==================== cpu_player
Fig. 1: cpu_player, met2 routing
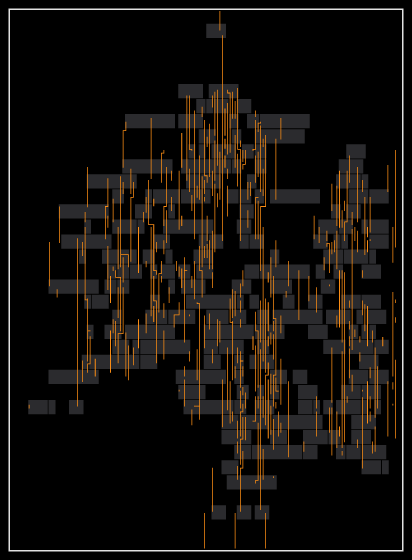

<file path="config.mk">
export PLATFORM = sky130hd
export DESIGN_NAME = cpu_player
export DESIGN_NICKNAME = d
export VERILOG_FILES = /design/src/rtl/cpu_player.sv
export SDC_FILE = /design/constraint.sdc
export NUM_CORES = 1
export LEC_CHECK = 0
export CORE_ASPECT_RATIO = 1.4
export CORE_MARGIN = 2
export CORE_UTILIZATION = 24
export CTS_BUF_LIST = sky130_fd_sc_hd__clkbuf_8
export CTS_CLUSTER_SIZE = 24
export DETAILED_ROUTE_END_ITERATION = 7
export SLEW_MARGIN = 20
export SYNTH_ARGS = -nofsm -noshare
export SYNTH_HDL_FRONTEND = slang
export SYNTH_SLANG_ARGS = --single-unit
</file>
<file path="constraint.sdc">
create_clock -name clk -period 2.6 [get_ports clk]
set_input_delay 0.65 -clock clk [delete_from_list [all_inputs] [get_ports clk]]
set_output_delay 0.65 -clock clk [all_outputs]
set_load 0.1 [all_outputs]
</file>
<file path="src/rtl/cpu_player.sv">
// Computer opponent: every TICK_DIV enabled cycles, presses if level > rnd, then rests COOL_TICKS ticks.
// Latency: press is registered, high the cycle after the deciding tick; press_cnt updates with it.
// Backpressure: none; enable=0 freezes and clears the decision logic (press_cnt is kept).
//
// Ports:
//   clk       - system clock, rising edge
//   reset     - asynchronous, active-high reset
//   enable    - game active
//   rnd       - 10-bit LFSR value, sampled only in a tick cycle while IDLE
//   level     - 9-bit threshold; hit = {1'b0,level} > rnd
//   press     - one-cycle press pulse (registered, no combinational input path)
//   press_cnt - presses issued, saturating at 255
`timescale 1ns/1ps
module cpu_player #(
    parameter int TICK_DIV   = 1024,
    parameter int COOL_TICKS = 2
) (
    input  logic       clk,
    input  logic       reset,
    input  logic       enable,
    input  logic [9:0] rnd,
    input  logic [8:0] level,
    output logic       press,
    output logic [7:0] press_cnt
);

    // A one-bit counter is still needed when TICK_DIV is 2.
    localparam int TW = (TICK_DIV > 2) ? $clog2(TICK_DIV) : 1;
    localparam logic [TW-1:0] TICK_LAST = TW'(TICK_DIV - 1);
    localparam logic [3:0]    COOL_LOAD = 4'(COOL_TICKS);

    typedef enum logic {
        IDLE = 1'b0,
        COOL = 1'b1
    } state_t;

    logic [TW-1:0] tick_cnt_q,  tick_cnt_d;
    state_t        state_q,     state_d;
    logic [3:0]    cool_cnt_q,  cool_cnt_d;
    logic          press_q,     press_d;
    logic [7:0]    press_cnt_q, press_cnt_d;

    logic tick;
    logic hit;

    // Decision strobe: last count of the prescaler while enabled.
    assign tick = enable && (tick_cnt_q == TICK_LAST);

    // Zero-extended level so level=511 still loses against rnd=511..1023.
    assign hit = ({1'b0, level} > rnd);

    // Prescaler. Compare-and-wrap rather than natural overflow so that
    // non-power-of-two TICK_DIV values keep the exact period.
    always_comb begin
        tick_cnt_d = '0;
        if (enable) begin
            if (tick_cnt_q == TICK_LAST) begin
                tick_cnt_d = '0;
            end else begin
                tick_cnt_d = tick_cnt_q + 1'b1;
            end
        end
    end

    // Next-state / output logic.
    always_comb begin
        state_d    = state_q;
        cool_cnt_d = cool_cnt_q;
        press_d    = 1'b0;

        if (!enable) begin
            // Disabling abandons any cooldown; an already registered
            // press still shows for its one cycle because press_q is
            // simply not reloaded with 1.
            state_d    = IDLE;
            cool_cnt_d = '0;
        end else if (tick) begin
            case (state_q)
                IDLE: begin
                    if (hit) begin
                        press_d    = 1'b1;
                        state_d    = COOL;
                        cool_cnt_d = COOL_LOAD;
                    end
                end
                COOL: begin
                    // The tick that drains the counter hands control back;
                    // the following tick is the first evaluation.
                    if (cool_cnt_q <= 4'd1) begin
                        cool_cnt_d = '0;
                        state_d    = IDLE;
                    end else begin
                        cool_cnt_d = cool_cnt_q - 4'd1;
                    end
                end
                default: begin
                    state_d    = IDLE;
                    cool_cnt_d = '0;
                end
            endcase
        end
    end

    // Counted off press_d so the count is already updated in the cycle
    // press is visible.
    always_comb begin
        press_cnt_d = press_cnt_q;
        if (press_d && (press_cnt_q != 8'hFF)) begin
            press_cnt_d = press_cnt_q + 8'd1;
        end
    end

    always_ff @(posedge clk or posedge reset) begin
        if (reset) begin
            tick_cnt_q  <= '0;
            state_q     <= IDLE;
            cool_cnt_q  <= '0;
            press_q     <= 1'b0;
            press_cnt_q <= '0;
        end else begin
            tick_cnt_q  <= tick_cnt_d;
            state_q     <= state_d;
            cool_cnt_q  <= cool_cnt_d;
            press_q     <= press_d;
            press_cnt_q <= press_cnt_d;
        end
    end

    assign press     = press_q;
    assign press_cnt = press_cnt_q;

endmodule

</file>
==================== axis_serializer
File: src/rtl/axis_serializer.sv
// Wide-to-narrow AXI-Stream serializer: each wide word leaves as DATA_NB narrow
// beats, least significant sub-word first, through a fully registered output.
module axis_serializer #(
    parameter int DATA_NB    = 2,
    parameter int DATA_WIDTH = 8
) (
    input  logic                          clk,
    input  logic                          rst,
    output logic                          up_ready,
    input  logic                          up_valid,
    input  logic [DATA_WIDTH*DATA_NB-1:0] up_data,
    input  logic                          up_last,
    input  logic                          down_ready,
    output logic                          down_valid,
    output logic [DATA_WIDTH-1:0]         down_data,
    output logic                          down_last
);

    localparam int WW    = DATA_WIDTH * DATA_NB;
    localparam int CNT_W = (DATA_NB > 1) ? $clog2(DATA_NB) : 1;
    localparam logic [CNT_W-1:0] CNT_FINAL = CNT_W'(DATA_NB - 1);

    logic [WW-1:0]    r_sreg;
    logic [CNT_W-1:0] r_cnt;
    logic             r_last;
    logic             r_valid;
    logic             r_down_last;

    logic [WW-1:0]    w_sreg_shift;
    logic [CNT_W-1:0] w_cnt_inc;
    logic             w_final;
    logic             w_up_hs;
    logic             w_down_hs;

    // Sub-word k+1 moves into slot k; the vacated top slot is filled with zeros.
    genvar gi;
    generate
        for (gi = 0; gi < DATA_NB - 1; gi++) begin : g_shift
            assign w_sreg_shift[gi*DATA_WIDTH +: DATA_WIDTH] = r_sreg[(gi+1)*DATA_WIDTH +: DATA_WIDTH];
        end
    endgenerate
    assign w_sreg_shift[WW-1 -: DATA_WIDTH] = '0;

    assign w_cnt_inc = r_cnt + 1'b1;
    assign w_final   = (r_cnt == CNT_FINAL);
    assign up_ready  = ~r_valid | (down_ready & w_final);
    assign w_up_hs   = up_valid & up_ready;
    assign w_down_hs = r_valid & down_ready;

    assign down_valid = r_valid;
    assign down_data  = r_sreg[DATA_WIDTH-1:0];
    assign down_last  = r_down_last;

    always_ff @(posedge clk) begin
        if (rst) begin
            r_valid     <= 1'b0;
            r_down_last <= 1'b0;
            r_cnt       <= '0;
            r_last      <= 1'b0;
        end else if (w_up_hs) begin
            // A new word always wins over retiring the final beat, so no bubble.
            r_valid     <= 1'b1;
            r_cnt       <= '0;
            r_last      <= up_last;
            r_down_last <= up_last & (DATA_NB == 1);
        end else if (w_down_hs) begin
            if (w_final) begin
                r_valid     <= 1'b0;
                r_down_last <= 1'b0;
                r_cnt       <= '0;
            end else begin
                r_cnt       <= w_cnt_inc;
                r_down_last <= r_last & (w_cnt_inc == CNT_FINAL);
            end
        end
    end

    // The data path carries no reset; its content is meaningless while down_valid is low.
    always_ff @(posedge clk) begin
        if (!rst) begin
            if (w_up_hs) begin
                r_sreg <= up_data;
            end else if (w_down_hs && !w_final) begin
                r_sreg <= w_sreg_shift;
            end
        end
    end

endmodule

File: config.mk
export PLATFORM = sky130hd
export DESIGN_NAME = axis_serializer
export DESIGN_NICKNAME = d
export VERILOG_FILES = /design/src/rtl/axis_serializer.sv
export SDC_FILE = /design/constraint.sdc
export NUM_CORES = 1
export LEC_CHECK = 0
export CORE_MARGIN = 2
export CORE_UTILIZATION = 43
export DETAILED_ROUTE_END_ITERATION = 6
export GPL_TIMING_DRIVEN = 0
export PLACE_DENSITY_LB_ADDON = 0.25
export REMOVE_ABC_BUFFERS = 1
export SETUP_SLACK_MARGIN = 0.5
export SLEW_MARGIN = 20
export SYNTH_ARGS = -nofsm -noshare
export SYNTH_HDL_FRONTEND = slang
export SYNTH_SLANG_ARGS = --single-unit
File: constraint.sdc
create_clock -name clk -period 1.54 [get_ports clk]
set_input_delay 0.231 -clock clk [delete_from_list [all_inputs] [get_ports clk]]
set_output_delay 0.231 -clock clk [all_outputs]
set_load 0.01 [all_outputs]
==================== cla_pipe_adder
## config.mk

```make
export PLATFORM = sky130hd
export DESIGN_NAME = cla_pipe_adder
export DESIGN_NICKNAME = d
export VERILOG_FILES = /design/src/rtl/cla_pkg.sv /design/src/rtl/cla_group.sv /design/src/rtl/cla_pipe_adder.sv
export SDC_FILE = /design/constraint.sdc
export NUM_CORES = 1
export LEC_CHECK = 0
export ABC_AREA = 1
export CAP_MARGIN = 20
export CORE_MARGIN = 4
export CORE_UTILIZATION = 50
export DETAILED_ROUTE_END_ITERATION = 6
export PLACE_DENSITY = 0.76
export SYNTH_ARGS = -nofsm -noshare
export SYNTH_HDL_FRONTEND = slang
export SYNTH_SLANG_ARGS = --single-unit
```

## constraint.sdc

```tcl
create_clock -name clk -period 3.15 [get_ports clk]
set_input_delay 0.63 -clock clk [delete_from_list [all_inputs] [get_ports clk]]
set_output_delay 0.63 -clock clk [all_outputs]
set_load 0.01 [all_outputs]
```

## src/rtl/cla_pkg.sv

```systemverilog
// Shared constants and elaboration helpers for the pipelined carry-lookahead adder.
package cla_pkg;

    localparam int GRP_W = 4;

    function automatic int slice_cnt(input int width, input int slice_w);
        return width / slice_w;
    endfunction

    function automatic bit params_ok(input int width, input int slice_w);
        return (slice_w >= GRP_W) && (slice_w % GRP_W == 0) &&
               (width >= slice_w) && (width % slice_w == 0);
    endfunction

endpackage

```

## src/rtl/cla_group.sv

```systemverilog
// 4-bit carry-lookahead group: sum bits plus group propagate/generate for chaining.
module cla_group
    import cla_pkg::*;
(
    input  logic [GRP_W-1:0] a,
    input  logic [GRP_W-1:0] b,
    input  logic             cin,
    output logic [GRP_W-1:0] s,
    output logic             pg,
    output logic             gg,
    output logic             cout
);

    logic [GRP_W-1:0] g, p;
    logic [GRP_W:0]   c;

    always_comb begin
        g    = a & b;
        p    = a ^ b;
        c    = '0;
        c[0] = cin;
        for (int i = 0; i < GRP_W; i++) begin
            c[i+1] = g[i] | (p[i] & c[i]);
        end
        s  = p ^ c[GRP_W-1:0];
        pg = &p;
        gg = 1'b0;
        for (int i = 0; i < GRP_W; i++) begin
            gg = g[i] | (p[i] & gg);
        end
        cout = c[GRP_W];
    end

endmodule

```

## src/rtl/cla_pipe_adder.sv

```systemverilog
// Pipelined add/sub: one SLICE_W slice per stage, slice carry registered between stages,
// valid/ready on both sides with bubble collapsing.
module cla_pipe_adder
    import cla_pkg::*;
#(
    parameter int WIDTH   = 32,
    parameter int SLICE_W = 8
) (
    input  logic             clk,
    input  logic             rst_n,
    input  logic             in_valid,
    output logic             in_ready,
    input  logic [WIDTH-1:0] in_a,
    input  logic [WIDTH-1:0] in_b,
    input  logic             in_cin,
    input  logic             in_sub,
    output logic             out_valid,
    input  logic             out_ready,
    output logic [WIDTH-1:0] out_sum,
    output logic             out_cout,
    output logic             out_ovf
);

    localparam int LAT = slice_cnt(WIDTH, SLICE_W);
    localparam int NG  = SLICE_W / GRP_W;
    localparam int MSB = WIDTH - 1;

    if (!params_ok(WIDTH, SLICE_W)) begin : g_bad_params
        $error("cla_pipe_adder: WIDTH must be a multiple of SLICE_W, SLICE_W a multiple of 4");
    end

    logic [LAT-1:0]            vld_q;
    logic [LAT-1:0][WIDTH-1:0] a_q, b_q, s_q;
    logic [LAT-1:0]            c_q;
    logic                      ovf_q;

    logic [LAT:0]              vnx, adv;
    logic [LAT-1:0]            load;
    logic [LAT-1:0][WIDTH-1:0] a_in, b_in, s_in, s_d;
    logic [LAT-1:0]            c_in, v_in, c_d;
    logic                      ovf_d;

    // A stage advances when the stage after it is empty or itself advancing.
    assign vnx = {1'b1, vld_q};

    always_comb begin
        adv      = '0;
        adv[LAT] = out_ready;
        for (int k = LAT - 1; k >= 0; k--) begin
            adv[k] = vld_q[k] & (~vnx[k+1] | adv[k+1]);
        end
    end

    assign load      = ~vld_q | adv[LAT-1:0];
    assign in_ready  = load[0];
    assign out_valid = vld_q[LAT-1];

    for (genvar k = 0; k < LAT; k++) begin : g_stg
        logic [NG-1:0]      gp, gg, gco, gc;
        logic [SLICE_W-1:0] ss;

        if (k == 0) begin : g_head
            assign a_in[k] = in_a;
            assign b_in[k] = in_sub ? ~in_b : in_b;
            assign c_in[k] = in_sub | in_cin;
            assign s_in[k] = '0;
            assign v_in[k] = in_valid;
        end else begin : g_body
            assign a_in[k] = a_q[k-1];
            assign b_in[k] = b_q[k-1];
            assign c_in[k] = c_q[k-1];
            assign s_in[k] = s_q[k-1];
            assign v_in[k] = vld_q[k-1];
        end

        assign gc[0] = c_in[k];
        for (genvar j = 1; j < NG; j++) begin : g_chain
            assign gc[j] = gg[j-1] | (gp[j-1] & gc[j-1]);
        end

        for (genvar j = 0; j < NG; j++) begin : g_grp
            cla_group u_grp (
                .a    (a_in[k][k*SLICE_W + j*GRP_W +: GRP_W]),
                .b    (b_in[k][k*SLICE_W + j*GRP_W +: GRP_W]),
                .cin  (gc[j]),
                .s    (ss[j*GRP_W +: GRP_W]),
                .pg   (gp[j]),
                .gg   (gg[j]),
                .cout (gco[j])
            );
        end

        // Slice k of the partial sum is still zero on entry, so OR-ing it in is enough.
        assign s_d[k] = s_in[k] | (WIDTH'(ss) << (k * SLICE_W));
        assign c_d[k] = gco[NG-1];
    end

    // Carry into the MSB recovered from the MSB's own sum bit.
    assign ovf_d = (a_in[LAT-1][MSB] ^ b_in[LAT-1][MSB] ^ s_d[LAT-1][MSB]) ^ c_d[LAT-1];

    always_ff @(posedge clk or negedge rst_n) begin
        if (!rst_n) begin
            vld_q <= '0;
            a_q   <= '0;
            b_q   <= '0;
            s_q   <= '0;
            c_q   <= '0;
            ovf_q <= 1'b0;
        end else begin
            for (int k = 0; k < LAT; k++) begin
                if (load[k]) begin
                    vld_q[k] <= v_in[k];
                    if (v_in[k]) begin
                        a_q[k] <= a_in[k];
                        b_q[k] <= b_in[k];
                        s_q[k] <= s_d[k];
                        c_q[k] <= c_d[k];
                    end
                end
            end
            if (load[LAT-1] && v_in[LAT-1]) begin
                ovf_q <= ovf_d;
            end
        end
    end

    assign out_sum  = s_q[LAT-1];
    assign out_cout = c_q[LAT-1];
    assign out_ovf  = ovf_q;

endmodule

```


## Gallery

Met3 routing.
image #1
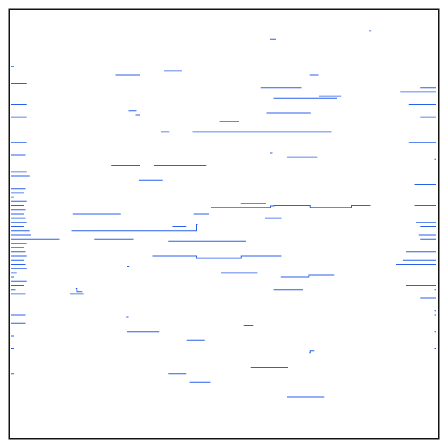
image #2
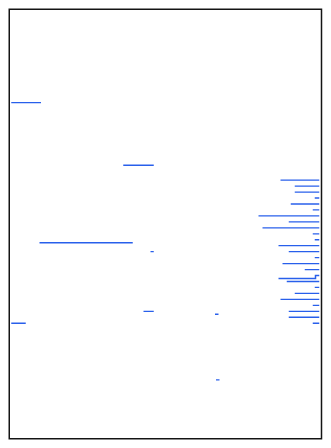
image #3
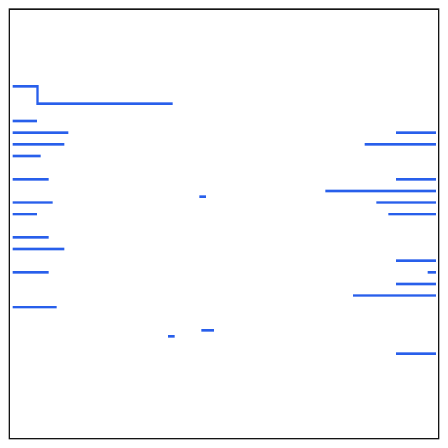
Image #1 comes from cla_pipe_adder.
Image #2 comes from cpu_player.
Image #3 comes from axis_serializer.

Key to image #3:
wire length on this layer = 133 µm
share of all routed wire = 8.1%
longest straight run = 15.6 µm
main direction = horizontal

Fig. 2: axis_serializer, wiring heat map
10 x 10 tiles, from dark blue (low) to red (high), scaled to the fullest tile. Values are wire area over tile area, all layers added.
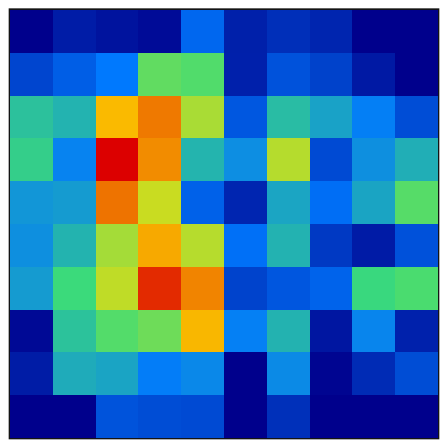
fullest tile = 0.36
densest ninth of the die = left middle
tiles over half the peak = 21%
emptiest ninth of the die = bottom right
mean over tiles = 0.11
nearly empty tiles = 13%
WL/cell: 13.1 µm
DRT Wirelength: 1650 µm
via count: 611

==> results.txt, axis_serializer <==
Slew @ Worst Pin: 0.307 ns
Invs w/o clock: 2
Logic area: 304 µm²
Final clock-cell share: 0.0201
Rows: 16
Crit-path max cell delay: 0.34 ns
Non-clock buffer count: 42
Gr usage total: 0.147
CTS tree: built
Dominant cell area share: 0.527
Met2 Use GR: 0.232
Post-route ant nets: 0
Pre-CTS setup slack: -0.651 ns
RSZ-0062 raised after global routing: true
Max Slew Vio Count: 0
Yosys stat cell total: 62
Last element of the critical path: r_sreg[3]$_DFFE_PP_
Largest net degree at the start of global routing: 12
DR top layer: met4
Detailed Place HPWL: 988 µm
Post-Place Cells: 110
Clock power share: 0.225
Setup CP Type: register to register
Yosys simple share: 0.103
Initial antenna violation count: 0
Synth Area in XOR/XNOR: 0.00960
Max-cap viol count: 0
Mux share: 0.128
Status: finished, final reports clean
Highest clock rate: 712 MHz
Fraction of area in registers: 0.434
GPL Wtd Cong: 0.618
Post-Layout Cell Count: 126
Synth Cell Area: 912 µm²
Sequential fraction of the synthesis area: 0.615
Most frequent cells in the layout: clkdlybuf4s50_1 (18), edfxtp_1 (16), buf_2 (9)
Top cells, area: edfxtp_1 (53%), mux2_4 (12%), dfxtp_1 (8.8%)
WP data required: 1.60 ns
I/O Buffers: 31
Crit path depth: 5
R2r startpoint: down_valid$_SDFFE_PP0P_
GR peak layer: met2
Die Wd: 50.1 µm
Clock Sinks: 20
Logic pwr share: 0.203
Final hold violation count: 0
Post-CTS Hold Fix Bufs: 0
Post-route DRC: 0
axis_serializer: through the flow:
step           TNS (ns)  hold WS, ns
2_1_floorplan         0        0.300
5_1_grt               0        0.499
3_5_place_dp     -14.43        0.480
3_3_place_gp     -13.57        0.469
6_report              0        0.484
4_1_cts               0        0.476
axis_serializer: repair_timing:
| action | 4_1_cts | 5_1_grt |
|---|---|---|
| gates cloned | 1 | 0 |
| setup endpoints to repair | 46 | 44 |
| pin swaps | 5 | 1 |
| resized | 59 | 1 |
| setup buffers | 7 | 4 |
Fig. 3: cla_pipe_adder, met2 routing
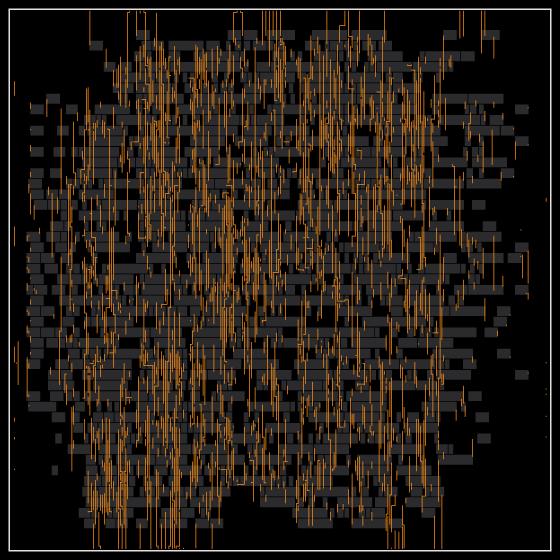
longest straight run = 48.6 µm
nets with wire on the layer = 842
wire length on this layer = 7600 µm
share of all routed wire = 45%
main direction = vertical
met2 Use GR: 0.269
DRT Wirelength: 17000 µm
via count: 6124

Fig. 4: cla_pipe_adder, the metal 4 layer
Supply wires on this layer in gray.
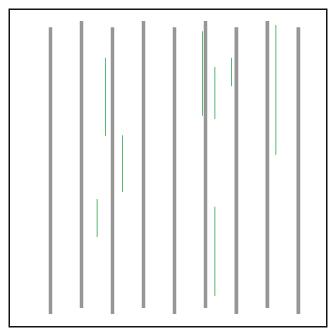
nets with wire on the layer = 4
share of all routed wire = 1.4%
main direction = vertical
longest straight run = 56.4 µm

==> results.txt, cla_pipe_adder <==
Top cells, area: dfrtp_1 (55%), nand2_1 (15%), fa_1 (6.6%)
Status: finished, final reports clean
Largest net degree at the start of global routing: 84
Part of the power in registers: 0.416
RSZ-0062 raised after global routing: true
Sequential fraction of the synthesis area: 0.545
First-pass GRT wire length: 29200 µm
CP arrival: 3.39 ns
I/O Buffers: 105
Slowest CP cell: fa_2
Post-CTS Hold Fix Bufs: 0
Tool Warnings: 29
Met3 routed WL: 765 µm
Worst hold slack: 0.235 ns
CP Max Fanout: 3
Design Power: 0.00898 W
WL met1: 8360 µm
P_leak: 5.32 nW
Post-CTS setup repair buffer count: 0
Cell Int Power: 0.00581 W
Tap cells: 220
Pre-CTS setup slack: -0.759 ns
Hold Path Class: input port to async pin
Logic pwr share: 0.358
Net Sw Frac: 0.353
Worst r2r path cells: 16
Die span in y: 138 µm
Data buffer area share: 0.126
DR top layer: met4
Core area: 16600 µm²
# setup viols final: 0
Crit-path leading delay family: adder cells
Crit end category: register
CTS tree: built
Crit path cell chain: ha_1 -> nand2_1 -> inv_2 -> nand2_2 -> nand2_2 -> a21oi_2 -> nand2_1 -> fa_2 -> fa_2 -> fa_2 -> inv_2 -> fa_2 -> xnor2_1 -> nand2_1 -> nand3_1 -> nand2_1
Synth Cell Area: 8490 µm²
Root buf cell: clkbuf_16
Logic area: 3500 µm²
Initial antenna violation count: 0
H-tree depth: 4
GR Layer Usage met3: 0.0404
Final clock-cell share: 0.0532
Final core utilization: 0.634
Dominant cell area share: 0.545
Setup CP Type: register to register
Max VDD drop: 0.479 mV
Fraction of area in registers: 0.439
Final #Nets: 1136
Unique masters post-synth: 25
Most frequent cells in the layout: nand2_1 (339), dfrtp_1 (185), nand3_1 (103)
Detailed Place HPWL: 11700 µm
Max-cap viol count: 0
Comb pwr: 0.00321 W
DR vias/cell: 4.89
Synth Area in XOR/XNOR: 0.0392
Antenna diode count: 0
DIE AREA: 19100 µm²
Most frequent logic cell in the layout: nand2_1
Post-CTS sizing: 26
Die Wd: 138 µm
Ports: 106
Reg-to-Reg End: out_ovf$_DFFE_PN0P_
GPL Wtd Cong: 0.812
[cla_pipe_adder: logic make-up after synthesis]
| kind of cell | Yosys count |
|---|---|
| AND-OR/OR-AND | 68 |
| XOR/XNOR | 38 |
| adder cells (fa/ha/maj) | 45 |
| buffers and inverters | 120 |
| flip-flops | 185 |
| AND/OR/NAND/NOR | 458 |
Fig. 5: cpu_player, metal 1
Scale bar: 20 µm. Supply wires on this layer in gray.
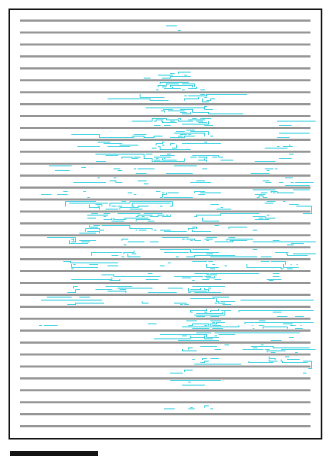
main direction = horizontal
wire length on this layer = 1430 µm
met1 Use GR: 0.113
DRT Wirelength: 3450 µm
via count: 1362

About Fig. 1:
nets with wire on the layer = 201
wire length on this layer = 1770 µm
met2 Use GR: 0.185

==> results.txt, cpu_player <==
Status: finished, final reports clean
Last element of the critical path: press_cnt[7]$_DFFE_PP0P_
Die Wd: 70.9 µm
Synth Cell Area: 1500 µm²
Yosys stat cell total: 161
WL met1: 1430 µm
Cell Int Power: 0.000541 W
Most frequent cells in the layout: dfrtp_1 (24), clkdlybuf4s50_1 (21), buf_4 (18)
Number of logic gates: 118
Hold Crit Start: tick_cnt_q[0]$_DFF_PP0_
CP bufs+invs: 3
Final core utilization: 0.323
Sw power: 0.000173 W
Seq_cells: 24
Comb pwr: 0.000113 W
Pre-antenna DRT Iters: 4
Max-cap viol count: 0
Worst r2r path cells: 6
Fillers: 649
CP Max Fanout: 5
Average cell area after synthesis: 9.33 µm²
Design Power: 0.000714 W
I/O Buffers: 30
Worst hold slack: 0.517 ns
Starting DRT DRC Count: 36
Clock Sinks: 24
Hold path depth: 1
Post-route DRC: 0
Crit-path max cell delay: 0.46 ns
Grt total ovfl: 0
AO/OA Area Share: 0.101
Pre-CTS setup slack: -0.247 ns
Placed Area: 1920 µm²
CTS tree: built
Ports: 31
CP Launch Point: rnd[7]
Max Slew Vio Count: 0
Crit path time final: 2.46 ns
Tap cells: 72
Synth Area in XOR/XNOR: 0.0758
Slowest CP cell: clkdlybuf4s50_1
Post-Place Cells: 268
Non-clock buffer count: 39
# setup viols final: 0
H-tree depth: 1
GR Layer Usage met3: 0.0218
Gr usage total: 0.103
FP Util: 0.245
Crit end category: register
Post-Layout Cell Count: 271
Commonest cells in the netlist: dfrtp_1 (24), inv_1 (15), ha_1 (13)
Logic share of the area: 0.428
Dominant cell area share: 0.400
Logic area: 847 µm²
P_clk: 0.000218 W
Flop area: 601 µm²
Hold Path Class: register to register
Biggest Area Class: combinational gates
Slew headroom: 0.643
Post-synth top area cell: dfrtp_1
Crit path cell chain: clkdlybuf4s50_1 -> inv_1 -> ha_1 -> o21ai_0 -> a211oi_1 -> o21ai_1 -> buf_4 -> nor4_1 -> xor2_1
Clock Skew: 0.00101 ns
==> cpu_player: registers in the layout, indices dropped and copies added (netlist names) <==
signal,flops
tick_cnt_q,10
press_cnt,8
state_q,1
cool_cnt_q,4
press,1
==> cpu_player: repair_timing <==
action | 4_1_cts | 5_1_grt
hold buffers | 0 | 0
setup endpoints to repair | 0 | 8
endpoints found under the hold margin | 0 | 0
resized | 0 | 4
setup buffers | 0 | 0

==================== countdown_mmss
Fig. 6: countdown_mmss, the metal 4 layer
Supply wires on this layer in gray.
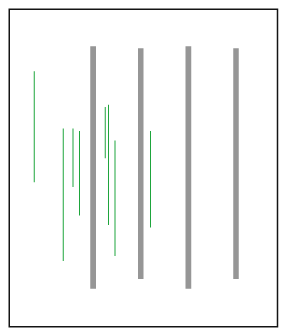

`config.mk`:
```
export PLATFORM = sky130hd
export DESIGN_NAME = countdown_mmss
export DESIGN_NICKNAME = d
export VERILOG_FILES = /design/src/rtl/timer_pkg.sv /design/src/rtl/countdown_mmss_bcd_digit_down.sv /design/src/rtl/countdown_mmss.sv
export SDC_FILE = /design/constraint.sdc
export NUM_CORES = 1
export LEC_CHECK = 0
export ABC_CLOCK_PERIOD_IN_PS = 1900
export CAP_MARGIN = 20
export CORE_ASPECT_RATIO = 1.25
export CORE_MARGIN = 10
export CORE_UTILIZATION = 45
export DETAILED_ROUTE_END_ITERATION = 7
export GPL_ROUTABILITY_DRIVEN = 0
export PLACE_DENSITY_LB_ADDON = 0.08
export SLEW_MARGIN = 20
export SYNTH_ARGS = -nofsm -noshare
export SYNTH_HDL_FRONTEND = slang
export SYNTH_SLANG_ARGS = --single-unit
```
`constraint.sdc`:
```
create_clock -name clk -period 1.9 [get_ports clk]
set_input_delay 0.475 -clock clk [delete_from_list [all_inputs] [get_ports clk]]
set_output_delay 0.475 -clock clk [all_outputs]
set_load 0.01 [all_outputs]
```
`src/rtl/timer_pkg.sv`:
```
// Shared types and constants for the timer datapath (state encoding, BCD digit type).
package timer_pkg;

    typedef enum logic [1:0] {
        IDLE  = 2'd0,
        RUN   = 2'd1,
        PAUSE = 2'd2,
        DONE  = 2'd3
    } state_t;

    typedef logic [3:0] bcd_t;

    localparam bcd_t BCD_NINE     = 4'd9;
    localparam bcd_t SEC_TENS_MAX = 4'd5;

    function automatic bcd_t clamp_digit(input bcd_t d, input bcd_t lim);
        return (d > lim) ? lim : d;
    endfunction

endpackage

```
`src/rtl/countdown_mmss_bcd_digit_down.sv`:
```
// Single BCD down-counting digit with synchronous clear/load and borrow output.
module bcd_digit_down
    import timer_pkg::*;
(
    input  logic       clk,
    input  logic       rst_n,
    input  logic       clr,
    input  logic       load,
    input  logic [3:0] load_val,
    input  logic [3:0] wrap,
    input  logic       dec_en,
    output logic [3:0] digit,
    output logic       borrow_out
);

    always_ff @(posedge clk or negedge rst_n) begin
        if (!rst_n) begin
            digit <= '0;
        end else if (clr) begin
            digit <= '0;
        end else if (load) begin
            digit <= load_val;
        end else if (dec_en) begin
            digit <= (digit == '0) ? wrap : digit - 4'd1;
        end
    end

    assign borrow_out = (digit == '0) && dec_en;

endmodule

```
`src/rtl/countdown_mmss.sv`:
```
// Loadable BCD MM:SS countdown timer with one-cycle done pulse.
// Optional feature: define COUNTDOWN_AUTO_RELOAD_EN to reload the last loaded value on reaching zero.
module countdown_mmss
    import timer_pkg::*;
#(
    parameter int unsigned MM_MAX = 59
) (
    input  logic       clk,
    input  logic       rst_n,
    input  logic       tick,
    input  logic       load,
    input  logic [3:0] load_m1,
    input  logic [3:0] load_m0,
    input  logic [3:0] load_s1,
    input  logic [3:0] load_s0,
    input  logic       start,
    input  logic       pause,
    input  logic       clear,
    output logic [3:0] m1,
    output logic [3:0] m0,
    output logic [3:0] s1,
    output logic [3:0] s0,
    output logic       running,
    output logic       done
);

    localparam bcd_t MM_MAX_T = 4'(MM_MAX / 10);
    localparam bcd_t MM_MAX_U = 4'(MM_MAX % 10);

    state_t      state, state_d;
    logic        running_d, done_d;
    bcd_t        cl_m1, cl_m0, cl_s1, cl_s0;
    logic [15:0] load_word, reload_word, digit_val;
    logic        load_ok, tick_en, reach_zero, reload, digit_ld;
    logic        count_zero, count_one;
    logic        s0_borrow, s1_borrow, m0_borrow, m1_borrow;

    always_comb begin
        cl_m1 = clamp_digit(load_m1, BCD_NINE);
        cl_m0 = clamp_digit(load_m0, BCD_NINE);
        cl_s1 = clamp_digit(load_s1, SEC_TENS_MAX);
        cl_s0 = clamp_digit(load_s0, BCD_NINE);
        if ((32'(cl_m1) * 32'd10 + 32'(cl_m0)) > MM_MAX) begin
            cl_m1 = MM_MAX_T;
            cl_m0 = MM_MAX_U;
        end
    end

    assign load_word  = {cl_m1, cl_m0, cl_s1, cl_s0};
    assign load_ok    = load && !clear && (state != RUN);
    assign count_zero = ({m1, m0, s1, s0} == 16'h0000);
    assign count_one  = ({m1, m0, s1, s0} == 16'h0001);
    assign tick_en    = (state == RUN) && tick && !pause && !clear;
    assign reach_zero = tick_en && count_one;

`ifdef COUNTDOWN_AUTO_RELOAD_EN
    logic [15:0] shadow;

    always_ff @(posedge clk or negedge rst_n) begin
        if (!rst_n) begin
            shadow <= '0;
        end else if (clear) begin
            shadow <= '0;
        end else if (load_ok) begin
            shadow <= load_word;
        end
    end

    assign reload      = reach_zero && (shadow != '0);
    assign reload_word = shadow;
`else
    assign reload      = 1'b0;
    assign reload_word = '0;
`endif

    // load_ok and reload are exclusive: one needs RUN, the other forbids it
    assign digit_ld  = load_ok || reload;
    assign digit_val = reload ? reload_word : load_word;

    bcd_digit_down u_s0 (
        .clk(clk), .rst_n(rst_n), .clr(clear), .load(digit_ld), .load_val(digit_val[3:0]),
        .wrap(BCD_NINE), .dec_en(tick_en), .digit(s0), .borrow_out(s0_borrow)
    );
    bcd_digit_down u_s1 (
        .clk(clk), .rst_n(rst_n), .clr(clear), .load(digit_ld), .load_val(digit_val[7:4]),
        .wrap(SEC_TENS_MAX), .dec_en(s0_borrow), .digit(s1), .borrow_out(s1_borrow)
    );
    bcd_digit_down u_m0 (
        .clk(clk), .rst_n(rst_n), .clr(clear), .load(digit_ld), .load_val(digit_val[11:8]),
        .wrap(BCD_NINE), .dec_en(s1_borrow), .digit(m0), .borrow_out(m0_borrow)
    );
    bcd_digit_down u_m1 (
        .clk(clk), .rst_n(rst_n), .clr(clear), .load(digit_ld), .load_val(digit_val[15:12]),
        .wrap(BCD_NINE), .dec_en(m0_borrow), .digit(m1), .borrow_out(m1_borrow)
    );

    always_ff @(posedge clk or negedge rst_n) begin
        if (!rst_n) begin
            state <= IDLE;
        end else begin
            state <= state_d;
        end
    end

    always_comb begin
        state_d = state;
        if (clear || load_ok) begin
            state_d = IDLE;
        end else begin
            unique case (state)
                IDLE, PAUSE: if (start && !count_zero) state_d = RUN;
                // m1 borrow means an underflow past 00:00; treat it as finished
                RUN: begin
                    if (pause) state_d = PAUSE;
                    else if ((reach_zero && !reload) || m1_borrow) state_d = DONE;
                end
                DONE: state_d = DONE;
                default: state_d = IDLE;
            endcase
        end
    end

    always_comb begin
        running_d = (state_d == RUN);
        done_d    = reach_zero;
    end

    always_ff @(posedge clk or negedge rst_n) begin
        if (!rst_n) begin
            running <= 1'b0;
            done    <= 1'b0;
        end else begin
            running <= running_d;
            done    <= done_d;
        end
    end

endmodule
```
==================== step_controller
**config.mk**
```make
export PLATFORM = sky130hd
export DESIGN_NAME = step_controller
export DESIGN_NICKNAME = d
export VERILOG_FILES = /design/src/rtl/pico_pkg.sv /design/src/rtl/debouncer.sv /design/src/rtl/step_controller.sv
export SDC_FILE = /design/constraint.sdc
export NUM_CORES = 1
export LEC_CHECK = 0
export ABC_AREA = 1
export ABC_CLOCK_PERIOD_IN_PS = 4000
export CAP_MARGIN = 15
export CORE_ASPECT_RATIO = 0.75
export CORE_MARGIN = 3
export CORE_UTILIZATION = 30
export CTS_BUF_LIST = sky130_fd_sc_hd__clkbuf_4 sky130_fd_sc_hd__clkbuf_8
export CTS_CLUSTER_SIZE = 40
export DETAILED_ROUTE_END_ITERATION = 8
export PLACE_DENSITY = 0.47
export SLEW_MARGIN = 20
export SYNTH_ARGS = -nofsm -noshare
export SYNTH_HDL_FRONTEND = slang
export SYNTH_SLANG_ARGS = --single-unit
export TNS_END_PERCENT = 50
```
**constraint.sdc**
```tcl
create_clock -name fastclk -period 4 [get_ports fastclk]
set_input_delay 0.8 -clock fastclk [delete_from_list [all_inputs] [get_ports fastclk]]
set_output_delay 0.8 -clock fastclk [all_outputs]
set_load 0.005 [all_outputs]
```
**src/rtl/pico_pkg.sv**
```systemverilog
// Shared types and default sizing for the processor pacing logic.
package pico_pkg;

    typedef enum logic [1:0] {
        S_IDLE = 2'd0,
        S_RUN  = 2'd1,
        S_HALT = 2'd2
    } step_state_t;

    localparam int DB_COUNT_DEF = 500000;
    localparam int CNT_W_DEF    = 16;

endpackage

```
**src/rtl/debouncer.sv**
```systemverilog
// Synchronises and debounces an asynchronous pushbutton; emits a one-cycle
// pulse when the accepted level rises.
module debouncer
    import pico_pkg::*;
#(
    parameter int DB_COUNT = DB_COUNT_DEF
) (
    input  logic fastclk,
    input  logic reset,
    input  logic din,
    output logic dout,
    output logic rise
);

    localparam int DB_W = (DB_COUNT > 1) ? $clog2(DB_COUNT) : 1;
    localparam logic [DB_W-1:0] CNT_LAST = DB_W'(DB_COUNT - 1);

    logic            sync_p0;
    logic            sync_p1;
    logic [DB_W-1:0] cnt;

    always_ff @(posedge fastclk) begin
        if (reset) begin
            sync_p0 <= 1'b0;
            sync_p1 <= 1'b0;
            dout    <= 1'b0;
            rise    <= 1'b0;
            cnt     <= '0;
        end else begin
            sync_p0 <= din;
            sync_p1 <= sync_p0;
            rise    <= 1'b0;
            // A new level is accepted only after DB_COUNT consecutive differing samples.
            if (sync_p1 != dout) begin
                if (cnt == CNT_LAST) begin
                    dout <= sync_p1;
                    rise <= sync_p1;
                    cnt  <= '0;
                end else begin
                    cnt <= cnt + DB_W'(1);
                end
            end else begin
                cnt <= '0;
            end
        end
    end

endmodule

```
**src/rtl/step_controller.sv**
```systemverilog
// Turns the divider's slow square wave, a run switch and a debounced step
// button into a single-cycle processor clock-enable on fastclk.
module step_controller
    import pico_pkg::*;
#(
    parameter int DB_COUNT = DB_COUNT_DEF,
    parameter int CNT_W    = CNT_W_DEF
) (
    input  logic             fastclk,
    input  logic             reset,
    input  logic             slow_clk,
    input  logic             run,
    input  logic             step_btn,
    input  logic             halt,
    output logic             cpu_en,
    output logic [CNT_W-1:0] step_count,
    output logic [1:0]       state
);

    step_state_t state_q;
    logic        run_p0;
    logic        run_s;
    logic        slow_prev;
    logic        tick;
    logic        btn_db;
    logic        btn_rise;
    logic        step_req;

    debouncer #(.DB_COUNT(DB_COUNT)) u_step_db (
        .fastclk (fastclk),
        .reset   (reset),
        .din     (step_btn),
        .dout    (btn_db),
        .rise    (btn_rise)
    );

    assign step_req = btn_rise & btn_db;
    assign tick     = slow_clk & ~slow_prev;
    assign state    = state_q;

    always_ff @(posedge fastclk) begin
        if (reset) begin
            run_p0     <= 1'b0;
            run_s      <= 1'b0;
            // Held high so a slow_clk already high out of reset is not a tick.
            slow_prev  <= 1'b1;
            state_q    <= S_IDLE;
            cpu_en     <= 1'b0;
            step_count <= '0;
        end else begin
            run_p0    <= run;
            run_s     <= run_p0;
            slow_prev <= slow_clk;
            cpu_en    <= 1'b0;
            if (cpu_en) begin
                step_count <= step_count + CNT_W'(1);
            end
            case (state_q)
                S_IDLE: begin
                    if (halt)          state_q <= S_HALT;
                    else if (run_s)    state_q <= S_RUN;
                    else if (step_req) cpu_en  <= 1'b1;
                end
                S_RUN: begin
                    if (halt)        state_q <= S_HALT;
                    else if (!run_s) state_q <= S_IDLE;
                    else if (tick)   cpu_en  <= 1'b1;
                end
                S_HALT: state_q <= S_HALT;
                default: state_q <= S_IDLE;
            endcase
        end
    end

endmodule

```
==================== cus19_pc_ctrl
File: src/rtl/cus19_pc_ctrl.sv
// Control-flow sequencer for the Custom19 PC: one registered PC command per accepted instruction.
// Optional interrupt entry path is enabled by defining CUS19_IRQ_EN.
module cus19_pc_ctrl #(
  parameter int                  PC_Width    = 11,
  parameter int                  Stack_Depth = 8,
  parameter logic [PC_Width-1:0] IRQ_Vector  = 11'h7F0
) (
  input  logic                           clk,
  input  logic                           rst,
  input  logic                           instr_valid_in,
  input  logic [2:0]                     op_class_in,
  input  logic                           cond_in,
  input  logic [PC_Width-1:0]            imm_addr_in,
  input  logic                           stall_in,
  input  logic                           irq_in,
  output logic [2:0]                     pc_src_out,
  output logic                           pc_en_out,
  output logic [PC_Width-1:0]            imm_addr_out,
  output logic                           flush_out,
  output logic                           halted_out,
  output logic [$clog2(Stack_Depth):0]   stack_cnt_out,
  output logic                           stack_fault_out,
  output logic                           irq_ack_out
);
  localparam int CNT_W = $clog2(Stack_Depth) + 1;
  localparam logic [CNT_W-1:0] DEPTH = CNT_W'(Stack_Depth);
  localparam logic [CNT_W-1:0] ONE   = CNT_W'(1);

  localparam logic [2:0] SRC_INC  = 3'b000;
  localparam logic [2:0] SRC_BR   = 3'b001;
  localparam logic [2:0] SRC_JMP  = 3'b010;
  localparam logic [2:0] SRC_CALL = 3'b011;
  localparam logic [2:0] SRC_RET  = 3'b100;

  localparam logic [2:0] OP_BR   = 3'b001;
  localparam logic [2:0] OP_JMP  = 3'b010;
  localparam logic [2:0] OP_CALL = 3'b011;
  localparam logic [2:0] OP_RET  = 3'b100;
  localparam logic [2:0] OP_HALT = 3'b101;

  typedef enum logic [1:0] {RUN, FLUSH, HALT, FAULT} state_t;
  state_t state;

`ifdef CUS19_IRQ_EN
  logic             in_isr;
  logic [CNT_W-1:0] isr_cnt;
  logic             irq_take;
  assign irq_take = irq_in && !in_isr;
`else
  localparam logic [PC_Width-1:0] unused_vector = IRQ_Vector;
  logic unused_irq;
  assign unused_irq  = irq_in;
  assign irq_ack_out = 1'b0;
`endif

  always_ff @(posedge clk) begin
    if (rst) begin
      state           <= RUN;
      pc_src_out      <= SRC_INC;
      pc_en_out       <= 1'b0;
      imm_addr_out    <= '0;
      flush_out       <= 1'b0;
      halted_out      <= 1'b0;
      stack_cnt_out   <= '0;
      stack_fault_out <= 1'b0;
`ifdef CUS19_IRQ_EN
      irq_ack_out     <= 1'b0;
      in_isr          <= 1'b0;
      isr_cnt         <= '0;
`endif
    end else begin
      // Command outputs are single-cycle strobes; imm_addr_out alone holds.
      pc_src_out <= SRC_INC;
      pc_en_out  <= 1'b0;
      flush_out  <= 1'b0;
`ifdef CUS19_IRQ_EN
      irq_ack_out <= 1'b0;
`endif
      case (state)
        RUN: begin
          if (!stall_in) begin
`ifdef CUS19_IRQ_EN
            if (irq_take) begin
              if (stack_cnt_out == DEPTH) begin
                stack_fault_out <= 1'b1;
                state           <= FAULT;
              end else begin
                pc_en_out     <= 1'b1;
                pc_src_out    <= SRC_CALL;
                imm_addr_out  <= IRQ_Vector;
                flush_out     <= 1'b1;
                irq_ack_out   <= 1'b1;
                in_isr        <= 1'b1;
                isr_cnt       <= stack_cnt_out;
                stack_cnt_out <= stack_cnt_out + ONE;
                state         <= FLUSH;
              end
            end else
`endif
            if (instr_valid_in) begin
              case (op_class_in)
                OP_BR: begin
                  pc_en_out    <= 1'b1;
                  imm_addr_out <= imm_addr_in;
                  if (cond_in) begin
                    pc_src_out <= SRC_BR;
                    flush_out  <= 1'b1;
                    state      <= FLUSH;
                  end
                end
                OP_JMP: begin
                  pc_en_out    <= 1'b1;
                  pc_src_out   <= SRC_JMP;
                  imm_addr_out <= imm_addr_in;
                  flush_out    <= 1'b1;
                  state        <= FLUSH;
                end
                OP_CALL: begin
                  if (stack_cnt_out == DEPTH) begin
                    stack_fault_out <= 1'b1;
                    state           <= FAULT;
                  end else begin
                    pc_en_out     <= 1'b1;
                    pc_src_out    <= SRC_CALL;
                    imm_addr_out  <= imm_addr_in;
                    flush_out     <= 1'b1;
                    stack_cnt_out <= stack_cnt_out + ONE;
                    state         <= FLUSH;
                  end
                end
                OP_RET: begin
                  if (stack_cnt_out == '0) begin
                    stack_fault_out <= 1'b1;
                    state           <= FAULT;
                  end else begin
                    pc_en_out     <= 1'b1;
                    pc_src_out    <= SRC_RET;
                    imm_addr_out  <= imm_addr_in;
                    flush_out     <= 1'b1;
                    stack_cnt_out <= stack_cnt_out - ONE;
                    state         <= FLUSH;
`ifdef CUS19_IRQ_EN
                    // Leaving the ISR: the stack is back at its entry depth.
                    if (in_isr && (stack_cnt_out - ONE) == isr_cnt) in_isr <= 1'b0;
`endif
                  end
                end
                OP_HALT: begin
                  halted_out <= 1'b1;
                  state      <= HALT;
                end
                default: begin
                  pc_en_out    <= 1'b1;
                  imm_addr_out <= imm_addr_in;
                end
              endcase
            end
          end
        end
        FLUSH: state <= RUN;
        HALT: begin
`ifdef CUS19_IRQ_EN
          // Wake to RUN; the level irq is taken there on the next cycle.
          if (irq_take) begin
            halted_out <= 1'b0;
            state      <= RUN;
          end
`endif
        end
        default: state <= FAULT;
      endcase
    end
  end
endmodule

File: config.mk
export PLATFORM = sky130hd
export DESIGN_NAME = cus19_pc_ctrl
export DESIGN_NICKNAME = d
export VERILOG_FILES = /design/src/rtl/cus19_pc_ctrl.sv
export SDC_FILE = /design/constraint.sdc
export NUM_CORES = 1
export LEC_CHECK = 0
export ABC_AREA = 1
export CAP_MARGIN = 40
export CORE_ASPECT_RATIO = 0.6
export CORE_MARGIN = 4
export CORE_UTILIZATION = 25
export CTS_BUF_LIST = sky130_fd_sc_hd__clkbuf_16
export DETAILED_ROUTE_END_ITERATION = 7
export SETUP_SLACK_MARGIN = 0.1
export SLEW_MARGIN = 30
export SYNTH_ARGS = -nofsm -noshare
export SYNTH_HDL_FRONTEND = slang
export SYNTH_SLANG_ARGS = --single-unit
File: constraint.sdc
create_clock -name clk -period 2.6 [get_ports clk]
set_input_delay 0.52 -clock clk [delete_from_list [all_inputs] [get_ports clk]]
set_output_delay 0.52 -clock clk [all_outputs]
set_load 0.005 [all_outputs]
Fig. 7: cus19_pc_ctrl, routing congestion map
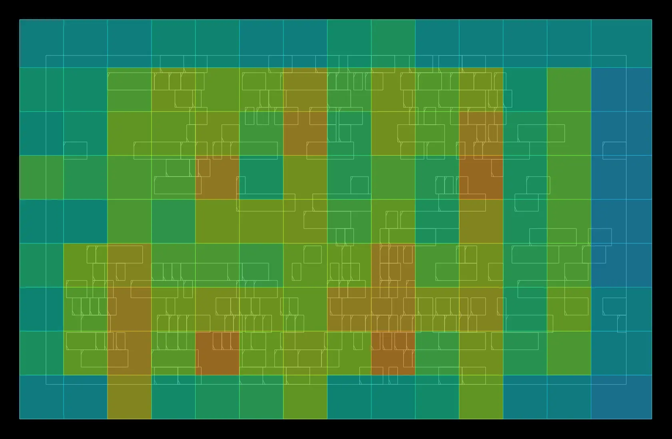
GR peak layer: met1
gr usage total: 0.105

==> results.txt, cus19_pc_ctrl <==
Met3 routed WL: 133 µm
Net Sw Frac: 0.242
Sequential fraction of the synthesis area: 0.385
Area Growth Syn to Fin: 43.6%
Antenna diode count: 0
Slowest CP cell: clkdlybuf4s50_1
Hold Path Class: register to register
Status: finished, final reports clean
Top cells, area: dfxtp_1 (38%), nand2_1 (11%), nor2_1 (9.6%)
Met2 Use GR: 0.145
Comb pwr: 0.000173 W
Seq group: 0.000398 W
CP arrival: 2.31 ns
Number of global-route vias before repair: 1085
Cts bufs inserted: 3
Sw power: 0.000217 W
Setup CP Type: input port to register
Worst reg2reg setup slack: 1.10 ns
Average cell area after synthesis: 7.09 µm²
Last element of the critical path: stack_cnt_out[3]$_SDFFE_PP0P_
Die Wd: 99.2 µm
Crit-path leading delay family: buffers and inverters
I/O Buffers: 40
Logic pwr share: 0.192
Crit-path max cell delay: 0.61 ns
Starting DRT DRC Count: 47
R2r startpoint: stack_cnt_out[1]$_SDFFE_PP0P_
Tool Warnings: 27
CP Launch Point: op_class_in[2]
WL met1: 1720 µm
Final hold violation count: 0
Top power group: registers
Post-route ant nets: 0
Commonest cells in the netlist: nand2_1 (38), nor2_1 (32), dfxtp_1 (24)
Clock Sinks: 24
Cell Int Power: 0.000682 W
-- cus19_pc_ctrl: cell type report --
type | count | area share
multi-input cells | 131 | 0.373
flip-flops and latches | 24 | 0.268
repair buffers | 44 | 0.240
well taps | 63 | 0.0440
clock buffers | 3 | 0.0419
inverters | 15 | 0.0314
clock inverters | 1 | 0.00209
-- cus19_pc_ctrl: metrics by stage --
step                utilization  area [µm²]  hold slack [ns]
global placement          0.364        1710            0.448
finish                    0.381        1790            0.469
detailed placement        0.364        1710            0.454
global route              0.381        1790            0.521
floorplan                     -        1250            0.452
CTS                       0.381        1790            0.472
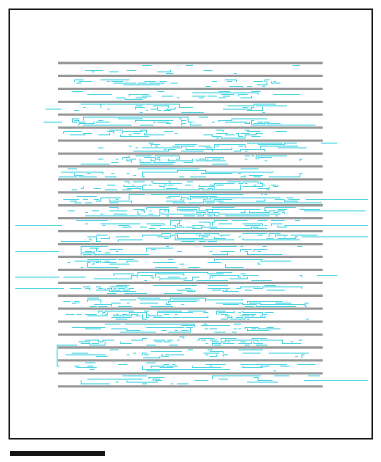
Fig. 8. Metal 1 (countdown_mmss).
Scale bar: 20 µm. Supply wires on this layer in gray.
nets with wire on the layer = 334
longest straight run = 22.1 µm
met1 Use GR: 0.174
via count: 2050
DRT Wirelength: 5990 µm

Fig. 9: countdown_mmss, met2 routing
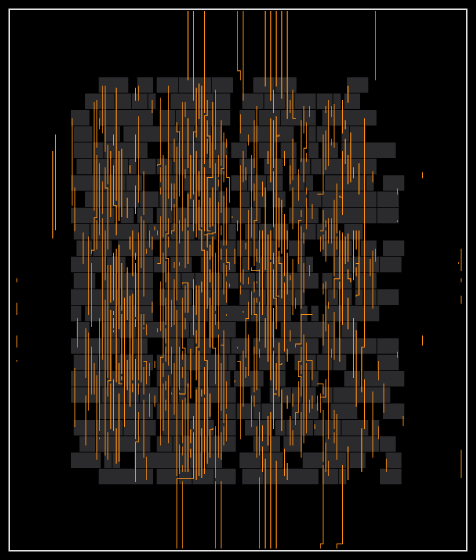
wire length on this layer = 3200 µm
main direction = vertical
nets with wire on the layer = 304
share of all routed wire = 53%
met2 Use GR: 0.310

Notes on Fig. 6 above:
main direction = vertical
longest straight run = 37.4 µm

==> results.txt, countdown_mmss <==
WP data required: 2.06 ns
Seq_cells: 20
Tool Warnings: 34
GR peak layer: met2
Logic area: 1420 µm²
Setup WS post-layout: -0.628 ns
Clock Sinks: 20
I/O Buffers: 40
CP arrival: 2.69 ns
Most frequent cells in the layout: buf_4 (72), clkdlybuf4s50_1 (32), dfrtp_1 (19)
Die Wd: 76.0 µm
Most common cell in the netlist: dfrtp_1
Post-route DRC: 0
Logic share of the area: 0.464
Most frequent logic cell in the layout: buf_4
Slowest CP cell: fa_2
First-pass GRT wire length: 9870 µm
Highest clock rate: 395 MHz
WL met1: 2340 µm
DR top layer: met4
Fillers: 239
Biggest Area Class: combinational gates
Yosys simple share: 0.221
Post-route ant nets: 0
# setup viols final: 8
Root buf cell: clkbuf_8
Met3 routed WL: 234 µm
CP bufs+invs: 2
Detailed Place HPWL: 4500 µm
Dominant cell area share: 0.283
FP Util: 0.466
P_clk: 0.000297 W
Comb pwr: 0.00108 W
Pre-antenna DRT Iters: 4
Flip-flops with a built-in enable: 0
Cts bufs inserted: 3
Flop area: 502 µm²
Logic pwr share: 0.565
CP Launch Type: input port
Mux share: 0.0177
Max VDD drop: 0.337 mV
Status: complete, but fails checks
Placed Area: 2710 µm²
Crit-path leading delay family: adder cells
Setup CP Type: input port to register
Clock Skew: 0.00278 ns
Violated checks: setup timing
Post-Layout Cell Count: 371
Reg-to-Reg End: u_m1.digit[1]$_DFFE_PN0P_
Ports: 41
Sequential fraction of the synthesis area: 0.283
Invs w/o clock: 19
CTS tree: built
Clock buf count: 3
Crit path cell chain: buf_8 -> o21ai_4 -> nand2b_4 -> ha_4 -> ha_4 -> inv_4 -> fa_2 -> nor4b_2 -> nand4b_1 -> o21ai_4 -> a41oi_2 -> a221o_1
YS chip area: 1770 µm²
Post-CTS Hold Fix Bufs: 0
Max Slew Vio Count: 0
Largest net degree at the start of global routing: 21
Crit path depth: 12
Final #Nets: 358
Worst reg2reg setup slack: -0.05 ns
Starting DRT DRC Count: 102
Clock power share: 0.156
Commonest cells in the netlist: dfrtp_1 (20), inv_1 (19), o21ai_0 (18)
## countdown_mmss: worst max path at each step
stage,startpoint,to,slack [ns]
floorplan,load_m1[1],u_m0.digit[0]$_DFFE_PN0P_,-0.52
detailed placement,load_m1[3],u_m0.digit[0]$_DFFE_PN0P_,-1.30
global placement,load_m1[3],u_m0.digit[0]$_DFFE_PN0P_,-1.22
finish,load_m1[1],u_m0.digit[0]$_DFFE_PN0P_,-0.63
CTS,load_m1[2],u_m0.digit[3]$_DFFE_PN0P_,-0.54
global route,load_m1[1],u_m0.digit[3]$_DFFE_PN0P_,-0.70
Fig. 10: step_controller, wiring heat map
20 x 16 tiles, from dark blue (low) to red (high), scaled to the fullest tile. Values are wire area over tile area, all layers added.
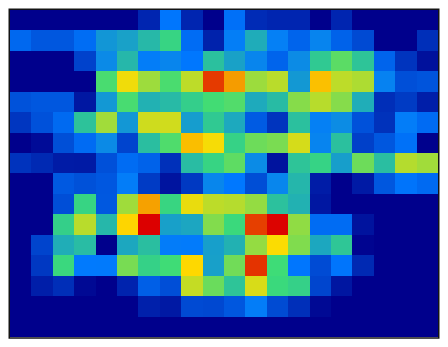
densest ninth of the die = middle
fullest tile = 0.34
tiles over half the peak = 18%
DRT Wirelength: 4350 µm
via count: 1771
gr usage total: 0.118

==> results.txt, step_controller <==
Status: finished, final reports clean
Tap cells: 81
Die Wd: 102 µm
Design Power: 0.000834 W
Slew @ Worst Pin: 0.474 ns
Latency at later pin: 0.29 ns
PwrDens: 332 nW/µm²
Clock Sinks: 45
CP bufs+invs: 1
Slew headroom: 0.683
Worst-path clk slew: 0.09 ns
Share of cells above drive strength 1: 0.0692
RSZ-0062 raised after global routing: false
Grt total ovfl: 0
Post-Place Cells: 391
## step_controller: power by group through the flow
| stage | clock [W] | combinational, W | sequential, W |
|---|---|---|---|
| 6_report | 0.000362 | 0.0000191 | 0.000453 |
| 3_5_place_dp | 0 | 0.0000195 | 0.000464 |
| 2_1_floorplan | 0 | 0.0000108 | 0.000463 |
| 5_1_grt | 0.000394 | 0.0000221 | 0.000454 |
| 3_3_place_gp | 0 | 0.0000197 | 0.000464 |
| 4_1_cts | 0.000374 | 0.0000197 | 0.000453 |

==> screenshots <==
Met3 routing.
(a)
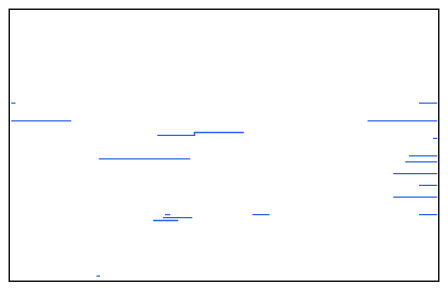
(b)
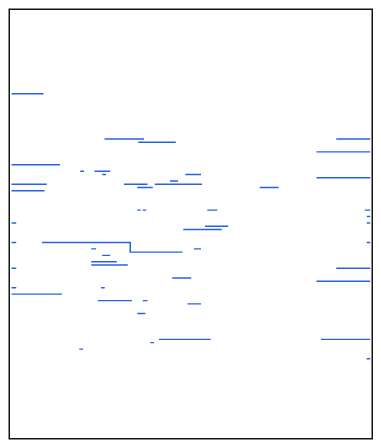
(c)
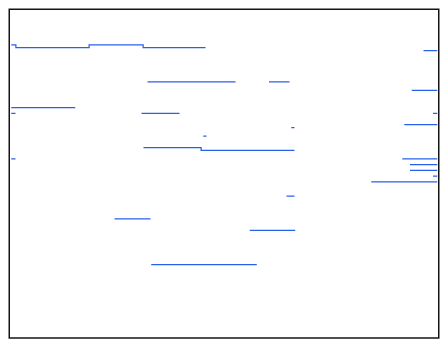
(b) is countdown_mmss.
(c) is step_controller.
(a) is cus19_pc_ctrl.


==================== fp32_mul_normround
Fig. 11: fp32_mul_normround, met3 routing
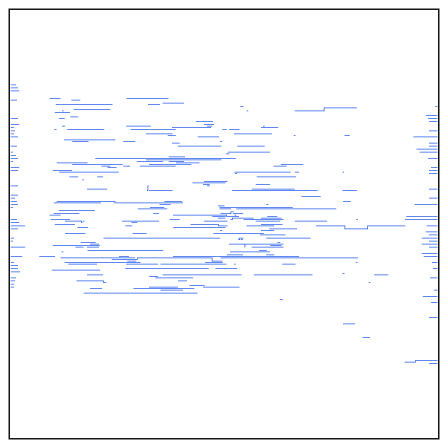

**src/rtl/fp32_mul_normround.sv**
```systemverilog
// fp32_mul_normround: two-stage normalize/round back end for the fp32 multiplier.
// Define FP_SUBNORMAL_EN for gradual underflow; default flushes tiny results to zero.
module fp32_mul_normround (
  input  logic        CLK,
  input  logic        nRST,
  input  logic        in_valid,
  output logic        in_ready,
  input  logic        in_sign,
  input  logic [9:0]  in_exp,
  input  logic [47:0] in_mant,
  input  logic [1:0]  in_special,
  output logic        out_valid,
  input  logic        out_ready,
  output logic [31:0] out_result,
  output logic [2:0]  out_flags
);

  logic               s1_valid_q, s1_valid_d;
  logic               s1_sign_q, s1_sign_d;
  logic [1:0]         s1_special_q, s1_special_d;
  logic signed [10:0] s1_exp_q, s1_exp_d;
  logic [47:0]        s1_mant_q, s1_mant_d;
  logic               out_valid_q, out_valid_d;
  logic [31:0]        out_result_q, out_result_d;
  logic [2:0]         out_flags_q, out_flags_d;

  logic               s1_en, s2_en;
  logic [5:0]         lz;
  logic               tiny, lost, g, st, rnd, inx, ovf;
  logic [47:0]        mt;
  logic [24:0]        sum;
  logic signed [10:0] base;
  logic [33:0]        packed_r;
`ifdef FP_SUBNORMAL_EN
  logic signed [10:0] sh;
`endif

  assign s2_en    = !out_valid_q || out_ready;
  assign s1_en    = !s1_valid_q || s2_en;
  assign in_ready = s1_en;

  // Leading-zero count of the raw product (highest set bit wins).
  always_comb begin
    lz = 6'd48;
    for (int i = 0; i < 48; i++)
      if (in_mant[i]) lz = 6'(47 - i);
  end

  // Stage 1: normalize mantissa, adjust exponent, recode zero products.
  always_comb begin
    s1_valid_d   = s1_valid_q;
    s1_sign_d    = s1_sign_q;
    s1_special_d = s1_special_q;
    s1_exp_d     = s1_exp_q;
    s1_mant_d    = s1_mant_q;
    if (s1_en) s1_valid_d = in_valid;
    if (s1_en && in_valid) begin
      s1_sign_d    = in_sign;
      s1_special_d = (in_special == 2'b00 && in_mant == '0)
                     ? 2'b01 : in_special;
      s1_exp_d     = $signed({in_exp[9], in_exp}) + 11'sd1
                     - $signed({5'b0, lz});
      s1_mant_d    = in_mant << lz;
    end
  end

  // Stage 2 datapath: denormalize if tiny, round to nearest even, pack.
  always_comb begin
    tiny = s1_exp_q < 11'sd1;
    mt   = s1_mant_q;
    lost = 1'b0;
`ifdef FP_SUBNORMAL_EN
    sh = 11'sd1 - s1_exp_q;
    if (tiny) begin
      if (sh >= 11'sd26) begin
        mt   = '0;
        lost = |s1_mant_q;
      end else begin
        mt   = s1_mant_q >> sh[4:0];
        lost = |(s1_mant_q & ~({48{1'b1}} << sh[4:0]));
      end
    end
`endif
    g   = mt[23];
    st  = lost | (|mt[22:0]);
    rnd = g & (st | mt[24]);
    inx = g | st;
    sum = {1'b0, mt[47:24]} + {24'b0, rnd};
    // Hidden bit and rounding carry fold into the exponent by addition.
    base     = tiny ? 11'sd0 : s1_exp_q - 11'sd1;
    packed_r = {base, 23'b0} + {9'b0, sum};
    ovf      = $signed(packed_r[33:23]) >= 11'sd255;
  end

  // Stage 2 control and result selection.
  always_comb begin
    out_valid_d  = out_valid_q;
    out_result_d = out_result_q;
    out_flags_d  = out_flags_q;
    if (s2_en) out_valid_d = s1_valid_q;
    if (s2_en && s1_valid_q) begin
      unique case (s1_special_q)
        2'b11: begin
          out_result_d = 32'h7FC00000;
          out_flags_d  = 3'b000;
        end
        2'b10: begin
          out_result_d = {s1_sign_q, 8'hFF, 23'b0};
          out_flags_d  = 3'b000;
        end
        2'b01: begin
          out_result_d = {s1_sign_q, 31'b0};
          out_flags_d  = 3'b000;
        end
        default: begin
          if (tiny) begin
`ifdef FP_SUBNORMAL_EN
            out_result_d = {s1_sign_q, packed_r[30:0]};
            out_flags_d  = {1'b0, inx, inx};
`else
            out_result_d = {s1_sign_q, 31'b0};
            out_flags_d  = 3'b011;
`endif
          end else if (ovf) begin
            out_result_d = {s1_sign_q, 8'hFF, 23'b0};
            out_flags_d  = 3'b101;
          end else begin
            out_result_d = {s1_sign_q, packed_r[30:0]};
            out_flags_d  = {2'b00, inx};
          end
        end
      endcase
    end
  end

  // Pipeline registers; reset discards anything in flight.
  always_ff @(posedge CLK or negedge nRST) begin
    if (!nRST) begin
      s1_valid_q   <= 1'b0;
      s1_sign_q    <= 1'b0;
      s1_special_q <= 2'b00;
      s1_exp_q     <= '0;
      s1_mant_q    <= '0;
      out_valid_q  <= 1'b0;
      out_result_q <= '0;
      out_flags_q  <= '0;
    end else begin
      s1_valid_q   <= s1_valid_d;
      s1_sign_q    <= s1_sign_d;
      s1_special_q <= s1_special_d;
      s1_exp_q     <= s1_exp_d;
      s1_mant_q    <= s1_mant_d;
      out_valid_q  <= out_valid_d;
      out_result_q <= out_result_d;
      out_flags_q  <= out_flags_d;
    end
  end

  assign out_valid  = out_valid_q;
  assign out_result = out_result_q;
  assign out_flags  = out_flags_q;

endmodule

```
**config.mk**
```make
export PLATFORM = sky130hd
export DESIGN_NAME = fp32_mul_normround
export DESIGN_NICKNAME = d
export VERILOG_FILES = /design/src/rtl/fp32_mul_normround.sv
export SDC_FILE = /design/constraint.sdc
export NUM_CORES = 1
export LEC_CHECK = 0
export CAP_MARGIN = 25
export CORE_UTILIZATION = 25
export CTS_CLUSTER_SIZE = 28
export DETAILED_ROUTE_END_ITERATION = 7
export SLEW_MARGIN = 25
export SYNTH_ARGS = -nofsm -noshare
export SYNTH_HDL_FRONTEND = slang
export SYNTH_SLANG_ARGS = --single-unit
```
**constraint.sdc**
```tcl
create_clock -name CLK -period 6.31 [get_ports CLK]
set_input_delay 1.5775 -clock CLK [delete_from_list [all_inputs] [get_ports CLK]]
set_output_delay 1.5775 -clock CLK [all_outputs]
set_load 0.03 [all_outputs]
```
==================== pattern_drive_sequencer
File: src/rtl/pat_pkg.sv
// Shared definitions for the pattern drive stage: phase encoding, buffer
// record field offsets (as functions of the tweak-lane count) and the
// safe-off drive levels.
package pat_pkg;

   typedef enum logic [1:0] {
      PH_OFF  = 2'd0,
      PH_DEAD = 2'd1,
      PH_HIGH = 2'd2,
      PH_LOW  = 2'd3
   } phase_e;

   // Fixed fields at the start of every buffer record
   localparam int F_PDRIVE = 0;
   localparam int F_NDRIVE = 1;
   localparam int F_PSENSE = 2;
   localparam int F_PDELAY = 3;

   // Safe-off gate levels: P gates are active-low, N gates active-high
   localparam logic SAFE_P_LEVEL = 1'b1;
   localparam logic SAFE_N_LEVEL = 1'b0;

   function automatic int f_ptweak(input int k);
      return 4 + k;
   endfunction

   function automatic int f_nsense(input int nt);
      return 4 + nt;
   endfunction

   function automatic int f_ndelay(input int nt);
      return 5 + nt;
   endfunction

   function automatic int f_ntweak(input int nt, input int k);
      return 6 + nt + k;
   endfunction

   function automatic int f_nfields(input int nt);
      return 2 + 2 * (2 + nt);
   endfunction

endpackage

File: src/rtl/pwm_sync.sv
// Two-flop synchroniser bringing the asynchronous pwm pin into clk.
module pwm_sync (
   input  logic clk,
   input  logic rst,
   input  logic pwm,
   output logic pwm_s
);

   logic meta;

   // first flop may go metastable, second resolves it
   always_ff @(posedge clk or posedge rst) begin
      if (rst) begin
         meta  <= 1'b0;
         pwm_s <= 1'b0;
      end else begin
         meta  <= pwm;
         pwm_s <= meta;
      end
   end

endmodule

File: src/rtl/pattern_drive_sequencer.sv
// Pattern-buffer drive stage: registers the pat-side pointers, tracks pwm
// phase with programmable dead-time and drives P/N gates plus tweak lanes
// from the active buffer record. Gates fall back to safe-off when disabled.
module pattern_drive_sequencer
   import pat_pkg::*;
#(
   parameter  int BUF_WIDTH   = 8,
   parameter  int BUF_SIZE    = 22,
   parameter  int NO_BUFS     = 8,
   parameter  int NO_TWEAKS   = 8,
   parameter  int DEAD_CYCLES = 2,
   localparam int NFIELDS     = f_nfields(NO_TWEAKS),
   localparam int BSEL_W      = $clog2(NO_BUFS)
) (
   input  logic                           clk,
   input  logic                           rst,
   input  logic                           enable,
   input  logic                           pwm,
   input  logic [NFIELDS*BUF_WIDTH-1:0]   cur_buf,
   input  logic [BUF_WIDTH-1:0]           field_byte,
   input  logic [2:0]                     bufp_in,
   input  logic [BUF_SIZE-1:0]            fieldp_in,
   input  logic [BUF_SIZE-1:0]            fieldwp_in,
   input  logic [BUF_WIDTH-1:0]           field_in_in,
   input  logic                           field_write_in,
   output logic [2:0]                     bufp,
   output logic [BUF_SIZE-1:0]            fieldp,
   output logic [BUF_SIZE-1:0]            fieldwp,
   output logic [BUF_WIDTH-1:0]           field_in,
   output logic                           field_write,
   output logic [BUF_WIDTH-1:0]           field_byte_out,
   output logic [BSEL_W-1:0]              buffer_select,
   output logic [1:0]                     phase,
   output logic [BUF_WIDTH-1:0]           p_drive,
   output logic [BUF_WIDTH-1:0]           n_drive,
   output logic [BUF_WIDTH-1:0]           tweak_delay,
   output logic [BUF_WIDTH-1:0]           tweak_sense,
   output logic [NO_TWEAKS*BUF_WIDTH-1:0] tweak_drive
);

   localparam logic [3:0]        DEAD_LOAD = 4'(DEAD_CYCLES);
   localparam logic [BSEL_W-1:0] BSEL_MAX  = BSEL_W'(NO_BUFS - 1);
   localparam int                TW        = NO_TWEAKS * BUF_WIDTH;

   logic                 pwm_s;
   logic                 pwm_prev;
   logic                 pwm_edge;
   phase_e               state_reg, state_next, live_phase;
   logic [3:0]           dcnt_reg, dcnt_next;
   logic [BUF_WIDTH-1:0] p_drive_next, n_drive_next, delay_next, sense_next;
   logic [TW-1:0]        tweak_next, p_tweaks, n_tweaks;

   pwm_sync u_pwm_sync (
      .clk   (clk),
      .rst   (rst),
      .pwm   (pwm),
      .pwm_s (pwm_s)
   );

   assign pwm_edge   = (pwm_s != pwm_prev);
   assign live_phase = pwm_s ? PH_HIGH : PH_LOW;
   assign phase      = state_reg;

   // gather the P-side and N-side tweak lanes out of the record
   for (genvar gi = 0; gi < NO_TWEAKS; gi++) begin : g_lane
      assign p_tweaks[gi*BUF_WIDTH +: BUF_WIDTH] =
         cur_buf[f_ptweak(gi)*BUF_WIDTH +: BUF_WIDTH];
      assign n_tweaks[gi*BUF_WIDTH +: BUF_WIDTH] =
         cur_buf[f_ntweak(NO_TWEAKS, gi)*BUF_WIDTH +: BUF_WIDTH];
   end

   // pat-side pass-through pipeline, independent of enable
   always_ff @(posedge clk or posedge rst) begin
      if (rst) begin
         bufp           <= '0;
         fieldp         <= '0;
         fieldwp        <= '0;
         field_in       <= '0;
         field_write    <= 1'b0;
         field_byte_out <= '0;
      end else begin
         bufp           <= bufp_in;
         fieldp         <= fieldp_in;
         fieldwp        <= fieldwp_in;
         field_in       <= field_in_in;
         field_write    <= field_write_in;
         field_byte_out <= field_byte;
      end
   end

   // pwm history for edge detection and buffer settle counter
   always_ff @(posedge clk or posedge rst) begin
      if (rst) begin
         pwm_prev      <= 1'b0;
         buffer_select <= BSEL_MAX;
      end else begin
         pwm_prev <= pwm_s;
         if (pwm_edge)
            buffer_select <= '0;
         else if (buffer_select != BSEL_MAX)
            buffer_select <= buffer_select + 1'b1;
      end
   end

   // phase state machine: next state and dead-time counter
   always_comb begin
      state_next = state_reg;
      dcnt_next  = dcnt_reg;
      if (!enable) begin
         state_next = PH_OFF;
         dcnt_next  = '0;
      end else begin
         case (state_reg)
            PH_OFF: begin
               state_next = PH_DEAD;
               dcnt_next  = DEAD_LOAD;
            end
            PH_DEAD: begin
               if (pwm_edge) begin
                  // a fresh edge restarts the dead-time from full
                  if (DEAD_CYCLES == 0)
                     state_next = live_phase;
                  else
                     dcnt_next = DEAD_LOAD;
               end else if (dcnt_reg <= 4'd1) begin
                  state_next = pwm_prev ? PH_HIGH : PH_LOW;
                  dcnt_next  = '0;
               end else begin
                  dcnt_next = dcnt_reg - 4'd1;
               end
            end
            default: begin
               if (pwm_edge) begin
                  if (DEAD_CYCLES == 0) begin
                     state_next = live_phase;
                  end else begin
                     state_next = PH_DEAD;
                     dcnt_next  = DEAD_LOAD;
                  end
               end
            end
         endcase
      end
   end

   // drive values for the state being entered; fields re-read every cycle
   always_comb begin
      p_drive_next = {BUF_WIDTH{SAFE_P_LEVEL}};
      n_drive_next = {BUF_WIDTH{SAFE_N_LEVEL}};
      delay_next   = '0;
      sense_next   = '0;
      tweak_next   = '0;
      case (state_next)
         PH_HIGH: begin
            p_drive_next = cur_buf[F_PDRIVE*BUF_WIDTH +: BUF_WIDTH];
            sense_next   = cur_buf[F_PSENSE*BUF_WIDTH +: BUF_WIDTH];
            delay_next   = cur_buf[F_PDELAY*BUF_WIDTH +: BUF_WIDTH];
            tweak_next   = p_tweaks;
         end
         PH_LOW: begin
            n_drive_next = cur_buf[F_NDRIVE*BUF_WIDTH +: BUF_WIDTH];
            sense_next   = cur_buf[f_nsense(NO_TWEAKS)*BUF_WIDTH +: BUF_WIDTH];
            delay_next   = cur_buf[f_ndelay(NO_TWEAKS)*BUF_WIDTH +: BUF_WIDTH];
            tweak_next   = n_tweaks;
         end
         default: ;
      endcase
   end

   // state register and registered gate outputs
   always_ff @(posedge clk or posedge rst) begin
      if (rst) begin
         state_reg   <= PH_OFF;
         dcnt_reg    <= '0;
         p_drive     <= {BUF_WIDTH{SAFE_P_LEVEL}};
         n_drive     <= {BUF_WIDTH{SAFE_N_LEVEL}};
         tweak_delay <= '0;
         tweak_sense <= '0;
         tweak_drive <= '0;
      end else begin
         state_reg   <= state_next;
         dcnt_reg    <= dcnt_next;
         p_drive     <= p_drive_next;
         n_drive     <= n_drive_next;
         tweak_delay <= delay_next;
         tweak_sense <= sense_next;
         tweak_drive <= tweak_next;
      end
   end

endmodule

File: config.mk
export PLATFORM = sky130hd
export DESIGN_NAME = pattern_drive_sequencer
export DESIGN_NICKNAME = d
export VERILOG_FILES = /design/src/rtl/pat_pkg.sv /design/src/rtl/pwm_sync.sv /design/src/rtl/pattern_drive_sequencer.sv
export SDC_FILE = /design/constraint.sdc
export NUM_CORES = 1
export LEC_CHECK = 0
export CAP_MARGIN = 20
export CORE_AREA = 2 2 161 163
export CTS_BUF_LIST = sky130_fd_sc_hd__clkbuf_4
export CTS_CLUSTER_DIAMETER = 200
export DETAILED_ROUTE_END_ITERATION = 16
export DIE_AREA = 0 0 163 165
export PLACE_DENSITY = 0.6
export SLEW_MARGIN = 20
export SYNTH_ARGS = -nofsm -noshare
export SYNTH_HDL_FRONTEND = slang
export SYNTH_HIERARCHICAL = 1
export SYNTH_SLANG_ARGS = --single-unit
File: constraint.sdc
create_clock -name clk -period 5.8 [get_ports clk]
set_clock_uncertainty 0.05 [all_clocks]
set_input_delay 1.16 -clock clk [delete_from_list [all_inputs] [get_ports clk]]
set_output_delay 1.16 -clock clk [all_outputs]
set_load 0.01 [all_outputs]
==================== mem_req_ctrl
==> src/rtl/mem_req_ctrl_pkg.sv <==
// Shared types for the memory request front-end: FSM states, the queued
// request layout and the default sizing.
package mem_req_ctrl_pkg;

  localparam int DATA_WIDTH    = 32;
  localparam int ADDRESS_WIDTH = 4;
  localparam int FIFO_DEPTH    = 4;

  typedef enum logic [2:0] {
    IDLE  = 3'd0,
    WRITE = 3'd1,
    READ  = 3'd2,
    WAIT  = 3'd3,
    RESP  = 3'd4
  } state_e;

  typedef struct packed {
    logic                     write;
    logic [ADDRESS_WIDTH-1:0] addr;
    logic [DATA_WIDTH-1:0]    wdata;
  } req_t;

  localparam int REQ_W = $bits(req_t);

endpackage

==> src/rtl/mem_req_fifo.sv <==
// Small in-order request FIFO. Push is ignored when full and pop when empty,
// so a full FIFO never accepts even if it drains on the same edge.
module mem_req_fifo #(
  parameter int W     = 37,
  parameter int DEPTH = 4,
  localparam int PW   = $clog2(DEPTH),
  localparam int CW   = PW + 1
) (
  input  logic          clk,
  input  logic          rst,
  input  logic          push_i,
  input  logic [W-1:0]  wdata_i,
  input  logic          pop_i,
  output logic [W-1:0]  rdata_o,
  output logic          full_o,
  output logic          empty_o,
  output logic [CW-1:0] count_o
);

  logic [W-1:0]  mem_q [DEPTH];
  logic [PW-1:0] wr_ptr_q, rd_ptr_q;
  logic [CW-1:0] count_q, count_d;
  logic          do_push, do_pop;

  assign full_o  = (count_q == CW'(DEPTH));
  assign empty_o = (count_q == '0);
  assign count_o = count_q;
  assign rdata_o = mem_q[rd_ptr_q];

  assign do_push = push_i && !full_o;
  assign do_pop  = pop_i && !empty_o;

  always_comb begin
    count_d = count_q;
    if (do_push && !do_pop)      count_d = count_q + 1'b1;
    else if (!do_push && do_pop) count_d = count_q - 1'b1;
  end

  // Pointers are PW bits wide, so they wrap modulo DEPTH on their own.
  always_ff @(posedge clk) begin
    if (rst) begin
      wr_ptr_q <= '0;
      rd_ptr_q <= '0;
      count_q  <= '0;
      for (int i = 0; i < DEPTH; i++) mem_q[i] <= '0;
    end else begin
      count_q <= count_d;
      if (do_push) begin
        mem_q[wr_ptr_q] <= wdata_i;
        wr_ptr_q        <= wr_ptr_q + 1'b1;
      end
      if (do_pop) rd_ptr_q <= rd_ptr_q + 1'b1;
    end
  end

endmodule

==> src/rtl/mem_req_ctrl.sv <==
// Request front-end for the single-port memory: queues write/read commands,
// issues them one at a time and returns read results on a valid/ready port.
module mem_req_ctrl
  import mem_req_ctrl_pkg::*;
#(
  parameter int DATA_WIDTH    = mem_req_ctrl_pkg::DATA_WIDTH,
  parameter int ADDRESS_WIDTH = mem_req_ctrl_pkg::ADDRESS_WIDTH,
  parameter int FIFO_DEPTH    = mem_req_ctrl_pkg::FIFO_DEPTH
) (
  input  logic                     clk,
  input  logic                     rst,
  input  logic                     req_valid,
  output logic                     req_ready,
  input  logic                     req_write,
  input  logic [ADDRESS_WIDTH-1:0] req_addr,
  input  logic [DATA_WIDTH-1:0]    req_wdata,
  output logic                     rsp_valid,
  input  logic                     rsp_ready,
  output logic [DATA_WIDTH-1:0]    rsp_rdata,
  output logic [ADDRESS_WIDTH-1:0] rsp_addr,
  output logic                     rsp_err,
  output logic                     mem_write_en,
  output logic                     mem_read_en,
  output logic [ADDRESS_WIDTH-1:0] mem_address,
  output logic [DATA_WIDTH-1:0]    mem_data_in,
  input  logic [DATA_WIDTH-1:0]    mem_data_out,
  input  logic                     mem_valid_out,
  output logic                     busy
);

  localparam int CW = $clog2(FIFO_DEPTH) + 1;

  state_e  state_q, state_d;
  req_t    issue_q, push_req, head_req;
  logic    fifo_pop, fifo_full, fifo_empty;
  logic [CW-1:0] fifo_count;

  logic [DATA_WIDTH-1:0]    rsp_rdata_q;
  logic [ADDRESS_WIDTH-1:0] rsp_addr_q;
  logic                     rsp_err_q;

  assign push_req = '{write: req_write, addr: req_addr, wdata: req_wdata};

  mem_req_fifo #(
    .W     (REQ_W),
    .DEPTH (FIFO_DEPTH)
  ) u_fifo (
    .clk     (clk),
    .rst     (rst),
    .push_i  (req_valid),
    .wdata_i (push_req),
    .pop_i   (fifo_pop),
    .rdata_o (head_req),
    .full_o  (fifo_full),
    .empty_o (fifo_empty),
    .count_o (fifo_count)
  );

  always_comb begin
    state_d  = state_q;
    fifo_pop = 1'b0;
    case (state_q)
      IDLE: begin
        if (!fifo_empty) begin
          fifo_pop = 1'b1;
          state_d  = head_req.write ? WRITE : READ;
        end
      end
      WRITE:   state_d = IDLE;
      READ:    state_d = WAIT;
      WAIT:    state_d = RESP;
      RESP:    if (rsp_ready) state_d = IDLE;
      default: state_d = IDLE;
    endcase
  end

  always_ff @(posedge clk) begin
    if (rst) begin
      state_q     <= IDLE;
      issue_q     <= '0;
      rsp_rdata_q <= '0;
      rsp_addr_q  <= '0;
      rsp_err_q   <= 1'b0;
    end else begin
      state_q <= state_d;
      if (fifo_pop) issue_q <= head_req;
      // A missing valid_out is reported as an error with zeroed data.
      if (state_q == WAIT) begin
        rsp_rdata_q <= mem_valid_out ? mem_data_out : '0;
        rsp_err_q   <= !mem_valid_out;
        rsp_addr_q  <= issue_q.addr;
      end
    end
  end

  assign req_ready    = !fifo_full;
  assign rsp_valid    = (state_q == RESP);
  assign rsp_rdata    = rsp_rdata_q;
  assign rsp_addr     = rsp_addr_q;
  assign rsp_err      = rsp_err_q;
  assign mem_write_en = (state_q == WRITE);
  assign mem_read_en  = (state_q == READ);
  assign mem_address  = issue_q.addr;
  assign mem_data_in  = issue_q.wdata;
  assign busy         = (fifo_count != '0) || (state_q != IDLE);

endmodule

==> config.mk <==
export PLATFORM = sky130hd
export DESIGN_NAME = mem_req_ctrl
export DESIGN_NICKNAME = d
export VERILOG_FILES = /design/src/rtl/mem_req_ctrl_pkg.sv /design/src/rtl/mem_req_fifo.sv /design/src/rtl/mem_req_ctrl.sv
export SDC_FILE = /design/constraint.sdc
export NUM_CORES = 1
export LEC_CHECK = 0
export CORE_MARGIN = 2
export CORE_UTILIZATION = 54
export CTS_CLUSTER_SIZE = 28
export DETAILED_ROUTE_END_ITERATION = 7
export GPL_ROUTABILITY_DRIVEN = 0
export PLACE_DENSITY = 0.87
export SYNTH_ARGS = -nofsm -noshare
export SYNTH_HDL_FRONTEND = slang
export SYNTH_SLANG_ARGS = --single-unit
==> constraint.sdc <==
create_clock -name clk -period 3.4 [get_ports clk]
set_clock_uncertainty 0.2 [all_clocks]
set_input_delay 0.51 -clock clk [delete_from_list [all_inputs] [get_ports clk]]
set_output_delay 0.51 -clock clk [all_outputs]
set_load 0.02 [all_outputs]
==================== overlap_scanner
==> src/rtl/overlap_scanner.sv <==
// Stores up to MAX_BOXES boxes per frame and reports every overlapping (newer, older) pair.
// Box n takes n+2 cycles from accept to the next in_ready; pair output stalls the scan until out_ready.
module overlap_scanner #(
  parameter int COORD_W   = 8,
  parameter int MAX_BOXES = 8,
  parameter int IDX_W     = 3
) (
  input  logic                 clk,
  input  logic                 rst,
  input  logic                 in_valid,
  output logic                 in_ready,
  input  logic [COORD_W-1:0]   in_x,
  input  logic [COORD_W-1:0]   in_y,
  input  logic [COORD_W-1:0]   in_w,
  input  logic [COORD_W-1:0]   in_h,
  input  logic                 in_last,
  output logic                 out_valid,
  input  logic                 out_ready,
  output logic [IDX_W-1:0]     out_idx_a,
  output logic [IDX_W-1:0]     out_idx_b,
  output logic                 done,
  output logic [2*IDX_W-1:0]   pair_count,
  output logic                 overflow
);

  typedef struct packed {
    logic [COORD_W-1:0] x;
    logic [COORD_W-1:0] y;
    logic [COORD_W-1:0] w;
    logic [COORD_W-1:0] h;
  } box_t;

  typedef enum logic [1:0] {ACCEPT, SCAN, EMIT, FINISH} state_t;

  state_t               r_state;
  state_t               w_state_nxt;
  box_t                 r_mem [MAX_BOXES];
  logic [IDX_W:0]       r_cnt;
  logic [IDX_W-1:0]     r_i;
  logic                 r_last;
  logic [2*IDX_W-1:0]   r_pairs;
  logic                 r_ovf;

  logic [IDX_W-1:0]     w_n;
  logic                 w_full;
  logic                 w_scan_end;
  logic                 w_hit;
  box_t                 w_a;
  box_t                 w_b;
  logic [COORD_W:0]     w_ax_end;
  logic [COORD_W:0]     w_ay_end;
  logic [COORD_W:0]     w_bx_end;
  logic [COORD_W:0]     w_by_end;

  assign w_n        = r_cnt[IDX_W-1:0];
  assign w_full     = (r_cnt == (IDX_W+1)'(MAX_BOXES));
  assign w_scan_end = (r_i == w_n);

  // Box under test (a) against stored box (b); far edges get one extra bit so they never wrap.
  assign w_a      = r_mem[w_n];
  assign w_b      = r_mem[r_i];
  assign w_ax_end = {1'b0, w_a.x} + {1'b0, w_a.w};
  assign w_ay_end = {1'b0, w_a.y} + {1'b0, w_a.h};
  assign w_bx_end = {1'b0, w_b.x} + {1'b0, w_b.w};
  assign w_by_end = {1'b0, w_b.y} + {1'b0, w_b.h};
  assign w_hit    = (|w_a.w) && (|w_a.h) && (|w_b.w) && (|w_b.h) &&
                    ({1'b0, w_a.x} < w_bx_end) && ({1'b0, w_b.x} < w_ax_end) &&
                    ({1'b0, w_a.y} < w_by_end) && ({1'b0, w_b.y} < w_ay_end);

  always_comb begin
    w_state_nxt = r_state;
    in_ready    = 1'b0;
    out_valid   = 1'b0;
    done        = 1'b0;
    case (r_state)
      ACCEPT: begin
        in_ready = 1'b1;
        if (in_valid) begin
          if (w_full) w_state_nxt = in_last ? FINISH : ACCEPT;
          else        w_state_nxt = SCAN;
        end
      end
      SCAN: begin
        if (w_scan_end) w_state_nxt = r_last ? FINISH : ACCEPT;
        else if (w_hit) w_state_nxt = EMIT;
      end
      EMIT: begin
        out_valid = 1'b1;
        if (out_ready) w_state_nxt = SCAN;
      end
      FINISH: begin
        done        = 1'b1;
        w_state_nxt = ACCEPT;
      end
      default: w_state_nxt = ACCEPT;
    endcase
  end

  always_ff @(posedge clk) begin
    if (rst) begin
      r_state <= ACCEPT;
      r_cnt   <= '0;
      r_i     <= '0;
      r_last  <= 1'b0;
      r_pairs <= '0;
      r_ovf   <= 1'b0;
    end else begin
      r_state <= w_state_nxt;
      case (r_state)
        ACCEPT: begin
          if (in_valid) begin
            if (w_full) begin
              r_ovf <= 1'b1;
            end else begin
              r_i    <= '0;
              r_last <= in_last;
            end
          end
        end
        SCAN: begin
          if (w_scan_end)  r_cnt <= r_cnt + (IDX_W+1)'(1);
          else if (!w_hit) r_i   <= r_i + IDX_W'(1);
        end
        EMIT: begin
          if (out_ready) begin
            r_pairs <= r_pairs + (2*IDX_W)'(1);
            r_i     <= r_i + IDX_W'(1);
          end
        end
        FINISH: begin
          r_cnt   <= '0;
          r_i     <= '0;
          r_pairs <= '0;
        end
        default: ;
      endcase
    end
  end

  // Box storage carries no reset; entries are only read after being written this frame.
  always_ff @(posedge clk) begin
    if (r_state == ACCEPT && in_valid && !w_full)
      r_mem[w_n] <= '{x: in_x, y: in_y, w: in_w, h: in_h};
  end

  assign out_idx_a  = w_n;
  assign out_idx_b  = r_i;
  assign pair_count = r_pairs;
  assign overflow   = r_ovf;

endmodule

==> config.mk <==
export PLATFORM = sky130hd
export DESIGN_NAME = overlap_scanner
export DESIGN_NICKNAME = d
export VERILOG_FILES = /design/src/rtl/overlap_scanner.sv
export SDC_FILE = /design/constraint.sdc
export NUM_CORES = 1
export LEC_CHECK = 0
export ABC_AREA = 1
export CORE_UTILIZATION = 40
export CTS_BUF_LIST = sky130_fd_sc_hd__clkbuf_8 sky130_fd_sc_hd__clkbuf_16
export CTS_CLUSTER_DIAMETER = 80
export DETAILED_ROUTE_END_ITERATION = 10
export PLACE_DENSITY_LB_ADDON = 0.15
export SLEW_MARGIN = 20
export SYNTH_ARGS = -nofsm -noshare
export SYNTH_HDL_FRONTEND = slang
export SYNTH_SLANG_ARGS = --single-unit
==> constraint.sdc <==
create_clock -name clk -period 4.37 [get_ports clk]
set_input_delay 0.6555 -clock clk [delete_from_list [all_inputs] [get_ports clk]]
set_output_delay 0.6555 -clock clk [all_outputs]
set_load 0.02 [all_outputs]
Fig. 12: fp32_mul_normround, the metal 4 layer
Supply wires on this layer in gray.
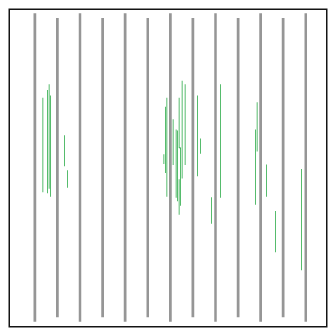
share of all routed wire = 3.0%
nets with wire on the layer = 22
via count: 9405
DRT Wirelength: 33100 µm

Notes on Fig. 11 above:
longest straight run = 62.1 µm
share of all routed wire = 7.6%
main direction = horizontal
GR Layer Usage met3: 0.0255

==> results.txt, fp32_mul_normround <==
Slowest CP cell: nor4_1
Number of global-route vias before repair: 8768
Slew headroom: 0.269
Yosys stat cell total: 1138
I/O Buffers: 101
Post-synthesis adder-cell area fraction: 0.0292
Crit path cell chain: clkdlybuf4s50_1 -> nor4_1 -> o211a_1 -> nor2_1 -> buf_4 -> o221ai_1 -> nor2_1 -> a311oi_1 -> a21oi_1 -> a221oi_1 -> a31oi_1
Worst reg2reg setup slack: 1.70 ns
Last element of the critical path: mt[43]$_DFFE_PN0P_
Yosys simple share: 0.226
Reg-to-Reg End: out_result[18]$_DFFE_PN0P_
Share of cells above drive strength 1: 0.0744
Pre-antenna DRT Iters: 8
Unique masters post-synth: 81
DR vias/cell: 5.65
Synth Area in XOR/XNOR: 0.0417
Final period utilization: 0.859
WHS Endpoint: out_result[21]$_DFFE_PN0P_
Latency at later pin: 0.34 ns
Root buf cell: clkbuf_16
GPL Wtd Cong: 0.962
Hold path depth: 2
Ys flops: 99
CP Launch Point: in_mant[47]
CP most frequent cell: nor2_1
Die span in y: 190 µm
Hold Crit Start: out_result[21]$_DFFE_PN0P_
Cell Int Power: 0.00147 W
WL met1: 15900 µm
Mapped Cells: 1138
Crit-path max cell delay: 0.74 ns
Final core utilization: 0.307
Synth Cell Area: 8830 µm²
Met3 routed WL: 2510 µm
Sequential fraction of the synthesis area: 0.281
Worst-path clk slew: 0.07 ns
Max VDD drop: 0.156 mV
Post-CTS setup repair buffer count: 0
Clock Path Buffers: 2
Max-cap viol count: 0
Core area: 34600 µm²
Dominant cell area share: 0.281
Clock power share: 0.233
Crit end category: register
Design Power: 0.00241 W
Pre-CTS setup slack: 0.579 ns
Ports: 102
Status: finished, final reports clean
Initial antenna violation count: 0
[fp32_mul_normround: final cells by class]
class	count	area, µm²	share of cell area
inverters	38	148	0.0139
repair buffers	139	1290	0.122
well taps	455	569	0.0536
clock inverters	6	62.6	0.00589
clock buffers	10	239	0.0225
multi-input cells	917	5830	0.549
flip-flops and latches	99	2480	0.233
[fp32_mul_normround: power by group through the flow]
stage	Combinational (W)	Sequential [W]	Clock (W)
detailed placement	0.000962	0.000880	0
CTS	0.000966	0.000869	0.000571
finish	0.000975	0.000869	0.000561
floorplan	0.000539	0.000937	0
global placement	0.000955	0.000875	0
global route	0.00106	0.000889	0.000597
Fig. 13: overlap_scanner, met2 routing
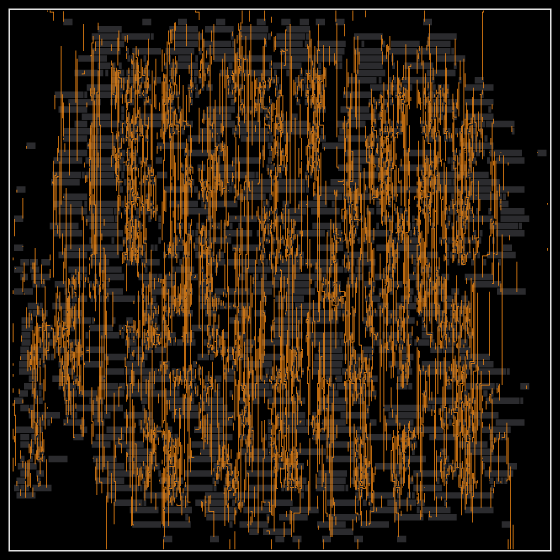
wire length on this layer = 21.9 mm
main direction = vertical
nets with wire on the layer = 1515
met2 Use GR: 0.374
DRT Wirelength: 45700 µm

==> results.txt, overlap_scanner <==
GR Layer Usage met3: 0.0326
Invs w/o clock: 271
Status: finished, final reports clean
Unique masters post-synth: 36
Yosys warns: 0
Max-cap viol count: 0
Worst hold slack: 0.483 ns
Fillers: 3610
GPL Wtd Cong: 0.867
Crit-path max cell delay: 0.44 ns
Met3 routed WL: 2370 µm
Logic share of the area: 0.342
Post-CTS setup repair buffer count: 0
Part of the power in registers: 0.243
Highest clock rate: 247 MHz
Net Sw Frac: 0.424
-- overlap_scanner: flip-flops by register name, indices dropped and copies added, names as in the netlist, named ones only --
signal,count
r_state,2
r_cnt,4
overflow,1
r_mem,256
r_last,1
pair_count,6
out_idx_b,3
-- overlap_scanner: logic make-up after synthesis --
family                   Yosys count
XOR/XNOR                          29
flip-flops                       279
adder cells (fa/ha/maj)           72
buffers and inverters            371
AND-OR/OR-AND                    346
AND/OR/NAND/NOR                  770
Fig. 14: pattern_drive_sequencer, metal 1
Scale bar: 50 µm. Supply wires on this layer in gray.
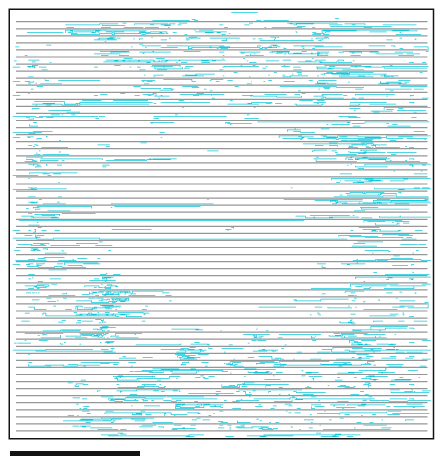
main direction = horizontal
share of all routed wire = 36%
met1 Use GR: 0.154
DRT Wirelength: 19900 µm
via count: 4401

==> results.txt, pattern_drive_sequencer <==
CP Launch Point: phase[1]$_DFF_PP0_
P_clk: 0.000704 W
Last element of the critical path: phase[1]
Flip-flops with a built-in enable: 0
GPL Wtd Cong: 0.729
Yosys warns: 6
Cts bufs inserted: 17
Setup CP Type: register to output pin
Worst r2r path cells: 7
Largest register FFs: 64
Post-Layout Cell Count: 1096
Mapped Cells: 338
Highest clock rate: 338 MHz
GR peak layer: met2
Hold Crit Start: u_pwm_sync/meta$_DFF_PP0_
Ports: 409
Post-route ant nets: 0
Post-synthesis adder-cell area fraction: 0.00902
Detailed Place HPWL: 15400 µm
Grt total ovfl: 0
DR top layer: met4
YS chip area: 5550 µm²
Status: finished, final reports clean
Setup WS post-layout: 2.84 ns
Initial antenna violation count: 2
Root buf cell: clkbuf_4
H-tree depth: 4
DIE AREA: 26900 µm²
Yosys stat cell total: 338
CP Launch Type: register
Rows: 58
Final period utilization: 0.510
Final hold violation count: 0
Design Power: 0.00237 W
Fillers: 2411
Max VDD drop: 0.107 mV
Synth Cell Area: 5550 µm²
CTS tree: built
Worst hold slack: 0.340 ns
Synth Area in XOR/XNOR: 0.00474
Crit path depth: 1
GR Layer Usage met3: 0.0668
WHS Endpoint: u_pwm_sync/pwm_s$_DFF_PP0_
Commonest cells in the netlist: dfrtp_1 (161), a22o_1 (80), dfstp_2 (11)
Tool Warnings: 30
R2r startpoint: dcnt_reg[1]$_DFFE_PP0P_
Average cell area after synthesis: 16.4 µm²
Post-Place Cells: 1062
pattern_drive_sequencer: cell type report:
type                    count  area [µm²]  area share
clock inverters            15         173      0.0166
well taps                 330         413      0.0398
clock buffers              17         128      0.0123
flip-flops and latches    172        4320       0.416
inverters                   6        30.0     0.00289
diodes                      2        5.00    0.000482
multi-input cells         141        1110       0.107
repair buffers            413        4200       0.405
pattern_drive_sequencer: worst register-to-register path, delay by kind of cell, from the launching register on:
kind / cells / cell delay (ns)
compound gates: 2 / 0.71
fa+ha+maj: 1 / 0.21
simple gates: 2 / 0.32
flops: 1 / 0.44
buf+inv: 2 / 0.40
Fig. 15: mem_req_ctrl, met3 routing
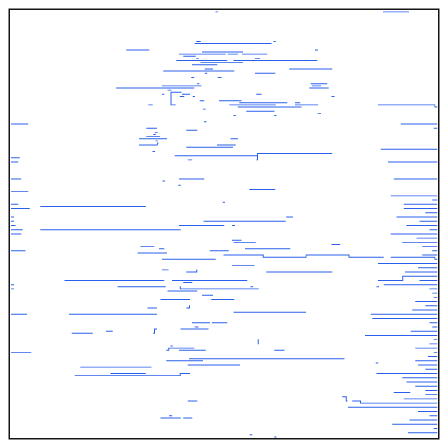
nets with wire on the layer = 158
longest straight run = 49.7 µm
share of all routed wire = 7.6%
wire length on this layer = 1760 µm
main direction = horizontal
GR Layer Usage met3: 0.0394
via count: 6563
DRT Wirelength: 23100 µm

==> results.txt, mem_req_ctrl <==
First-pass GRT wire length: 35000 µm
PwrDens: 699 nW/µm²
Synth Cell Area: 9640 µm²
Mux share: 0.0886
Comb pwr: 0.00234 W
Register with the most flip-flops: u_fifo.mem_q
Fillers: 1137
Die Wd: 138 µm
Rows: 48
Top power group: registers
Post-CTS setup repair buffer count: 0
Crit path cell chain: nor3b_4 -> inv_1 -> clkdlybuf4s50_1
Post-CTS sizing: 0
Net Sw Frac: 0.312
Net Count, Synth: 830
Dominant cell area share: 0.461
Sw power: 0.00264 W
Final #Nets: 969
Status: finished, final reports clean
Starting DRT DRC Count: 523
Latency at later pin: 0.51 ns
CP Launch Point: u_fifo.count_o[2]$_SDFFE_PP0P_
WL/cell: 20.4 µm
Clock power share: 0.288
YS chip area: 9640 µm²
# setup viols final: 0
Ys async rst share: 0
Initial antenna violation count: 0
Root buf cell: clkbuf_16
Yosys stat cell total: 754
Pre-CTS setup slack: 0.473 ns
Slowest CP cell: clkdlybuf4s50_1
AO/OA Area Share: 0.0652
Hold Path Class: input port to register
mem_req_ctrl: routing by layer:
layer	wire [µm]	track usage
met5	0	0
met4	692	0.0819
met3	1760	0.0394
met2	11900	0.431
met1	8760	0.304
mem_req_ctrl: layout make-up:
type	count	area, µm²	share of cell area
clock inverters	12	80.1	0.00661
multi-input cells	457	3220	0.266
repair buffers	173	1710	0.141
clock buffers	32	652	0.0538
flip-flops and latches	233	6150	0.508
inverters	4	15.0	0.00124
well taps	225	282	0.0232


==> gallery <==
Metal 1.
picture 1
Scale bar: 50 µm. Supply wires on this layer in gray.
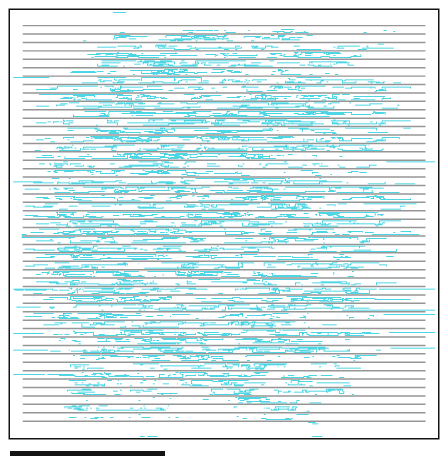
picture 2
Scale bar: 50 µm. Supply wires on this layer in gray.
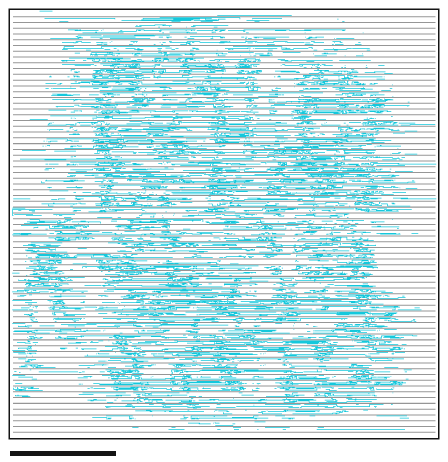
picture 3
Scale bar: 20 µm. Supply wires on this layer in gray.
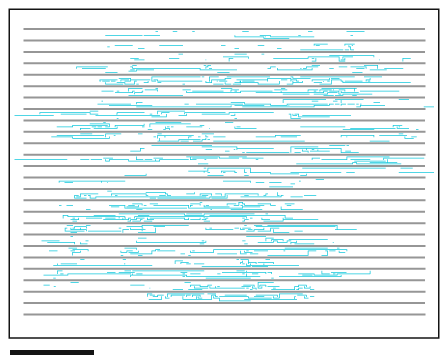
picture 4
Scale bar: 50 µm. Supply wires on this layer in gray.
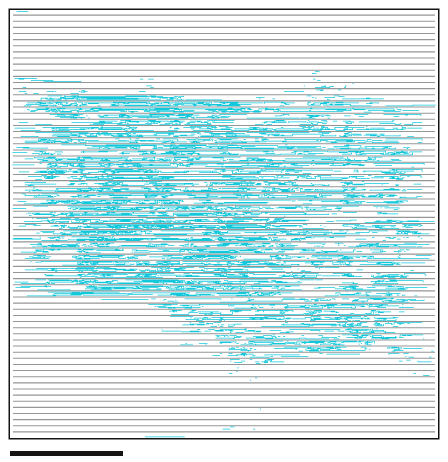
picture 5
Scale bar: 20 µm. Supply wires on this layer in gray.
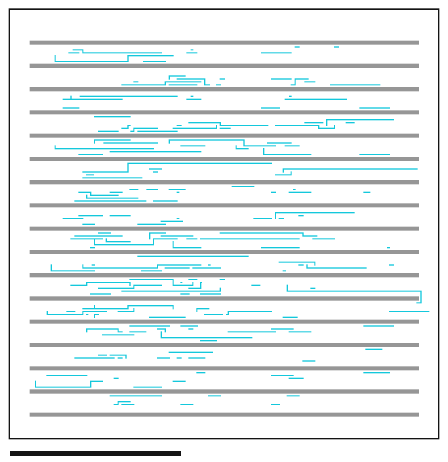
picture 6
Scale bar: 50 µm. Supply wires on this layer in gray.
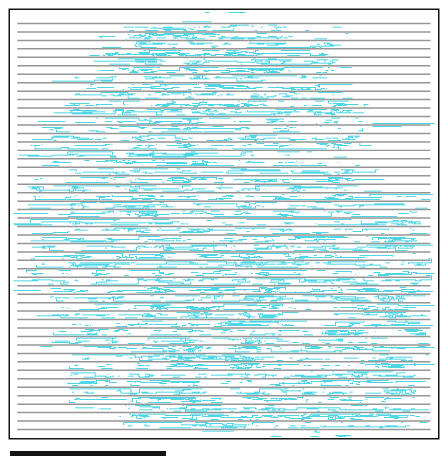
The one with the smallest die is picture 5.
- mem_req_ctrl = picture 6
- overlap_scanner = picture 2
- step_controller = picture 3
- axis_serializer = picture 5
- cla_pipe_adder = picture 1
- fp32_mul_normround = picture 4

Key to picture 2:
main direction = horizontal
wire length on this layer = 20.2 mm


==> notes/layouts.md <==
Pictures saved along the way, in no particular order.

Routing congestion map.
panel A
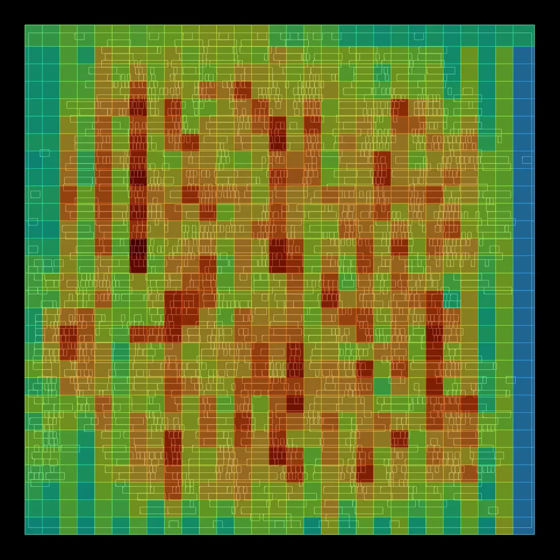
panel B
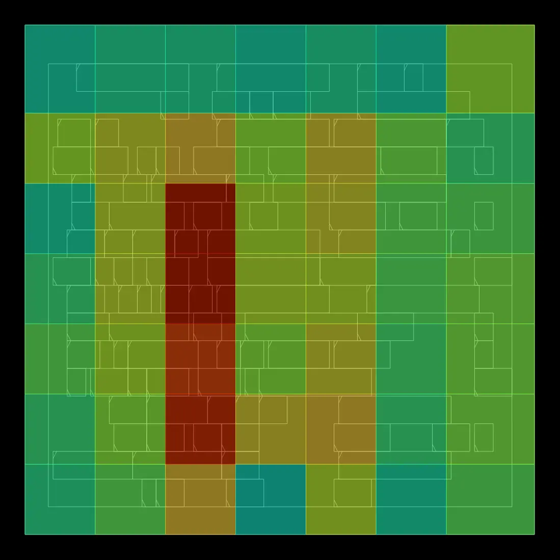
panel C
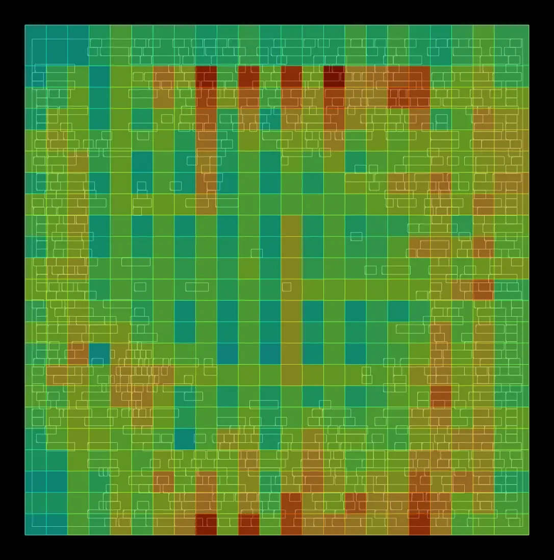
panel D
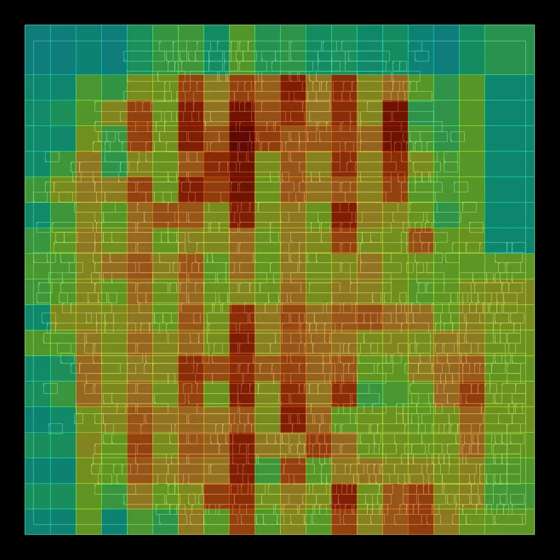
panel E
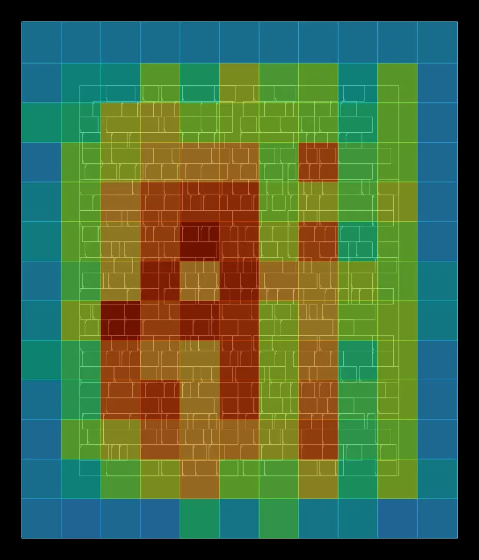
panel F
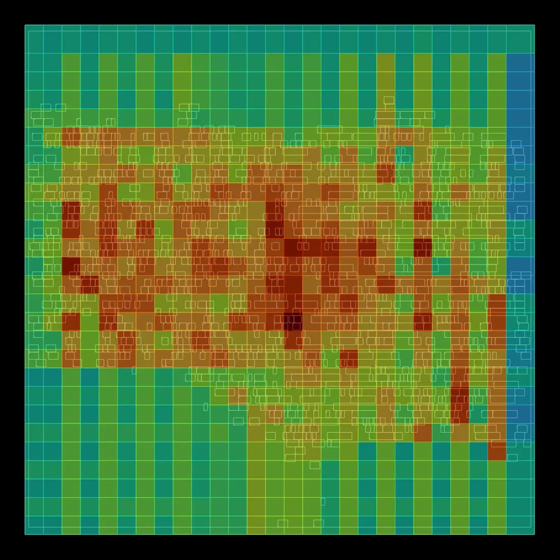
For axis_serializer, see panel B.
For countdown_mmss, see panel E.
For mem_req_ctrl, see panel D.
For overlap_scanner, see panel A.
For pattern_drive_sequencer, see panel C.
For fp32_mul_normround, see panel F.
- lowest utilization: panel F
- highest utilization: panel E

Power and IR drop assume default switching activity.
